=== reg_block_xfer ===
reg_block_xfer/met4.png
The bar under the picture is 20 um long.
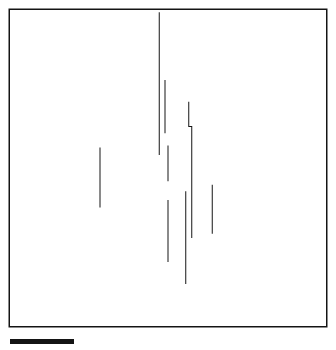

[config.mk]
export PLATFORM = sky130hd
export DESIGN_NAME = reg_block_xfer
export DESIGN_NICKNAME = d
export VERILOG_FILES = /design/src/rtl/reg_block_xfer_pkg.sv /design/src/rtl/reg_block_xfer.sv
export SDC_FILE = /design/constraint.sdc
export NUM_CORES = 1
export LEC_CHECK = 0
export ABC_AREA = 1
export ABC_CLOCK_PERIOD_IN_PS = 3700
export CORE_MARGIN = 10
export CORE_UTILIZATION = 55
export CTS_BUF_LIST = sky130_fd_sc_hd__clkbuf_8
export DETAILED_ROUTE_END_ITERATION = 8
export GPL_TIMING_DRIVEN = 0
export PLACE_DENSITY = 0.88
export SKIP_CTS_REPAIR_TIMING = 1
export SLEW_MARGIN = 20
export SYNTH_ARGS = -nofsm -noshare
export SYNTH_HDL_FRONTEND = slang
export SYNTH_SLANG_ARGS = --single-unit
[constraint.sdc]
create_clock -name clk -period 3.7 [get_ports clk]
set_clock_uncertainty 0.1 [all_clocks]
set_input_delay 0.74 -clock clk [delete_from_list [all_inputs] [get_ports clk]]
set_output_delay 0.74 -clock clk [all_outputs]
set_load 0.03 [all_outputs]
[src/rtl/reg_block_xfer_pkg.sv]
// Shared types and defaults for the CHIP-8 FX55/FX65
// block register/memory transfer sequencer.
package reg_block_xfer_pkg;

    localparam int ADDR_W_DEF = 12;
    localparam int DATA_W_DEF = 8;
    localparam int IDX_W_DEF  = 4;

    localparam logic DIR_STORE = 1'b0;
    localparam logic DIR_LOAD  = 1'b1;

    typedef enum logic [2:0] {
        S_IDLE,
        S_RF_WAIT,
        S_MEM_WR,
        S_MEM_RD,
        S_RF_WR,
        S_FIN
    } state_t;

endpackage

[src/rtl/reg_block_xfer.sv]
// FX55/FX65 sequencer: walks V0..VX against [I..I+X],
// owning the register file lines and the memory request.
module reg_block_xfer
    import reg_block_xfer_pkg::*;
#(
    parameter int ADDR_W    = ADDR_W_DEF,
    parameter int DATA_W    = DATA_W_DEF,
    parameter int IDX_W     = IDX_W_DEF,
    parameter int RF_RD_LAT = 1,
    parameter bit I_INCR    = 1'b1
) (
    input  logic              clk,
    input  logic              rst,
    input  logic              start,
    input  logic              dir,
    input  logic [IDX_W-1:0]  last_idx,
    input  logic [ADDR_W-1:0] base_addr,
    output logic              busy,
    output logic              done,
    output logic [ADDR_W-1:0] i_next,
    output logic [IDX_W-1:0]  rf_sel,
    output logic [DATA_W-1:0] rf_wdata,
    output logic              rf_we,
    input  logic [DATA_W-1:0] rf_rdata,
    output logic              mem_req,
    output logic              mem_we,
    output logic [ADDR_W-1:0] mem_addr,
    output logic [DATA_W-1:0] mem_wdata,
    input  logic              mem_ack,
    input  logic [DATA_W-1:0] mem_rdata
);

    localparam int LAT   = (RF_RD_LAT < 1) ? 1 : RF_RD_LAT;
    localparam int CNT_W = (LAT < 2) ? 1 : $clog2(LAT);

    state_t            state, state_n;
    logic [IDX_W-1:0]  idx;
    logic [IDX_W-1:0]  x_q;
    logic [ADDR_W-1:0] base_q;
    logic [ADDR_W-1:0] addr;
    logic [CNT_W-1:0]  cnt_lat;
    logic [DATA_W-1:0] rf_wdata_q;
    logic [DATA_W-1:0] mem_wdata_q;
    logic [ADDR_W-1:0] i_next_q;

    logic last;
    logic accept;
    logic adv;
    logic cnt_inc;
    logic cap_rf;
    logic cap_mem;
    logic to_fin;

    assign last = (idx == x_q);

    always_comb begin
        state_n = state;
        accept  = 1'b0;
        adv     = 1'b0;
        cnt_inc = 1'b0;
        cap_rf  = 1'b0;
        cap_mem = 1'b0;
        to_fin  = 1'b0;
        unique case (state)
            S_IDLE: begin
                if (start) begin
                    accept  = 1'b1;
                    state_n = (dir == DIR_STORE) ? S_RF_WAIT : S_MEM_RD;
                end
            end
            S_RF_WAIT: begin
                if (cnt_lat == CNT_W'(LAT - 1)) begin
                    cap_rf  = 1'b1;
                    state_n = S_MEM_WR;
                end else begin
                    cnt_inc = 1'b1;
                end
            end
            S_MEM_WR: begin
                if (mem_ack) begin
                    if (last) begin
                        to_fin  = 1'b1;
                        state_n = S_FIN;
                    end else begin
                        adv     = 1'b1;
                        state_n = S_RF_WAIT;
                    end
                end
            end
            S_MEM_RD: begin
                if (mem_ack) begin
                    cap_mem = 1'b1;
                    state_n = S_RF_WR;
                end
            end
            S_RF_WR: begin
                if (last) begin
                    to_fin  = 1'b1;
                    state_n = S_FIN;
                end else begin
                    adv     = 1'b1;
                    state_n = S_MEM_RD;
                end
            end
            S_FIN: begin
                state_n = S_IDLE;
            end
            default: begin
                state_n = S_IDLE;
            end
        endcase
    end

    always_ff @(posedge clk or negedge rst) begin
        if (!rst) begin
            state <= S_IDLE;
        end else begin
            state <= state_n;
        end
    end

    always_ff @(posedge clk or negedge rst) begin
        if (!rst) begin
            idx     <= '0;
            x_q     <= '0;
            base_q  <= '0;
            addr    <= '0;
            cnt_lat <= '0;
        end else if (accept) begin
            idx     <= '0;
            x_q     <= last_idx;
            base_q  <= base_addr;
            addr    <= base_addr;
            cnt_lat <= '0;
        end else if (adv) begin
            idx     <= idx + IDX_W'(1);
            addr    <= addr + ADDR_W'(1);
            cnt_lat <= '0;
        end else if (to_fin) begin
            // idle select back at V0 so the next store sees it settled
            idx     <= '0;
        end else if (cnt_inc) begin
            cnt_lat <= cnt_lat + CNT_W'(1);
        end
    end

    always_ff @(posedge clk or negedge rst) begin
        if (!rst) begin
            rf_wdata_q  <= '0;
            mem_wdata_q <= '0;
            i_next_q    <= '0;
        end else begin
            if (cap_rf) begin
                mem_wdata_q <= rf_rdata;
            end
            if (cap_mem) begin
                rf_wdata_q <= mem_rdata;
            end
            if (to_fin) begin
                i_next_q <= I_INCR ? base_q + ADDR_W'(x_q) + ADDR_W'(1)
                                   : base_q;
            end
        end
    end

    assign busy      = (state != S_IDLE) && (state != S_FIN);
    assign done      = (state == S_FIN);
    assign rf_we     = (state == S_RF_WR);
    assign mem_req   = (state == S_MEM_WR) || (state == S_MEM_RD);
    assign mem_we    = (state == S_MEM_WR);
    assign mem_addr  = addr;
    assign mem_wdata = mem_wdata_q;
    assign rf_wdata  = rf_wdata_q;
    assign i_next    = i_next_q;

    // register read is registered: aim at the next element while the
    // write is still outstanding so its data is ready in RF_WAIT
    assign rf_sel = (state == S_MEM_WR && !last) ? idx + IDX_W'(1) : idx;

endmodule

=== keypad_scan ===
### config.mk
export PLATFORM = sky130hd
export DESIGN_NAME = keypad_scan
export DESIGN_NICKNAME = d
export VERILOG_FILES = /design/src/rtl/keypad_scan.sv
export SDC_FILE = /design/constraint.sdc
export NUM_CORES = 1
export LEC_CHECK = 0
export ABC_AREA = 1
export CAP_MARGIN = 20
export CORE_ASPECT_RATIO = 1.5
export CORE_MARGIN = 5
export CORE_UTILIZATION = 55
export DETAILED_ROUTE_END_ITERATION = 16
export PLACE_DENSITY = 0.79
export SLEW_MARGIN = 5
export SYNTH_ARGS = -nofsm -noshare
export SYNTH_HDL_FRONTEND = slang
export SYNTH_SLANG_ARGS = --single-unit
### constraint.sdc
create_clock -name clk -period 2.5 [get_ports clk]
set_clock_uncertainty 0.15 [all_clocks]
set_input_delay 0.625 -clock clk [delete_from_list [all_inputs] [get_ports clk]]
set_output_delay 0.625 -clock clk [all_outputs]
set_load 0.01 [all_outputs]
### src/rtl/keypad_scan.sv
// keypad_scan: 4x4 matrix keypad scanner with press/release debounce.
//
// Drives one column low at a time, samples the active-low rows through a
// 2-FF synchronizer, debounces press and release, and reports the accepted
// key as a 4-bit code with a single-cycle strobe.
//
// Parameters:
//   SCAN_DIV      clock cycles each column is driven (2..65535)
//   DEBOUNCE_CNT  consecutive stable cycles to accept press/release (1..65535)
//
// Ports:
//   clk       in   system clock
//   rst_n     in   asynchronous active-low reset
//   row_n     in   [3:0] keypad rows, active-low, asynchronous
//   col_n     out  [3:0] column drive, one-hot low
//   key_out   out  [3:0] code of the last accepted key
//   pressed   out  one-cycle pulse on key accept
//   key_held  out  high from accept until release is accepted
//
// Build option:
//   KEYPAD_DIGIT_FILTER_EN  when defined, codes A..F are never accepted.
//
// state    | meaning
// ---------+----------------------------------------------------------
// SCAN     | drive col_idx, count dwell, sample rows on last dwell cycle
// DEBOUNCE | column frozen, latched row must stay low DEBOUNCE_CNT cycles
// HELD     | key accepted, wait for DEBOUNCE_CNT consecutive high cycles
// RELEASE  | one cycle: drop key_held, advance column, restart dwell

module keypad_scan #(
  parameter logic [15:0] SCAN_DIV     = 16'd50000,
  parameter logic [15:0] DEBOUNCE_CNT = 16'd20
) (
  input  logic       clk,
  input  logic       rst_n,
  input  logic [3:0] row_n,
  output logic [3:0] col_n,
  output logic [3:0] key_out,
  output logic       pressed,
  output logic       key_held
);

  typedef enum logic [1:0] {
    ST_SCAN     = 2'd0,
    ST_DEBOUNCE = 2'd1,
    ST_HELD     = 2'd2,
    ST_RELEASE  = 2'd3
  } state_t;

  localparam logic [15:0] DWELL_LAST = SCAN_DIV - 16'd1;
  localparam logic [15:0] STAB_LAST  = DEBOUNCE_CNT - 16'd1;

  logic [3:0]  row_meta;
  logic [3:0]  row_s;

  state_t      state;
  state_t      state_nxt;
  logic [1:0]  col_idx;
  logic [1:0]  col_idx_nxt;
  logic [15:0] dwell_cnt;
  logic [15:0] dwell_cnt_nxt;
  logic [15:0] stab_cnt;
  logic [15:0] stab_cnt_nxt;
  logic [1:0]  row_idx;
  logic [1:0]  row_idx_nxt;
  logic [3:0]  key_out_nxt;
  logic        pressed_nxt;
  logic        key_held_nxt;

  logic        row_low;
  logic        accept_ok;
  logic [3:0]  key_code;

  // lowest-numbered low row wins when several rows are low
  function automatic logic [1:0] low_row(input logic [3:0] rows);
    logic [1:0] idx;
    idx = 2'd3;
    for (int i = 3; i >= 0; i--) begin
      if (!rows[i]) idx = 2'(i);
    end
    return idx;
  endfunction

  function automatic logic [3:0] map_code(input logic [1:0] r, input logic [1:0] c);
    logic [3:0] code;
    case ({r, c})
      4'h0: code = 4'h1;
      4'h1: code = 4'h2;
      4'h2: code = 4'h3;
      4'h3: code = 4'hA;
      4'h4: code = 4'h4;
      4'h5: code = 4'h5;
      4'h6: code = 4'h6;
      4'h7: code = 4'hB;
      4'h8: code = 4'h7;
      4'h9: code = 4'h8;
      4'hA: code = 4'h9;
      4'hB: code = 4'hC;
      4'hC: code = 4'hE;
      4'hD: code = 4'h0;
      4'hE: code = 4'hF;
      default: code = 4'hD;
    endcase
    return code;
  endfunction

  // row_n is asynchronous to clk; idle (released) value is all-high
  always_ff @(posedge clk or negedge rst_n) begin
    if (!rst_n) begin
      row_meta <= 4'hF;
      row_s    <= 4'hF;
    end else begin
      row_meta <= row_n;
      row_s    <= row_meta;
    end
  end

  assign col_n    = ~(4'b0001 << col_idx);
  assign row_low  = ~row_s[row_idx];
  assign key_code = map_code(row_idx, col_idx);

`ifdef KEYPAD_DIGIT_FILTER_EN
  // letter keys still run through HELD so their release is debounced,
  // they just never surface as an accepted key
  assign accept_ok = (key_code <= 4'h9);
`else
  assign accept_ok = 1'b1;
`endif

  always_comb begin
    state_nxt     = state;
    col_idx_nxt   = col_idx;
    dwell_cnt_nxt = dwell_cnt;
    stab_cnt_nxt  = stab_cnt;
    row_idx_nxt   = row_idx;
    key_out_nxt   = key_out;
    pressed_nxt   = 1'b0;
    key_held_nxt  = key_held;

    case (state)
      ST_SCAN: begin
        if (dwell_cnt == DWELL_LAST) begin
          if (row_s != 4'hF) begin
            row_idx_nxt   = low_row(row_s);
            stab_cnt_nxt  = 16'd0;
            dwell_cnt_nxt = 16'd0;
            state_nxt     = ST_DEBOUNCE;
          end else begin
            col_idx_nxt   = col_idx + 2'd1;
            dwell_cnt_nxt = 16'd0;
          end
        end else begin
          dwell_cnt_nxt = dwell_cnt + 16'd1;
        end
      end

      ST_DEBOUNCE: begin
        if (!row_low) begin
          col_idx_nxt   = col_idx + 2'd1;
          dwell_cnt_nxt = 16'd0;
          stab_cnt_nxt  = 16'd0;
          state_nxt     = ST_SCAN;
        end else if (stab_cnt == STAB_LAST) begin
          stab_cnt_nxt = 16'd0;
          state_nxt    = ST_HELD;
          if (accept_ok) begin
            key_out_nxt  = key_code;
            pressed_nxt  = 1'b1;
            key_held_nxt = 1'b1;
          end
        end else begin
          stab_cnt_nxt = stab_cnt + 16'd1;
        end
      end

      ST_HELD: begin
        // only the latched row matters; other keys are ignored (no rollover)
        if (row_low) begin
          stab_cnt_nxt = 16'd0;
        end else if (stab_cnt == STAB_LAST) begin
          stab_cnt_nxt = 16'd0;
          state_nxt    = ST_RELEASE;
        end else begin
          stab_cnt_nxt = stab_cnt + 16'd1;
        end
      end

      ST_RELEASE: begin
        key_held_nxt  = 1'b0;
        col_idx_nxt   = col_idx + 2'd1;
        dwell_cnt_nxt = 16'd0;
        stab_cnt_nxt  = 16'd0;
        state_nxt     = ST_SCAN;
      end

      default: begin
        state_nxt     = ST_SCAN;
        col_idx_nxt   = 2'd0;
        dwell_cnt_nxt = 16'd0;
        stab_cnt_nxt  = 16'd0;
        key_held_nxt  = 1'b0;
      end
    endcase
  end

  always_ff @(posedge clk or negedge rst_n) begin
    if (!rst_n) begin
      state     <= ST_SCAN;
      col_idx   <= 2'd0;
      dwell_cnt <= 16'd0;
      stab_cnt  <= 16'd0;
      row_idx   <= 2'd0;
      key_out   <= 4'h0;
      pressed   <= 1'b0;
      key_held  <= 1'b0;
    end else begin
      state     <= state_nxt;
      col_idx   <= col_idx_nxt;
      dwell_cnt <= dwell_cnt_nxt;
      stab_cnt  <= stab_cnt_nxt;
      row_idx   <= row_idx_nxt;
      key_out   <= key_out_nxt;
      pressed   <= pressed_nxt;
      key_held  <= key_held_nxt;
    end
  end

endmodule

=== rf_wb_arbiter_flat ===
### src/rtl/rf_wb_arbiter_pkg.sv
// Shared definitions for the register-file writeback arbiter slice.
package rf_wb_arbiter_pkg;

   localparam int REG_W  = 5;
   localparam int NREG   = 32;
   localparam int DW_DEF = 32;

   typedef logic [REG_W-1:0] reg_idx_t;

   localparam reg_idx_t REG_ZERO = '0;

   typedef enum logic [1:0] {
      SRC_NONE = 2'd0,
      SRC_ALU  = 2'd1,
      SRC_MD   = 2'd2
   } wb_src_e;

   // r0 is hardwired to zero, so writes and pending marks for it are dropped.
   function automatic logic is_real_reg(input reg_idx_t r);
      return r != REG_ZERO;
   endfunction

endpackage

### src/rtl/rf_wb_arbiter_if.sv
// Writeback, mul/div handshake, scoreboard query and register-file write bus.
interface rf_wb_arbiter_if
   import rf_wb_arbiter_pkg::*;
   #(parameter int DW = DW_DEF);

   logic          alu_valid;
   reg_idx_t      alu_wn;
   logic [DW-1:0] alu_wd;
   logic          alu_hold;

   logic          md_valid;
   logic          md_ready;
   reg_idx_t      md_wn;
   logic [DW-1:0] md_wd;

   logic          iss_set;
   reg_idx_t      iss_wn;

   reg_idx_t      q_rs1;
   reg_idx_t      q_rs2;
   reg_idx_t      q_rd;
   logic          stall;

   logic          rf_w;
   reg_idx_t      rf_wn;
   logic [DW-1:0] rf_wd;

   modport master (
      output alu_valid, alu_wn, alu_wd,
      input  alu_hold,
      output md_valid, md_wn, md_wd,
      input  md_ready,
      output iss_set, iss_wn,
      output q_rs1, q_rs2, q_rd,
      input  stall,
      input  rf_w, rf_wn, rf_wd
   );

   modport slave (
      input  alu_valid, alu_wn, alu_wd,
      output alu_hold,
      input  md_valid, md_wn, md_wd,
      output md_ready,
      input  iss_set, iss_wn,
      input  q_rs1, q_rs2, q_rd,
      output stall,
      output rf_w, rf_wn, rf_wd
   );

endinterface

### src/rtl/rf_wb_arbiter_scoreboard.sv
// Pending-destination scoreboard: one bit per register still owed by mul/div.
module rf_scoreboard
   import rf_wb_arbiter_pkg::*;
(
   input  logic     clk,
   input  logic     rst,
   input  logic     set_en,
   input  reg_idx_t set_wn,
   input  logic     clr_en,
   input  reg_idx_t clr_wn,
   input  reg_idx_t q_rs1,
   input  reg_idx_t q_rs2,
   input  reg_idx_t q_rd,
   output logic     stall
);

   logic [NREG-1:0] pend;
   logic [NREG-1:0] pend_nxt;

   // Clear is applied first so a same-edge re-issue keeps the register pending.
   always_comb begin
      pend_nxt = pend;
      if (clr_en) pend_nxt[clr_wn] = 1'b0;
      if (set_en && is_real_reg(set_wn)) pend_nxt[set_wn] = 1'b1;
      pend_nxt[REG_ZERO] = 1'b0;
   end

   always_ff @(posedge clk or posedge rst) begin
      if (rst) begin
         pend <= '0;
      end else begin
         pend <= pend_nxt;
      end
   end

   assign stall = pend[q_rs1] | pend[q_rs2] | pend[q_rd];

endmodule

### src/rtl/rf_wb_arbiter.sv
// Arbitrates the single register-file write port between the ALU writeback
// (no back-pressure) and the mul/div result (valid/ready), with anti-starvation.
module rf_wb_arbiter
   import rf_wb_arbiter_pkg::*;
#(
   parameter int DW         = DW_DEF,
   parameter int STARVE_MAX = 4,
   parameter int CW         = 4
) (
   input logic            clk,
   input logic            rst,
   rf_wb_arbiter_if.slave wb
);

   localparam logic [CW-1:0] STARVE_LIM = CW'(STARVE_MAX);

   logic          md_ready_c;
   logic          md_xfer;
   wb_src_e       src_p0;
   logic [CW-1:0] wait_cnt;
   logic [CW-1:0] wait_nxt;
   logic          alu_hold_q;

   logic          vld_p1;
   reg_idx_t      rf_wn_p1;
   logic [DW-1:0] rf_wd_p1;
   logic          md_out_p1;

   // ---- stage p0: arbitration on the incoming writeback requests ----
   assign md_ready_c = !wb.alu_valid || alu_hold_q;
   assign md_xfer    = wb.md_valid && md_ready_c;

   // While frozen, any ALU data that still arrives is dropped.
   always_comb begin
      src_p0 = SRC_NONE;
      if (md_xfer)                        src_p0 = SRC_MD;
      else if (wb.alu_valid && !alu_hold_q) src_p0 = SRC_ALU;
   end

   always_comb begin
      wait_nxt = wait_cnt;
      if (md_xfer || !wb.md_valid)      wait_nxt = '0;
      else if (wait_cnt != STARVE_LIM)  wait_nxt = wait_cnt + 1'b1;
   end

   always_ff @(posedge clk or posedge rst) begin
      if (rst) begin
         wait_cnt   <= '0;
         alu_hold_q <= 1'b0;
      end else begin
         wait_cnt <= wait_nxt;
         if (md_xfer)                     alu_hold_q <= 1'b0;
         else if (wait_nxt == STARVE_LIM) alu_hold_q <= 1'b1;
      end
   end

   // ---- stage p1: registered write port towards the register file ----
   always_ff @(posedge clk or posedge rst) begin
      if (rst) begin
         vld_p1    <= 1'b0;
         rf_wn_p1  <= REG_ZERO;
         rf_wd_p1  <= '0;
         md_out_p1 <= 1'b0;
      end else begin
         vld_p1    <= 1'b0;
         md_out_p1 <= 1'b0;
         case (src_p0)
            SRC_MD: begin
               vld_p1    <= is_real_reg(wb.md_wn);
               rf_wn_p1  <= wb.md_wn;
               rf_wd_p1  <= wb.md_wd;
               md_out_p1 <= 1'b1;
            end
            SRC_ALU: begin
               vld_p1   <= is_real_reg(wb.alu_wn);
               rf_wn_p1 <= wb.alu_wn;
               rf_wd_p1 <= wb.alu_wd;
            end
            default: ;
         endcase
      end
   end

   // Pending bit drops on the same edge that the register file commits the md write.
   rf_scoreboard u_sb (
      .clk    (clk),
      .rst    (rst),
      .set_en (wb.iss_set),
      .set_wn (wb.iss_wn),
      .clr_en (md_out_p1),
      .clr_wn (rf_wn_p1),
      .q_rs1  (wb.q_rs1),
      .q_rs2  (wb.q_rs2),
      .q_rd   (wb.q_rd),
      .stall  (wb.stall)
   );

   assign wb.md_ready = md_ready_c;
   assign wb.alu_hold = alu_hold_q;
   assign wb.rf_w     = vld_p1;
   assign wb.rf_wn    = rf_wn_p1;
   assign wb.rf_wd    = rf_wd_p1;

endmodule

### src/flat_wrapper.sv
// flat-port wrapper written by rule: the top's interface ports become plain ports
module rf_wb_arbiter_flat import rf_wb_arbiter_pkg::*;
#(
   parameter int DW         = DW_DEF,
   parameter int STARVE_MAX = 4,
   parameter int CW         = 4
)
  (clk, rst, wb_alu_valid, wb_alu_wn, wb_alu_wd, wb_alu_hold, wb_md_valid, wb_md_wn, wb_md_wd, wb_md_ready, wb_iss_set, wb_iss_wn, wb_q_rs1, wb_q_rs2, wb_q_rd, wb_stall, wb_rf_w, wb_rf_wn, wb_rf_wd);
  rf_wb_arbiter_if #(.DW(DW)) wb_i ();
  input logic clk;
  input logic rst;
  input wire logic [$bits(wb_i.alu_valid)-1:0] wb_alu_valid;
  input wire logic [$bits(wb_i.alu_wn)-1:0] wb_alu_wn;
  input wire logic [$bits(wb_i.alu_wd)-1:0] wb_alu_wd;
  output wire logic [$bits(wb_i.alu_hold)-1:0] wb_alu_hold;
  input wire logic [$bits(wb_i.md_valid)-1:0] wb_md_valid;
  input wire logic [$bits(wb_i.md_wn)-1:0] wb_md_wn;
  input wire logic [$bits(wb_i.md_wd)-1:0] wb_md_wd;
  output wire logic [$bits(wb_i.md_ready)-1:0] wb_md_ready;
  input wire logic [$bits(wb_i.iss_set)-1:0] wb_iss_set;
  input wire logic [$bits(wb_i.iss_wn)-1:0] wb_iss_wn;
  input wire logic [$bits(wb_i.q_rs1)-1:0] wb_q_rs1;
  input wire logic [$bits(wb_i.q_rs2)-1:0] wb_q_rs2;
  input wire logic [$bits(wb_i.q_rd)-1:0] wb_q_rd;
  output wire logic [$bits(wb_i.stall)-1:0] wb_stall;
  output wire logic [$bits(wb_i.rf_w)-1:0] wb_rf_w;
  output wire logic [$bits(wb_i.rf_wn)-1:0] wb_rf_wn;
  output wire logic [$bits(wb_i.rf_wd)-1:0] wb_rf_wd;
  assign wb_i.alu_valid = wb_alu_valid;
  assign wb_i.alu_wn = wb_alu_wn;
  assign wb_i.alu_wd = wb_alu_wd;
  assign wb_alu_hold = wb_i.alu_hold;
  assign wb_i.md_valid = wb_md_valid;
  assign wb_i.md_wn = wb_md_wn;
  assign wb_i.md_wd = wb_md_wd;
  assign wb_md_ready = wb_i.md_ready;
  assign wb_i.iss_set = wb_iss_set;
  assign wb_i.iss_wn = wb_iss_wn;
  assign wb_i.q_rs1 = wb_q_rs1;
  assign wb_i.q_rs2 = wb_q_rs2;
  assign wb_i.q_rd = wb_q_rd;
  assign wb_stall = wb_i.stall;
  assign wb_rf_w = wb_i.rf_w;
  assign wb_rf_wn = wb_i.rf_wn;
  assign wb_rf_wd = wb_i.rf_wd;
  rf_wb_arbiter #(.DW(DW), .STARVE_MAX(STARVE_MAX), .CW(CW)) u_core (.clk(clk), .rst(rst), .wb(wb_i));
endmodule
### config.mk
export PLATFORM = sky130hd
export DESIGN_NAME = rf_wb_arbiter_flat
export DESIGN_NICKNAME = d
export VERILOG_FILES = /design/src/rtl/rf_wb_arbiter_pkg.sv /design/src/rtl/rf_wb_arbiter_if.sv /design/src/rtl/rf_wb_arbiter_scoreboard.sv /design/src/rtl/rf_wb_arbiter.sv /design/src/flat_wrapper.sv
export SDC_FILE = /design/constraint.sdc
export NUM_CORES = 1
export LEC_CHECK = 0
export CAP_MARGIN = 10
export CORE_AREA = 2 2 99 101
export CTS_BUF_LIST = sky130_fd_sc_hd__clkbuf_8 sky130_fd_sc_hd__clkbuf_16
export DETAILED_ROUTE_END_ITERATION = 8
export DIE_AREA = 0 0 101 103
export GPL_ROUTABILITY_DRIVEN = 0
export PLACE_DENSITY = 0.79
export RECOVER_POWER = 100
export SYNTH_ARGS = -nofsm -noshare
export SYNTH_HDL_FRONTEND = slang
export SYNTH_SLANG_ARGS = --single-unit
### constraint.sdc
create_clock -name clk -period 2.51 [get_ports clk]
set_input_delay 0.3765 -clock clk [delete_from_list [all_inputs] [get_ports clk]]
set_output_delay 0.3765 -clock clk [all_outputs]
set_load 0.005 [all_outputs]
keypad_scan/metal_stack.png
The bar under the picture is 20 um long.
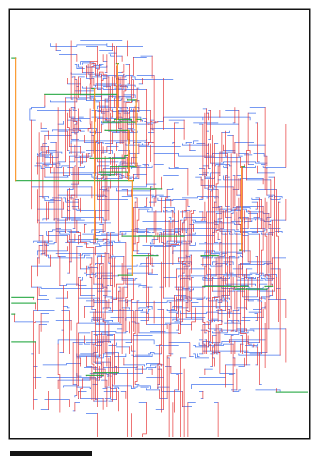
Key: red = met2 [wire length 3660 um]; blue = met1 [wire length 2740 um]; green = met3 [wire length 189 um]; orange = met4 [wire length 153 um]
via count: 2829
GRT Total Usage: 0.190

==> impl_metrics.ini, keypad_scan <==
; synthesis and place-and-route metrics
[global_route]
use_met1 = 0.226
busiest_layer = met2
grt_pass1_vias = 2762

[setup_path]
endpoint_kind = output port
cp.required_ps = 1730
cpPeakStageDelay_ps = 520
crit_path_end = col_n[3]
cp_cell_sequence = buf_4, ha_1, inv_1, clkdlybuf4s50_1
cp_slowest_cell = clkdlybuf4s50_1

[logic_synthesis]
synth-edff-count = 0
synth.cell_area_mm2 = 0.00328
ys_seq_share = 0.400
top_cells_by_count = nand2_1, nor2_1, inv_1, dfrtp_1, nand3_1
ys_area_mm2 = 0.00328
syn_inst = 432
most_common_cell = nand2_1
synth-compound-area-share = 0.0981
ys_warn_count = 0

[layout]
stdcell_area_mm2 = 0.00357
num-multi-input-gates = 318
lay_top_count = nand2_1
nFillCells = 549
layout_top_cells = nand2_1, nor2_1, inv_1
final.clkbuf_count = 6
drive_gt1_frac = 0.108

[run]
cap_violations = 0

[power]
p_clk_frac = 0.345
p_seq_uw = 856

[cts]
cts_sinks = 52
hold_buffers = 0

[floorplanning]
initCoreUtil = 0.567
ioPinCount = 16
die_area_mm2 = 0.00764

[placed_design]
dp_hpwl_um = 5190

[outcome]
status = finished, final reports clean

[hold_path]
hold_class = input port to asynchronous set/reset pin

[drt]
via_per_inst = 5.39

[sta]
max_slew.worst_pin.slew_ps = 387
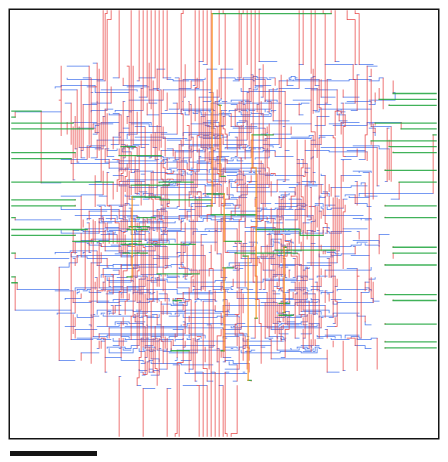
reg_block_xfer/metal_stack.png
The bar under the picture is 20 um long.
Key: red = met2 [wire length 4870 um]; blue = met1 [wire length 3500 um]; orange = met4 [wire length 195 um]; green = met3 [wire length 605 um]
GRT Total Usage: 0.191
final wirelength: 9170 um

reg_block_xfer/final_placement.png
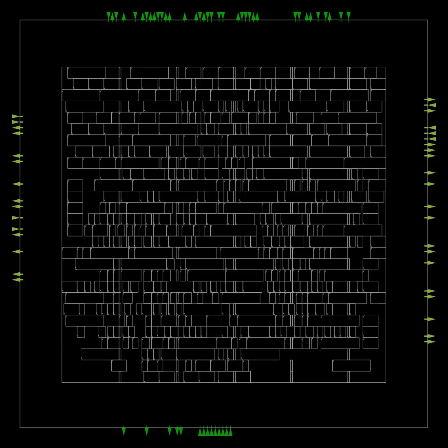
Placement Rows: 28
FILL cells: 413
sequential cell area share: 0.350
core box area: 0.00596 mm^2

## Picture notes: reg_block_xfer/met4.png
The layer holds 2.1% of the routed length. 7 nets have wire on it.
via count: 3088

==> impl_metrics.ini, reg_block_xfer <==
; synthesis and place-and-route metrics
[layout]
lay_top_count = nand2_1
drive_gt1_frac = 0.106
final_cells = 594
antenna_cells = 0
inverters = 40

[placed_design]
dp_hpwl_um = 6890

[logic_synthesis]
synth.cell_area_mm2 = 0.00338
ys_area_mm2 = 0.00338
synthTopLogicFamily = simple AND/OR/NAND/NOR gates
synth.avg_cell_area_um2 = 8.09

[floorplanning]
taps = 75

[power]
p_int_mw = 2.36
p_seq_frac = 0.296

[setup_path]
worstSetupPathDepth = 6
startpoint = idx[0]
cp_cell_sequence = xor2_1, nor2_1, nand2_1, nand2_1, o21ai_0, clkdlybuf4s50_1

[cts]
numCtsBuffers = 9

[outcome]
status = finished, final reports clean

[run]
cap_violations = 0

[sta]
setup_slack_ps = 345
rf_wb_arbiter_flat/final_placement.png
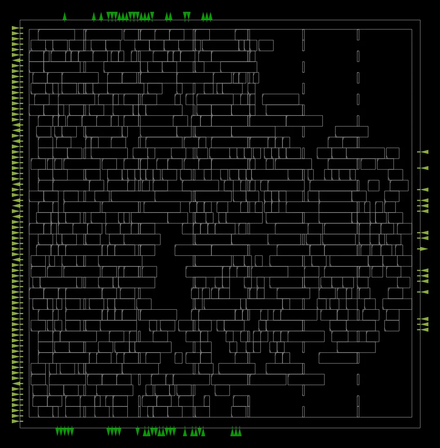
number of tapcells: 114
Placement Rows: 36
sequential cell area share: 0.312
final core occ: 0.637
core box area: 0.00946 mm^2

==> impl_metrics.ini, rf_wb_arbiter_flat <==
; synthesis and place-and-route metrics
[sta]
rsz0062_at_grt = false
setup_slack_ps = 75.0
skew_ps = 7.59
finalCriticalPeriod_ps = 2440

[logic_synthesis]
most_common_cell = o21ai_0
yosysTopAreaCellShare = 0.451
synth-compound-area-share = 0.138
topCellsByArea = dfrtp_1, mux2i_1, o21ai_0, mux4_2, nand2_1
synth.avg_cell_area_um2 = 10.6
synthArstFlopShare = 1.00
fa_ha_area_frac = 0.00601
synth_nets = 493

[layout]
final_cells = 660
clkCellAreaFrac = 0.0401
combAreaFraction = 0.355

[power]
power_clock_mw = 1.11
p_seq_frac = 0.446
netSwitchingFraction = 0.273
power.density_mw_per_mm2 = 600
top_power_group = registers
p_comb_uw = 896

[drt]
drt_iter0_markers = 231
drt-wirelength-per-cell_um = 18.1
via_count = 3775
wl_met3_um = 1150

[cts]
post_cts_buffers = 1
clk_latency_ps = 340
cts_sinks = 75
cts_resized = 9
hold_buffers = 0
clk_pin_slew_ps = 80

[setup_path]
cp_top_family = multiplexers
r2r-start = u_core.wb.alu_hold
worstSetupPathType = input port to output port

[placed_design]
placed_cells = 642
numPortBuffers = 139

[global_route]
antenna_found_initial = 0
grt_max_degree = 46

[outcome]
status = finished, final reports clean

[floorplanning]
die_h_um = 103
ioPinCount = 140

=== regfile_wb_arbiter ===
regfile_wb_arbiter/cell_classes.png
The bar under the picture is 50 um long. Fill, decap, tap and diode cells in gray.
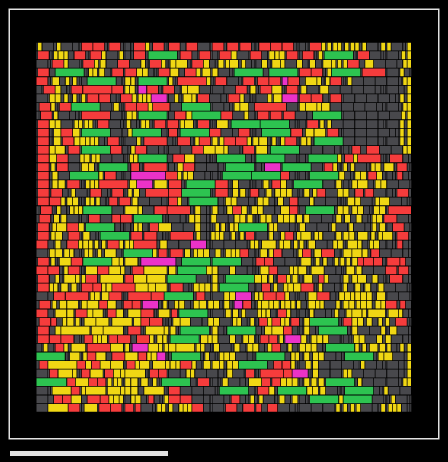

[config.mk]
export PLATFORM = sky130hd
export DESIGN_NAME = regfile_wb_arbiter
export DESIGN_NICKNAME = d
export VERILOG_FILES = /design/src/rtl/regfile_wb_arbiter.sv
export SDC_FILE = /design/constraint.sdc
export NUM_CORES = 1
export LEC_CHECK = 0
export ABC_AREA = 1
export CAP_MARGIN = 20
export CORE_MARGIN = 8
export CORE_UTILIZATION = 40
export CTS_BUF_LIST = sky130_fd_sc_hd__clkbuf_4 sky130_fd_sc_hd__clkbuf_8
export DETAILED_ROUTE_END_ITERATION = 10
export PLACE_DENSITY_LB_ADDON = 0.05
export SYNTH_ARGS = -nofsm -noshare
export SYNTH_HDL_FRONTEND = slang
export SYNTH_SLANG_ARGS = --single-unit
[constraint.sdc]
create_clock -name clk -period 2.06 [get_ports clk]
set_input_delay 0.412 -clock clk [delete_from_list [all_inputs] [get_ports clk]]
set_output_delay 0.412 -clock clk [all_outputs]
set_load 0.005 [all_outputs]
[src/rtl/regfile_wb_arbiter.sv]
// Round-robin writeback arbiter for the shared register-file write port, with a busy scoreboard.
// Optional feature macro: WB_BYPASS_EN (forwards the in-flight write in the cycle wb_rd_we=1).
module regfile_wb_arbiter #(
  parameter int NUM_REQ = 3
) (
  input  logic                   clk,
  input  logic                   rst,
  input  logic [NUM_REQ-1:0]     req_valid,
  input  logic [NUM_REQ*5-1:0]   req_rd,
  input  logic [NUM_REQ*32-1:0]  req_data,
  output logic [NUM_REQ-1:0]     req_ready,
  input  logic                   rsv_valid,
  input  logic [4:0]             rsv_rd,
  output logic                   rsv_ready,
  input  logic                   sb_clear,
  input  logic [4:0]             q_rs1,
  input  logic [4:0]             q_rs2,
  output logic                   rs1_hazard,
  output logic                   rs2_hazard,
  output logic                   rs1_fwd_valid,
  output logic [31:0]            rs1_fwd_data,
  output logic                   rs2_fwd_valid,
  output logic [31:0]            rs2_fwd_data,
  output logic [4:0]             wb_rd_index,
  output logic [31:0]            wb_rd_data,
  output logic                   wb_rd_we
);

  localparam int PW = (NUM_REQ > 2) ? $clog2(NUM_REQ) : 1;

  logic [31:0]        busy_r;
  logic [PW-1:0]      rr_ptr_r;
  logic [NUM_REQ-1:0] grant_s;
  logic [PW-1:0]      grant_idx_s;
  logic               grant_any_s;
  logic [4:0]         sel_rd_s;
  logic [31:0]        sel_data_s;
  logic [31:0]        clr_mask_s;
  logic [31:0]        set_mask_s;

  // Round-robin search starting one past the last granted requester
  always_comb begin
    grant_s     = '0;
    grant_idx_s = rr_ptr_r;
    grant_any_s = 1'b0;
    for (int i = 1; i <= NUM_REQ; i++) begin
      grant_s[(int'(rr_ptr_r) + i) % NUM_REQ] =
        ~grant_any_s & req_valid[(int'(rr_ptr_r) + i) % NUM_REQ];
      grant_idx_s = (~grant_any_s & req_valid[(int'(rr_ptr_r) + i) % NUM_REQ])
                    ? PW'((int'(rr_ptr_r) + i) % NUM_REQ) : grant_idx_s;
      grant_any_s = grant_any_s | req_valid[(int'(rr_ptr_r) + i) % NUM_REQ];
    end
  end

  assign sel_rd_s   = req_rd[int'(grant_idx_s)*5 +: 5];
  assign sel_data_s = req_data[int'(grant_idx_s)*32 +: 32];
  assign req_ready  = grant_s;

  // Writeback register stage; a grant to x0 is consumed without raising the write enable
  always_ff @(posedge clk or posedge rst) begin
    if (rst) begin
      rr_ptr_r    <= PW'(NUM_REQ - 1);
      wb_rd_index <= 5'd0;
      wb_rd_data  <= 32'd0;
      wb_rd_we    <= 1'b0;
    end else if (grant_any_s) begin
      rr_ptr_r    <= grant_idx_s;
      wb_rd_index <= sel_rd_s;
      wb_rd_data  <= sel_data_s;
      wb_rd_we    <= (sel_rd_s != 5'd0);
    end else begin
      wb_rd_we    <= 1'b0;
    end
  end

  // Set is applied after clear so a same-index reservation keeps the register busy
  assign rsv_ready  = (rsv_rd == 5'd0) | ~busy_r[rsv_rd];
  assign clr_mask_s = wb_rd_we ? (32'd1 << wb_rd_index) : 32'd0;
  assign set_mask_s = (rsv_valid & rsv_ready & (rsv_rd != 5'd0)) ? (32'd1 << rsv_rd) : 32'd0;

  always_ff @(posedge clk or posedge rst) begin
    if (rst) begin
      busy_r <= 32'd0;
    end else if (sb_clear) begin
      busy_r <= 32'd0;
    end else begin
      busy_r <= (busy_r & ~clr_mask_s) | set_mask_s;
    end
  end

`ifdef WB_BYPASS_EN
  assign rs1_fwd_valid = wb_rd_we & (wb_rd_index == q_rs1) & (q_rs1 != 5'd0);
  assign rs2_fwd_valid = wb_rd_we & (wb_rd_index == q_rs2) & (q_rs2 != 5'd0);
  assign rs1_fwd_data  = rs1_fwd_valid ? wb_rd_data : 32'd0;
  assign rs2_fwd_data  = rs2_fwd_valid ? wb_rd_data : 32'd0;
`else
  assign rs1_fwd_valid = 1'b0;
  assign rs2_fwd_valid = 1'b0;
  assign rs1_fwd_data  = 32'd0;
  assign rs2_fwd_data  = 32'd0;
`endif

  assign rs1_hazard = busy_r[q_rs1] & ~rs1_fwd_valid & (q_rs1 != 5'd0);
  assign rs2_hazard = busy_r[q_rs2] & ~rs2_fwd_valid & (q_rs2 != 5'd0);

endmodule

=== bram_port_arbiter_flat ===
===== src/rtl/bram_port_arbiter_if.sv =====
// Request/response/BRAM-side bundle for bram_port_arbiter.
// slave = arbiter side, master = client + BRAM side.
interface bram_port_arbiter_if #(
    parameter int ADDR_W = 4,
    parameter int DATA_W = 8
);
    logic              req0_valid;
    logic              req0_ready;
    logic              req0_we;
    logic              req0_lock;
    logic [ADDR_W-1:0] req0_addr;
    logic [DATA_W-1:0] req0_wdata;
    logic              rsp0_valid;
    logic [DATA_W-1:0] rsp0_rdata;

    logic              req1_valid;
    logic              req1_ready;
    logic              req1_we;
    logic              req1_lock;
    logic [ADDR_W-1:0] req1_addr;
    logic [DATA_W-1:0] req1_wdata;
    logic              rsp1_valid;
    logic [DATA_W-1:0] rsp1_rdata;

    logic              bram_we;
    logic [ADDR_W-1:0] bram_addr;
    logic [DATA_W-1:0] bram_din;
    logic [DATA_W-1:0] bram_dout;
    logic              grant_id;

    modport slave (
        input  req0_valid, req0_we, req0_lock, req0_addr, req0_wdata,
        input  req1_valid, req1_we, req1_lock, req1_addr, req1_wdata,
        input  bram_dout,
        output req0_ready, rsp0_valid, rsp0_rdata,
        output req1_ready, rsp1_valid, rsp1_rdata,
        output bram_we, bram_addr, bram_din, grant_id
    );

    modport master (
        output req0_valid, req0_we, req0_lock, req0_addr, req0_wdata,
        output req1_valid, req1_we, req1_lock, req1_addr, req1_wdata,
        output bram_dout,
        input  req0_ready, rsp0_valid, rsp0_rdata,
        input  req1_ready, rsp1_valid, rsp1_rdata,
        input  bram_we, bram_addr, bram_din, grant_id
    );
endinterface


===== src/rtl/bram_port_arbiter.sv =====
// Round-robin arbiter with bounded burst lock sharing BRAM port A between two requesters.
// Optional grant statistics counters: define ARB_STATS_EN.
module bram_port_arbiter #(
    parameter int ADDR_W    = 4,
    parameter int DATA_W    = 8,
    parameter int MAX_BURST = 4,
    parameter int BCNT_W    = 2
) (
    input  logic               clk,
    input  logic               rst_n,
    bram_port_arbiter_if.slave bus
`ifdef ARB_STATS_EN
    ,
    input  logic               stat_clr,
    output logic [15:0]        gnt0_cnt,
    output logic [15:0]        gnt1_cnt
`endif
);

    typedef enum logic [1:0] {IDLE = 2'd0, OWN0 = 2'd1, OWN1 = 2'd2} state_t;

    localparam logic [BCNT_W:0] LP_MAX_BURST = (BCNT_W+1)'(MAX_BURST);
    localparam logic            LP_LOCK_EN   = (MAX_BURST > 1);

    generate
        if (MAX_BURST < 1 || (2**BCNT_W) < MAX_BURST) begin : g_cfg_check
            $error("bram_port_arbiter: MAX_BURST must be >=1 and fit in BCNT_W bits");
        end
    endgenerate

    state_t            r_state, w_state_nxt;
    logic              r_last_grant, w_last_grant_nxt;
    logic [BCNT_W-1:0] r_burst_cnt, w_burst_cnt_nxt;
    logic [BCNT_W:0]   w_cnt_inc;
    logic              r_rsp0_valid, r_rsp1_valid;
    logic              w_gnt0, w_gnt1, w_arb_open;
    logic              w_win_we, w_win_lock;
    logic [ADDR_W-1:0] w_addr;
    logic [DATA_W-1:0] w_din;

    // An owner that drops valid gives up the lock in the same cycle, so the
    // other requester can be granted right away instead of stalling a cycle.
    always_comb begin : p_grant
        w_gnt0     = 1'b0;
        w_gnt1     = 1'b0;
        w_arb_open = 1'b0;
        case (r_state)
            OWN0:    if (bus.req0_valid) w_gnt0 = 1'b1; else w_arb_open = 1'b1;
            OWN1:    if (bus.req1_valid) w_gnt1 = 1'b1; else w_arb_open = 1'b1;
            default: w_arb_open = 1'b1;
        endcase
        if (w_arb_open) begin
            if (bus.req0_valid && bus.req1_valid) begin
                w_gnt0 = r_last_grant;
                w_gnt1 = ~r_last_grant;
            end else begin
                w_gnt0 = bus.req0_valid;
                w_gnt1 = bus.req1_valid;
            end
        end
        if (!rst_n) begin
            w_gnt0 = 1'b0;
            w_gnt1 = 1'b0;
        end
    end

    always_comb begin : p_bram_mux
        w_win_we   = 1'b0;
        w_win_lock = 1'b0;
        w_addr     = '0;
        w_din      = '0;
        if (w_gnt1) begin
            w_win_we   = bus.req1_we;
            w_win_lock = bus.req1_lock;
            w_addr     = bus.req1_addr;
            w_din      = bus.req1_wdata;
        end else if (w_gnt0) begin
            w_win_we   = bus.req0_we;
            w_win_lock = bus.req0_lock;
            w_addr     = bus.req0_addr;
            w_din      = bus.req0_wdata;
        end
    end

    always_comb begin : p_next
        w_state_nxt      = IDLE;
        w_burst_cnt_nxt  = '0;
        w_last_grant_nxt = r_last_grant;
        w_cnt_inc        = {1'b0, r_burst_cnt} + 1'b1;
        if (w_gnt0 || w_gnt1) begin
            w_last_grant_nxt = w_gnt1;
            if (w_arb_open) begin
                if (w_win_lock && LP_LOCK_EN) begin
                    w_state_nxt     = w_gnt1 ? OWN1 : OWN0;
                    w_burst_cnt_nxt = BCNT_W'(1);
                end
            end else if (w_win_lock && (w_cnt_inc != LP_MAX_BURST)) begin
                w_state_nxt     = r_state;
                w_burst_cnt_nxt = w_cnt_inc[BCNT_W-1:0];
            end
        end
    end

    always_ff @(posedge clk or negedge rst_n) begin : p_state
        if (!rst_n) begin
            r_state      <= IDLE;
            r_last_grant <= 1'b1;
            r_burst_cnt  <= '0;
            r_rsp0_valid <= 1'b0;
            r_rsp1_valid <= 1'b0;
        end else begin
            r_state      <= w_state_nxt;
            r_last_grant <= w_last_grant_nxt;
            r_burst_cnt  <= w_burst_cnt_nxt;
            r_rsp0_valid <= w_gnt0 & ~bus.req0_we;
            r_rsp1_valid <= w_gnt1 & ~bus.req1_we;
        end
    end

    assign bus.req0_ready = w_gnt0;
    assign bus.req1_ready = w_gnt1;
    assign bus.grant_id   = w_gnt1;
    assign bus.bram_we    = w_win_we;
    assign bus.bram_addr  = w_addr;
    assign bus.bram_din   = w_din;
    assign bus.rsp0_valid = r_rsp0_valid;
    assign bus.rsp1_valid = r_rsp1_valid;
    assign bus.rsp0_rdata = bus.bram_dout;
    assign bus.rsp1_rdata = bus.bram_dout;

`ifdef ARB_STATS_EN
    logic [15:0] r_gnt0_cnt, r_gnt1_cnt;

    always_ff @(posedge clk or negedge rst_n) begin : p_stats
        if (!rst_n) begin
            r_gnt0_cnt <= '0;
            r_gnt1_cnt <= '0;
        end else if (stat_clr) begin
            r_gnt0_cnt <= '0;
            r_gnt1_cnt <= '0;
        end else begin
            if (w_gnt0 && (r_gnt0_cnt != '1)) r_gnt0_cnt <= r_gnt0_cnt + 1'b1;
            if (w_gnt1 && (r_gnt1_cnt != '1)) r_gnt1_cnt <= r_gnt1_cnt + 1'b1;
        end
    end

    assign gnt0_cnt = r_gnt0_cnt;
    assign gnt1_cnt = r_gnt1_cnt;
`endif

endmodule


===== src/flat_wrapper.sv =====
// flat-port wrapper written by rule: the top's interface ports become plain ports
module bram_port_arbiter_flat 
#(
    parameter int ADDR_W    = 4,
    parameter int DATA_W    = 8,
    parameter int MAX_BURST = 4,
    parameter int BCNT_W    = 2
)
  (clk, rst_n, bus_req0_valid, bus_req0_we, bus_req0_lock, bus_req0_addr, bus_req0_wdata, bus_req1_valid, bus_req1_we, bus_req1_lock, bus_req1_addr, bus_req1_wdata, bus_bram_dout, bus_req0_ready, bus_rsp0_valid, bus_rsp0_rdata, bus_req1_ready, bus_rsp1_valid, bus_rsp1_rdata, bus_bram_we, bus_bram_addr, bus_bram_din, bus_grant_id);
  bram_port_arbiter_if #(.ADDR_W(ADDR_W), .DATA_W(DATA_W)) bus_i ();
  input  logic clk;
  input  logic rst_n;
  input wire logic [$bits(bus_i.req0_valid)-1:0] bus_req0_valid;
  input wire logic [$bits(bus_i.req0_we)-1:0] bus_req0_we;
  input wire logic [$bits(bus_i.req0_lock)-1:0] bus_req0_lock;
  input wire logic [$bits(bus_i.req0_addr)-1:0] bus_req0_addr;
  input wire logic [$bits(bus_i.req0_wdata)-1:0] bus_req0_wdata;
  input wire logic [$bits(bus_i.req1_valid)-1:0] bus_req1_valid;
  input wire logic [$bits(bus_i.req1_we)-1:0] bus_req1_we;
  input wire logic [$bits(bus_i.req1_lock)-1:0] bus_req1_lock;
  input wire logic [$bits(bus_i.req1_addr)-1:0] bus_req1_addr;
  input wire logic [$bits(bus_i.req1_wdata)-1:0] bus_req1_wdata;
  input wire logic [$bits(bus_i.bram_dout)-1:0] bus_bram_dout;
  output wire logic [$bits(bus_i.req0_ready)-1:0] bus_req0_ready;
  output wire logic [$bits(bus_i.rsp0_valid)-1:0] bus_rsp0_valid;
  output wire logic [$bits(bus_i.rsp0_rdata)-1:0] bus_rsp0_rdata;
  output wire logic [$bits(bus_i.req1_ready)-1:0] bus_req1_ready;
  output wire logic [$bits(bus_i.rsp1_valid)-1:0] bus_rsp1_valid;
  output wire logic [$bits(bus_i.rsp1_rdata)-1:0] bus_rsp1_rdata;
  output wire logic [$bits(bus_i.bram_we)-1:0] bus_bram_we;
  output wire logic [$bits(bus_i.bram_addr)-1:0] bus_bram_addr;
  output wire logic [$bits(bus_i.bram_din)-1:0] bus_bram_din;
  output wire logic [$bits(bus_i.grant_id)-1:0] bus_grant_id;
  assign bus_i.req0_valid = bus_req0_valid;
  assign bus_i.req0_we = bus_req0_we;
  assign bus_i.req0_lock = bus_req0_lock;
  assign bus_i.req0_addr = bus_req0_addr;
  assign bus_i.req0_wdata = bus_req0_wdata;
  assign bus_i.req1_valid = bus_req1_valid;
  assign bus_i.req1_we = bus_req1_we;
  assign bus_i.req1_lock = bus_req1_lock;
  assign bus_i.req1_addr = bus_req1_addr;
  assign bus_i.req1_wdata = bus_req1_wdata;
  assign bus_i.bram_dout = bus_bram_dout;
  assign bus_req0_ready = bus_i.req0_ready;
  assign bus_rsp0_valid = bus_i.rsp0_valid;
  assign bus_rsp0_rdata = bus_i.rsp0_rdata;
  assign bus_req1_ready = bus_i.req1_ready;
  assign bus_rsp1_valid = bus_i.rsp1_valid;
  assign bus_rsp1_rdata = bus_i.rsp1_rdata;
  assign bus_bram_we = bus_i.bram_we;
  assign bus_bram_addr = bus_i.bram_addr;
  assign bus_bram_din = bus_i.bram_din;
  assign bus_grant_id = bus_i.grant_id;
  bram_port_arbiter #(.ADDR_W(ADDR_W), .DATA_W(DATA_W), .MAX_BURST(MAX_BURST), .BCNT_W(BCNT_W)) u_core (.clk(clk), .rst_n(rst_n), .bus(bus_i));
endmodule

===== config.mk =====
export PLATFORM = sky130hd
export DESIGN_NAME = bram_port_arbiter_flat
export DESIGN_NICKNAME = d
export VERILOG_FILES = /design/src/rtl/bram_port_arbiter_if.sv /design/src/rtl/bram_port_arbiter.sv /design/src/flat_wrapper.sv
export SDC_FILE = /design/constraint.sdc
export NUM_CORES = 1
export LEC_CHECK = 0
export CAP_MARGIN = 20
export CORE_ASPECT_RATIO = 0.7
export CORE_UTILIZATION = 28
export DETAILED_ROUTE_END_ITERATION = 16
export PLACE_DENSITY = 0.83
export SLEW_MARGIN = 10
export SYNTH_ARGS = -nofsm -noshare
export SYNTH_HDL_FRONTEND = slang
export SYNTH_SLANG_ARGS = --single-unit

===== constraint.sdc =====
create_clock -name clk -period 2.76 [get_ports clk]
set_input_delay 0.552 -clock clk [delete_from_list [all_inputs] [get_ports clk]]
set_output_delay 0.552 -clock clk [all_outputs]
set_load 0.02 [all_outputs]

=== apb_interconnect ===
### src/rtl/apb_interconnect.sv
`default_nettype none
// ============================================================================
// Module  : apb_interconnect
// Brief   : Single-master APB router to NUM_SLAVE address regions, with
//           access-phase timeout, sticky timeout flag and completion counters.
// Revision: 1.0 - initial release
// ============================================================================
module apb_interconnect #(
    parameter int                    DATA_WIDTH     = 32,
    parameter int                    ADDR_WIDTH     = 32,
    parameter int                    NUM_SLAVE      = 4,
    parameter logic [ADDR_WIDTH-1:0] BASE_ADDR      = '0,
    parameter int                    REGION_BITS    = 12,
    parameter int                    TIMEOUT_CYCLES = 16,
    parameter int                    CNT_WIDTH      = 16
) (
    input  logic                             S_PCLK,
    input  logic                             S_PRESET,
    input  logic [ADDR_WIDTH-1:0]            S_PADDR,
    input  logic                             S_PSEL,
    input  logic                             S_PENABLE,
    input  logic                             S_PWRITE,
    input  logic [DATA_WIDTH-1:0]            S_PWDATA,
    output logic                             S_PREADY,
    output logic [DATA_WIDTH-1:0]            S_PRDATA,
    output logic                             S_PSLAVEERR,
    output logic [NUM_SLAVE*ADDR_WIDTH-1:0]  M_PADDR,
    output logic [NUM_SLAVE-1:0]             M_PSEL,
    output logic [NUM_SLAVE-1:0]             M_PENABLE,
    output logic [NUM_SLAVE-1:0]             M_PWRITE,
    output logic [NUM_SLAVE*DATA_WIDTH-1:0]  M_PWDATA,
    input  logic [NUM_SLAVE-1:0]             M_PREADY,
    input  logic [NUM_SLAVE*DATA_WIDTH-1:0]  M_PRDATA,
    input  logic [NUM_SLAVE-1:0]             M_PSLAVEERR,
    input  logic                             TO_CLR,
    output logic                             TO_FLAG,
    output logic [CNT_WIDTH-1:0]             XFER_CNT,
    output logic [CNT_WIDTH-1:0]             ERR_CNT
);

    localparam int                c_idx_w    = (NUM_SLAVE > 1) ? $clog2(NUM_SLAVE) : 1;
    localparam int                c_wait_w   = $clog2(TIMEOUT_CYCLES);
    localparam logic [c_wait_w-1:0] c_wait_max = c_wait_w'(TIMEOUT_CYCLES - 1);

    typedef enum logic [1:0] {
        ST_IDLE   = 2'd0,
        ST_ACCESS = 2'd1,
        ST_ABORT  = 2'd2
    } state_t;

    state_t                  r_state;
    state_t                  w_next;
    logic [c_idx_w-1:0]      r_sel;
    logic                    r_hit;
    logic [c_wait_w-1:0]     r_wait;
    logic [CNT_WIDTH-1:0]    r_xfer_cnt;
    logic [CNT_WIDTH-1:0]    r_err_cnt;
    logic                    r_to_flag;

    logic [ADDR_WIDTH-1:0]   w_region;
    logic                    w_hit;
    logic [c_idx_w-1:0]      w_idx;
    logic                    w_slv_ready;
    logic                    w_slv_err;
    logic [DATA_WIDTH-1:0]   w_slv_rdata;
    logic [NUM_SLAVE-1:0]    w_psel;
    logic [NUM_SLAVE-1:0]    w_penable;
    logic                    w_ready;
    logic                    w_err;
    logic [DATA_WIDTH-1:0]   w_rdata;
    logic                    w_latch;
    logic                    w_wait_inc;
    logic                    w_to_set;

    // Address decode: region index relative to BASE_ADDR
    always_comb begin
        w_region = (S_PADDR - BASE_ADDR) >> REGION_BITS;
        w_hit    = (S_PADDR >= BASE_ADDR) && (w_region < ADDR_WIDTH'(NUM_SLAVE));
        w_idx    = '0;
        for (int i = 0; i < NUM_SLAVE; i++) begin
            if (w_region == ADDR_WIDTH'(i)) begin
                w_idx = c_idx_w'(i);
            end
        end
    end

    always_comb begin
        w_slv_ready = 1'b0;
        w_slv_err   = 1'b0;
        w_slv_rdata = '0;
        for (int i = 0; i < NUM_SLAVE; i++) begin
            if (r_sel == c_idx_w'(i)) begin
                w_slv_ready = M_PREADY[i];
                w_slv_err   = M_PSLAVEERR[i];
                w_slv_rdata = M_PRDATA[i*DATA_WIDTH +: DATA_WIDTH];
            end
        end
    end

    assign M_PADDR  = {NUM_SLAVE{S_PADDR}};
    assign M_PWRITE = {NUM_SLAVE{S_PWRITE}};
    assign M_PWDATA = {NUM_SLAVE{S_PWDATA}};

    always_ff @(posedge S_PCLK) begin
        if (S_PRESET) begin
            r_state <= ST_IDLE;
        end else begin
            r_state <= w_next;
        end
    end

    always_comb begin
        w_next     = r_state;
        w_psel     = '0;
        w_penable  = '0;
        w_ready    = 1'b0;
        w_err      = 1'b0;
        w_rdata    = '0;
        w_latch    = 1'b0;
        w_wait_inc = 1'b0;
        w_to_set   = 1'b0;
        case (r_state)
            ST_IDLE: begin
                if (S_PENABLE) begin
                    // Enable without a setup phase: reject in place
                    w_ready = 1'b1;
                    w_err   = 1'b1;
                end else if (S_PSEL) begin
                    w_latch = 1'b1;
                    w_next  = ST_ACCESS;
                    for (int i = 0; i < NUM_SLAVE; i++) begin
                        w_psel[i] = w_hit && (w_idx == c_idx_w'(i));
                    end
                end
            end
            ST_ACCESS: begin
                if (!S_PSEL) begin
                    w_next = ST_IDLE;
                end else if (!r_hit) begin
                    if (S_PENABLE) begin
                        w_ready = 1'b1;
                        w_err   = 1'b1;
                        w_next  = ST_IDLE;
                    end
                end else begin
                    for (int i = 0; i < NUM_SLAVE; i++) begin
                        w_psel[i]    = (r_sel == c_idx_w'(i));
                        w_penable[i] = (r_sel == c_idx_w'(i)) && S_PENABLE;
                    end
                    if (S_PENABLE && w_slv_ready) begin
                        w_ready = 1'b1;
                        w_err   = w_slv_err;
                        w_rdata = w_slv_rdata;
                        w_next  = ST_IDLE;
                    end else if (!w_slv_ready) begin
                        if (r_wait == c_wait_max) begin
                            w_next = ST_ABORT;
                        end else begin
                            w_wait_inc = 1'b1;
                        end
                    end
                end
            end
            ST_ABORT: begin
                w_ready  = 1'b1;
                w_err    = 1'b1;
                w_to_set = 1'b1;
                w_next   = ST_IDLE;
            end
            default: begin
                w_next = ST_IDLE;
            end
        endcase
        // Reset silences every handshake output immediately
        if (S_PRESET) begin
            w_psel    = '0;
            w_penable = '0;
            w_ready   = 1'b0;
            w_err     = 1'b0;
            w_rdata   = '0;
        end
    end

    always_ff @(posedge S_PCLK) begin
        if (S_PRESET) begin
            r_sel      <= '0;
            r_hit      <= 1'b0;
            r_wait     <= '0;
            r_xfer_cnt <= '0;
            r_err_cnt  <= '0;
            r_to_flag  <= 1'b0;
        end else begin
            if (w_latch) begin
                r_sel <= w_idx;
                r_hit <= w_hit;
            end
            if (r_state != ST_ACCESS) begin
                r_wait <= '0;
            end else if (w_wait_inc) begin
                r_wait <= r_wait + c_wait_w'(1);
            end
            if (w_ready && (r_xfer_cnt != '1)) begin
                r_xfer_cnt <= r_xfer_cnt + CNT_WIDTH'(1);
            end
            if (w_ready && w_err && (r_err_cnt != '1)) begin
                r_err_cnt <= r_err_cnt + CNT_WIDTH'(1);
            end
            if (w_to_set) begin
                r_to_flag <= 1'b1;
            end else if (TO_CLR) begin
                r_to_flag <= 1'b0;
            end
        end
    end

    assign M_PSEL      = w_psel;
    assign M_PENABLE   = w_penable;
    assign S_PREADY    = w_ready;
    assign S_PSLAVEERR = w_err;
    assign S_PRDATA    = w_rdata;
    assign TO_FLAG     = r_to_flag;
    assign XFER_CNT    = r_xfer_cnt;
    assign ERR_CNT     = r_err_cnt;

endmodule
`default_nettype wire

### config.mk
export PLATFORM = sky130hd
export DESIGN_NAME = apb_interconnect
export DESIGN_NICKNAME = d
export VERILOG_FILES = /design/src/rtl/apb_interconnect.sv
export SDC_FILE = /design/constraint.sdc
export NUM_CORES = 1
export LEC_CHECK = 0
export CORE_AREA = 2 2 209 211
export CTS_BUF_LIST = sky130_fd_sc_hd__clkbuf_8
export CTS_CLUSTER_SIZE = 10
export DETAILED_ROUTE_END_ITERATION = 8
export DIE_AREA = 0 0 211 213
export GPL_TIMING_DRIVEN = 0
export PLACE_DENSITY = 0.48
export SETUP_SLACK_MARGIN = 0.3
export SKIP_CTS_REPAIR_TIMING = 1
export SYNTH_ARGS = -nofsm -noshare
export SYNTH_HDL_FRONTEND = slang
export SYNTH_SLANG_ARGS = --single-unit
### constraint.sdc
create_clock -name S_PCLK -period 1.91 [get_ports S_PCLK]
set_clock_uncertainty 0.05 [all_clocks]
set_input_delay 0.382 -clock S_PCLK [delete_from_list [all_inputs] [get_ports S_PCLK]]
set_output_delay 0.382 -clock S_PCLK [all_outputs]
set_load 0.05 [all_outputs]
=== tx_interface ===
[config.mk]
export PLATFORM = sky130hd
export DESIGN_NAME = tx_interface
export DESIGN_NICKNAME = d
export VERILOG_FILES = /design/src/rtl/tx_interface.sv
export SDC_FILE = /design/constraint.sdc
export NUM_CORES = 1
export LEC_CHECK = 0
export CORE_MARGIN = 2
export CORE_UTILIZATION = 35
export DETAILED_ROUTE_END_ITERATION = 16
export HOLD_SLACK_MARGIN = 0.06
export MAX_ROUTING_LAYER = met4
export PLACE_DENSITY = 0.72
export SYNTH_ARGS = -nofsm -noshare
export SYNTH_HDL_FRONTEND = slang
export SYNTH_SLANG_ARGS = --single-unit
export TNS_END_PERCENT = 20
[constraint.sdc]
create_clock -name i_clock -period 1.1 [get_ports i_clock]
set_clock_uncertainty 0.1 [all_clocks]
set_input_delay 0.22 -clock i_clock [delete_from_list [all_inputs] [get_ports i_clock]]
set_output_delay 0.22 -clock i_clock [all_outputs]
set_load 0.005 [all_outputs]
[src/rtl/tx_interface.sv]
// Purpose : hands a latched ALU result to the UART transmitter, MSB byte first.
// Latency : i_start -> o_tx_start next cycle; i_tx_done -> next o_tx_start or o_done next cycle.
// Backpressure: one byte in flight; waits indefinitely for i_tx_done, drops i_start while busy.
//
// Ports:
//   i_clock, i_reset     clock and synchronous active-high reset
//   i_start, i_result    one-cycle request carrying the result to send
//   i_tx_done            transmitter finished the current byte
//   o_tx_start/o_tx_data start pulse and byte for the transmitter
//   o_busy, o_done       transfer in progress / one-cycle completion pulse
module tx_interface #(
   parameter int NB_DATA   = 8,
   parameter int NB_RESULT = 8
) (
   input  logic                 i_clock,
   input  logic                 i_reset,
   input  logic                 i_start,
   input  logic [NB_RESULT-1:0] i_result,
   input  logic                 i_tx_done,
   output logic                 o_tx_start,
   output logic [NB_DATA-1:0]   o_tx_data,
   output logic                 o_busy,
   output logic                 o_done
);

   localparam int N_BYTES = NB_RESULT / NB_DATA;
   localparam int NB_CNT  = (N_BYTES > 1) ? $clog2(N_BYTES) : 1;
   localparam logic [NB_CNT-1:0] LAST_CNT = NB_CNT'(N_BYTES - 1);

   typedef enum logic [1:0] {
      ST_IDLE = 2'd0,
      ST_SEND = 2'd1,
      ST_WAIT = 2'd2,
      ST_DONE = 2'd3
   } state_t;

   state_t               state_q, state_d;
   logic [NB_RESULT-1:0] shift_q, shift_d;
   logic [NB_RESULT-1:0] shift_nxt;
   logic [NB_CNT-1:0]    cnt_q, cnt_d;
   logic [NB_DATA-1:0]   data_q, data_d;
   logic                 last_byte;

   assign shift_nxt = shift_q << NB_DATA;
   assign last_byte = (cnt_q == LAST_CNT);

   // State and datapath registers
   always_ff @(posedge i_clock) begin
      if (i_reset) begin
         state_q <= ST_IDLE;
         shift_q <= '0;
         cnt_q   <= '0;
         data_q  <= '0;
      end else begin
         state_q <= state_d;
         shift_q <= shift_d;
         cnt_q   <= cnt_d;
         data_q  <= data_d;
      end
   end

   // Next-state logic
   always_comb begin
      state_d = state_q;
      case (state_q)
         ST_IDLE: if (i_start) state_d = ST_SEND;
         ST_SEND: state_d = ST_WAIT;
         ST_WAIT: if (i_tx_done) state_d = last_byte ? ST_DONE : ST_SEND;
         ST_DONE: state_d = ST_IDLE;
         default: state_d = ST_IDLE;
      endcase
   end

   // Datapath next values. The output byte register is loaded on the way
   // into SEND so it already shows the top byte during the SEND cycle and
   // keeps it through WAIT, DONE and IDLE until the next SEND.
   always_comb begin
      shift_d = shift_q;
      cnt_d   = cnt_q;
      data_d  = data_q;
      case (state_q)
         ST_IDLE: begin
            if (i_start) begin
               shift_d = i_result;
               cnt_d   = '0;
               data_d  = i_result[NB_RESULT-1 -: NB_DATA];
            end
         end
         ST_WAIT: begin
            if (i_tx_done && !last_byte) begin
               shift_d = shift_nxt;
               cnt_d   = cnt_q + NB_CNT'(1);
               data_d  = shift_nxt[NB_RESULT-1 -: NB_DATA];
            end
         end
         default: ;
      endcase
   end

   // Outputs decoded from state or taken straight from registers
   always_comb begin
      o_tx_start = (state_q == ST_SEND);
      o_done     = (state_q == ST_DONE);
      o_busy     = (state_q != ST_IDLE);
      o_tx_data  = data_q;
   end

endmodule

apb_interconnect/gate_families.png
The bar under the picture is 50 um long.
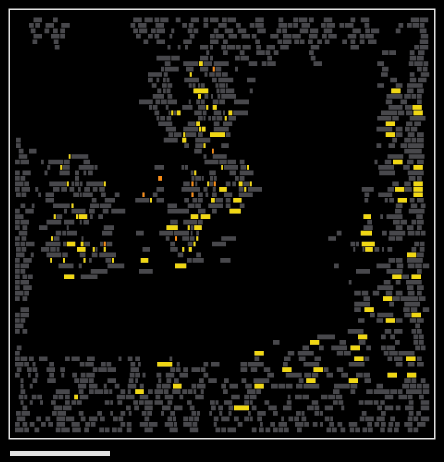
Key: yellow = NOR gates [cells 100]; orange = inverters [cells 9, where center]
logic share of the area: 0.241
final std cells w/o fill: 1708
highest-count logic cell in the final layout: buf_4

==> impl_metrics.ini, apb_interconnect <==
; synthesis and place-and-route metrics
[outcome]
status = complete, but fails checks
violations = setup timing

[power]
netSwitchingFraction = 0.431
p_int_mw = 2.39
top_power_group = combinational logic
p_comb_mw = 2.58
p_seq_frac = 0.209
p_clk_frac = 0.176
power_clock_uw = 737

[layout]
buf_share = 0.616
signal_buffers = 823
area_growth_syn_to_layout_pct = 128
nFlopsAndLatches = 42
antenna_cells = 0

[setup_path]
r2r_cells = 10
critPathLaunchType = input port
cp_top_family = buffers and inverters
worstSetupPathDepth = 9
crit_buf_inv = 5
crit_fanout = 6

[logic_synthesis]
ys_sh_simple = 0.170
synth_stat.cells = 621
top_cells_by_count = buf_4, dfxtp_1, nor2b_1, nor2_1, mux4_2
synth-edff-count = 0
ys_warn_count = 0

[global_route]
grt_overflow = 0
grt_usage = 0.106
grt_pass1_vias = 5711
antenna_found_initial = 1

[hold_path]
hold_end = ERR_CNT[3]

[cts]
h-tree-depth = 2

[drt]
ant_nets = 0
drt-wirelength-per-cell_um = 15.9
drc = 0
drt_wl_total_um = 27200
wl_met2_um = 14800
top_layer_used = met5
drt-met1-wl_um = 9990
via_count = 6087

[sta]
setup_viol = 78
rsz0062_at_grt = true
setup_slack_ps = -812

[floorplanning]
die_h_um = 213
die_area_mm2 = 0.0449

[placed_design]
placed_area_mm2 = 0.0115
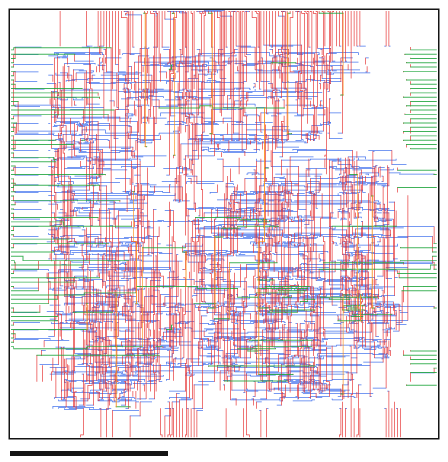
regfile_wb_arbiter/metal_stack.png
The bar under the picture is 50 um long.
Key: blue = met1 [wire length 8790 um]; red = met2 [wire length 11100 um]; green = met3 [wire length 1800 um]; orange = met4 [wire length 554 um]
Routed WL per cell: 17.3 um
GRT Total Usage: 0.225
via count: 6508
final wirelength: 22200 um

Notes on regfile_wb_arbiter/cell_classes.png above:
Key: red = other buffers and delay cells [cells 306, share of their area 34%]; magenta = clock drivers and dummy loads [cells 16, share of their area 2.5%]; green = flip-flops [cells 72, share of their area 20%]; yellow = all other logic [cells 711, share of their area 43%]
final core occ: 0.656
core box area: 0.0139 mm^2

==> impl_metrics.ini, regfile_wb_arbiter <==
; synthesis and place-and-route metrics
[outcome]
status = complete, but fails checks
violations = setup timing

[power]
p_seq_mw = 2.24

[logic_synthesis]
synthArstFlopShare = 1.00
synth.avg_cell_area_um2 = 6.88
yosysUniqueCellTypes = 40
ys_dominant_reg_cell = dfrtp_1
top_area_cell = dfrtp_1
ys_area_mm2 = 0.00570
ys_warn_count = 0
topCellsByArea = dfrtp_1, nand2_1, buf_4, o21ai_0, nand3_1
synth.cell_area_mm2 = 0.00570

[sta]
setup_tns_ps = -15580
setup_viol = 44
setup_slack_ps = -458
finalCriticalPeriod_ps = 2520

[setup_path]
worstSetupPathDepth = 13
cp.required_ps = 1650

[cts]
cts_sinks = 72
cts_resized = 115
hold_buffers = 0

[drt]
drtPass1Iterations = 5
drt_iter0_markers = 321
via_per_inst = 5.06

[layout]
num-multi-input-gates = 649
clkCellAreaFrac = 0.0247

[hold_path]
hold_class = input port to asynchronous set/reset pin

[floorplanning]
die_area_mm2 = 0.0183
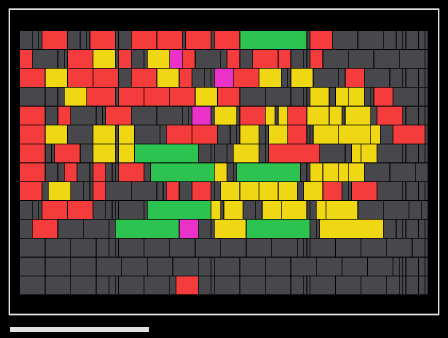
bram_port_arbiter_flat/cell_classes.png
The bar under the picture is 20 um long. Fill, decap, tap and diode cells in gray.
Key: magenta = clock drivers and dummy loads [cells 4, share of their area 2.5%]; red = other buffers and delay cells [cells 56, share of their area 46%]; yellow = all other logic [cells 49, share of their area 35%]; green = flip-flops [cells 7, share of their area 16%]
Placement Rows: 14
core box area: 0.00224 mm^2

bram_port_arbiter_flat/metal_stack.png
The bar under the picture is 20 um long.
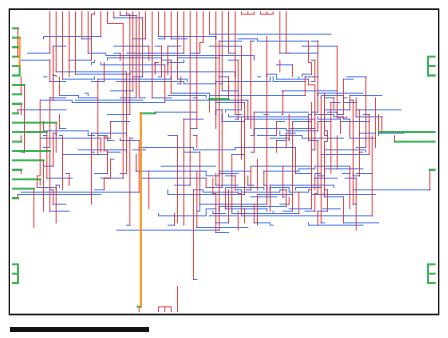
Key: red = met2 [wire length 1060 um]; blue = met1 [wire length 998 um]; green = met3 [wire length 76.7 um]; orange = met4 [wire length 32.0 um]
Routed WL per cell: 14.6 um
via count: 688
GRT Total Usage: 0.169
final wirelength: 2170 um

==> impl_metrics.ini, bram_port_arbiter_flat <==
; synthesis and place-and-route metrics
[outcome]
status = finished, final reports clean

[power]
p_int_uw = 267
p_comb_uw = 191
top_power_group = combinational logic

[placed_design]
dp_hpwl_um = 1690
numPortBuffers = 49

[cts]
root_buffer = clkbuf_4
clk_latency_ps = 260
numCtsBuffers = 3

[setup_path]
crit_buf_inv = 3
r2r-start = u_core.r_state[0]
r2r_cells = 7
r2r_slack_ps = 680
arrival_ps = 2140

[logic_synthesis]
ys_dominant_reg_cell = dfrtp_1
synth_stat.cells = 76
top_area_cell = dfrtp_1
ys_area_um2 = 698
most_common_cell = buf_4

[layout]
clkCellAreaFrac = 0.0245
largest_class = non-clock buffers
area_growth_syn_to_layout_pct = 60.8
regArea_um2 = 176
signal_buffers = 56

[run]
warnings = 27

[global_route]
grt_overflow = 0
antenna_found_initial = 0
busiest_layer = met2

[drt]
drtPass1Iterations = 4

[sta]
skew_ps = 5.85
slew_headroom = 0.579
fmax_ghz = 0.371
setup_tns_ps = 0
tx_interface/gate_families.png
The bar under the picture is 10 um long.
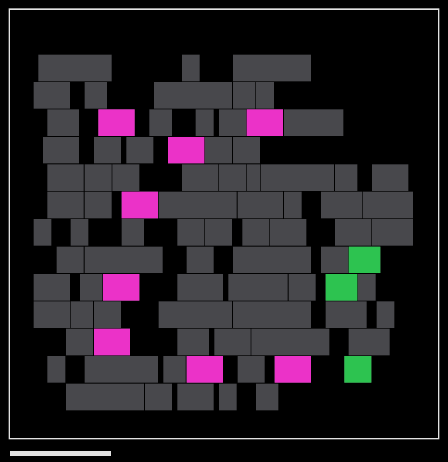
Key: magenta = multiplexers [cells 8]; green = AND and OR gates [cells 3]
highest-count logic cell in the final layout: clkdlybuf4s50_1
final std cells w/o fill: 101

==> impl_metrics.ini, tx_interface <==
; synthesis and place-and-route metrics
[layout]
area_growth_syn_to_layout_pct = 71.5
comb_area_um2 = 312
layout_top_cells = clkdlybuf4s50_1, nand2b_1, buf_4
num-multi-input-gates = 36

[cts]
clk_latency_ps = 260
clk_pin_slew_ps = 70
clock_path_buffers = 2
root_buffer = clkbuf_4

[setup_path]
crit_fanout = 4
cp_cell_sequence = and2b_2, buf_2

[global_route]
use_met1 = 0.153
busiest_layer = met2
use_met2 = 0.228
grt_pass1_wl_um = 1810

[drt]
via_count = 478
ant_nets = 0

[floorplanning]
fp-row-count = 13
core_area_mm2 = 0.00133
initCoreUtil = 0.388

[sta]
slew_viol_final = 0
rsz0062_at_grt = true
setup_slack_ps = -184
fin_crit_sh = 1.17
setup_viol = 15

[outcome]
violations = setup timing
status = complete, but fails checks

[logic_synthesis]
synth_nets = 62
synth-compound-area-share = 0.0604
synth.cell_area_um2 = 518
ys_warn_count = 0

[run]
cap_violations = 0

[placed_design]
placed_cells = 94

==> gallery <==
Cell placement.
picture 1
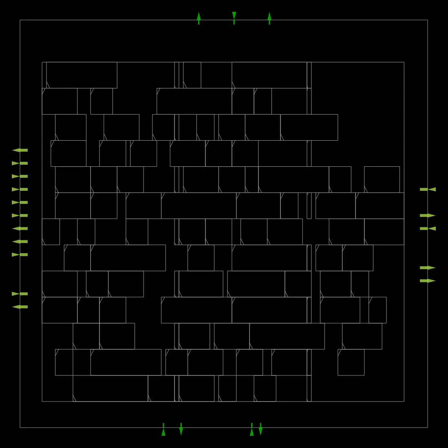
picture 2
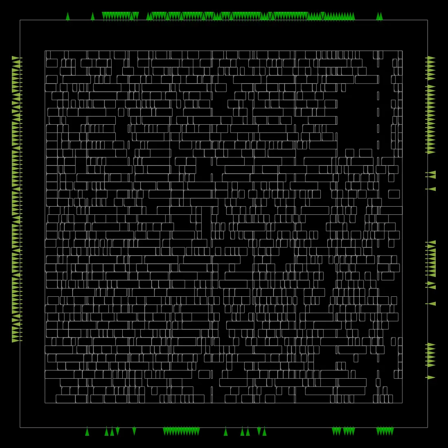
picture 3
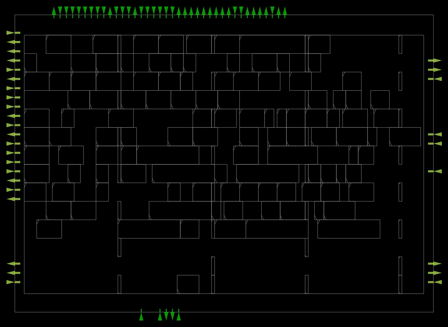
picture 4
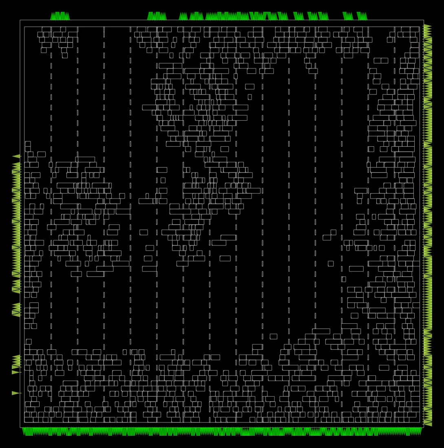
The one with the fewest cells is picture 1.
The one with the fewest sequential cells is picture 3.
| picture | from |
|---|---|
| picture 2 | regfile_wb_arbiter |
| picture 4 | apb_interconnect |
| picture 3 | bram_port_arbiter_flat |
| picture 1 | tx_interface |



==> gallery <==
Selected gate families.
Plate I
The bar under the picture is 20 um long.
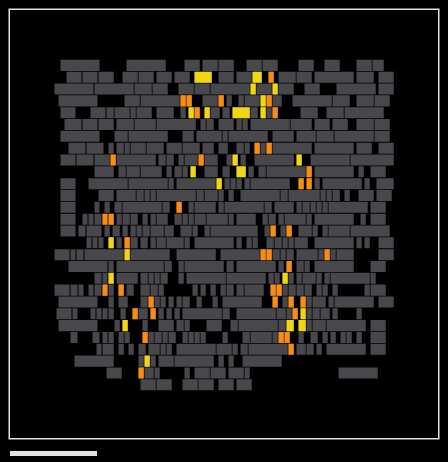
Plate II
The bar under the picture is 20 um long.
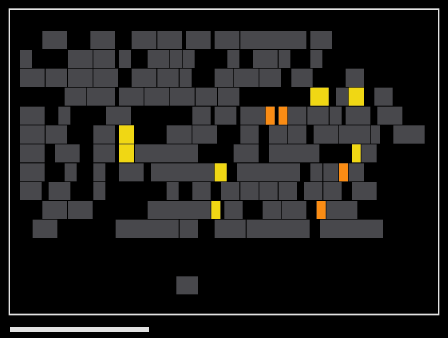
Plate III
The bar under the picture is 20 um long.
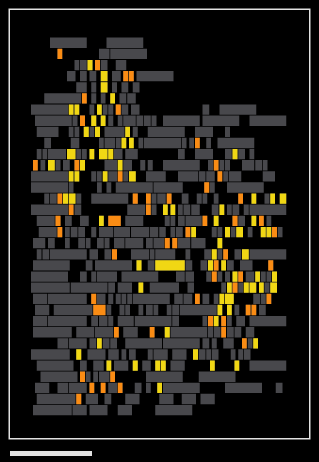
Plate IV
The bar under the picture is 50 um long.
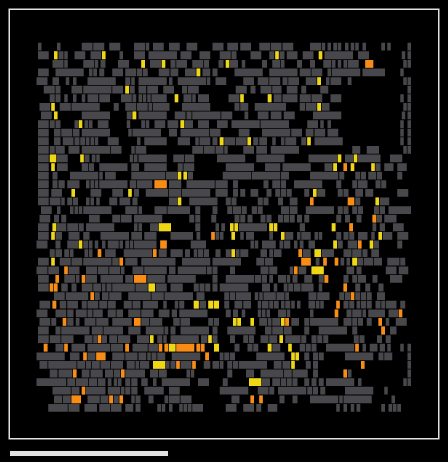
Plate V
The bar under the picture is 20 um long.
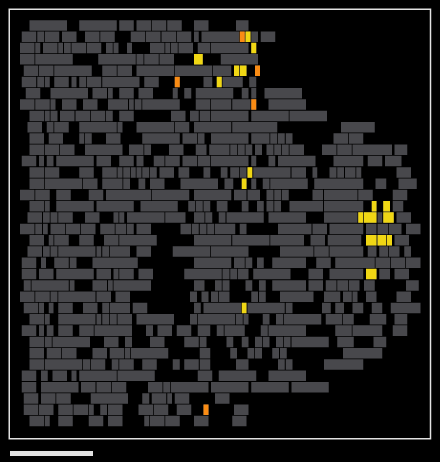
| from | picture |
|---|---|
| keypad_scan | Plate III |
| regfile_wb_arbiter | Plate IV |
| reg_block_xfer | Plate I |
| rf_wb_arbiter_flat | Plate V |
| bram_port_arbiter_flat | Plate II |
The one with the largest die is Plate IV.
The one with the most cells is Plate IV.

Key to Plate IV:
Key: orange = inverters [cells 62]; yellow = NOR gates [cells 76, where all over the die]


==> screenshots <==
Routed metal, one color a layer.
(a)
The bar under the picture is 10 um long.
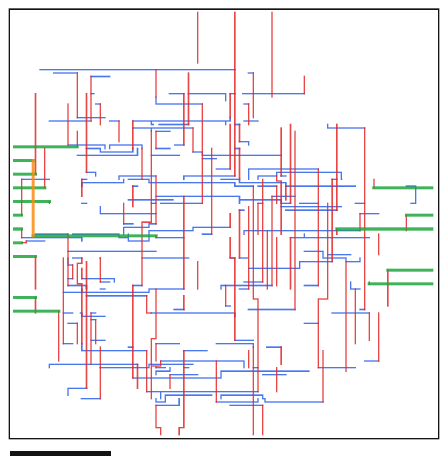
(b)
The bar under the picture is 20 um long.
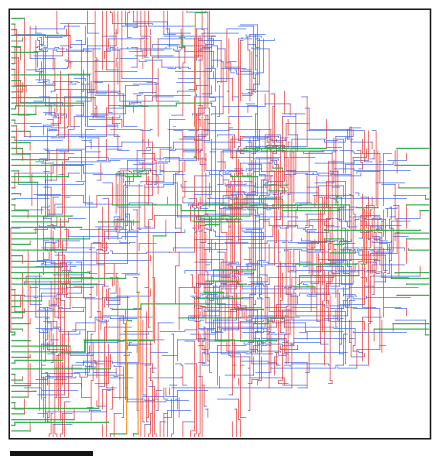
(c)
The bar under the picture is 50 um long.
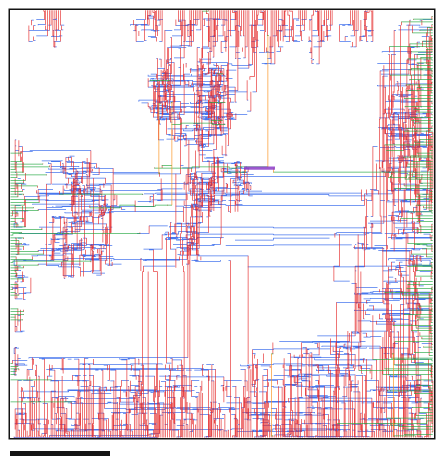
- (c) = apb_interconnect
- (a) = tx_interface
- (b) = rf_wb_arbiter_flat
Of these, most wire: (c)
Of these, least wire: (a)

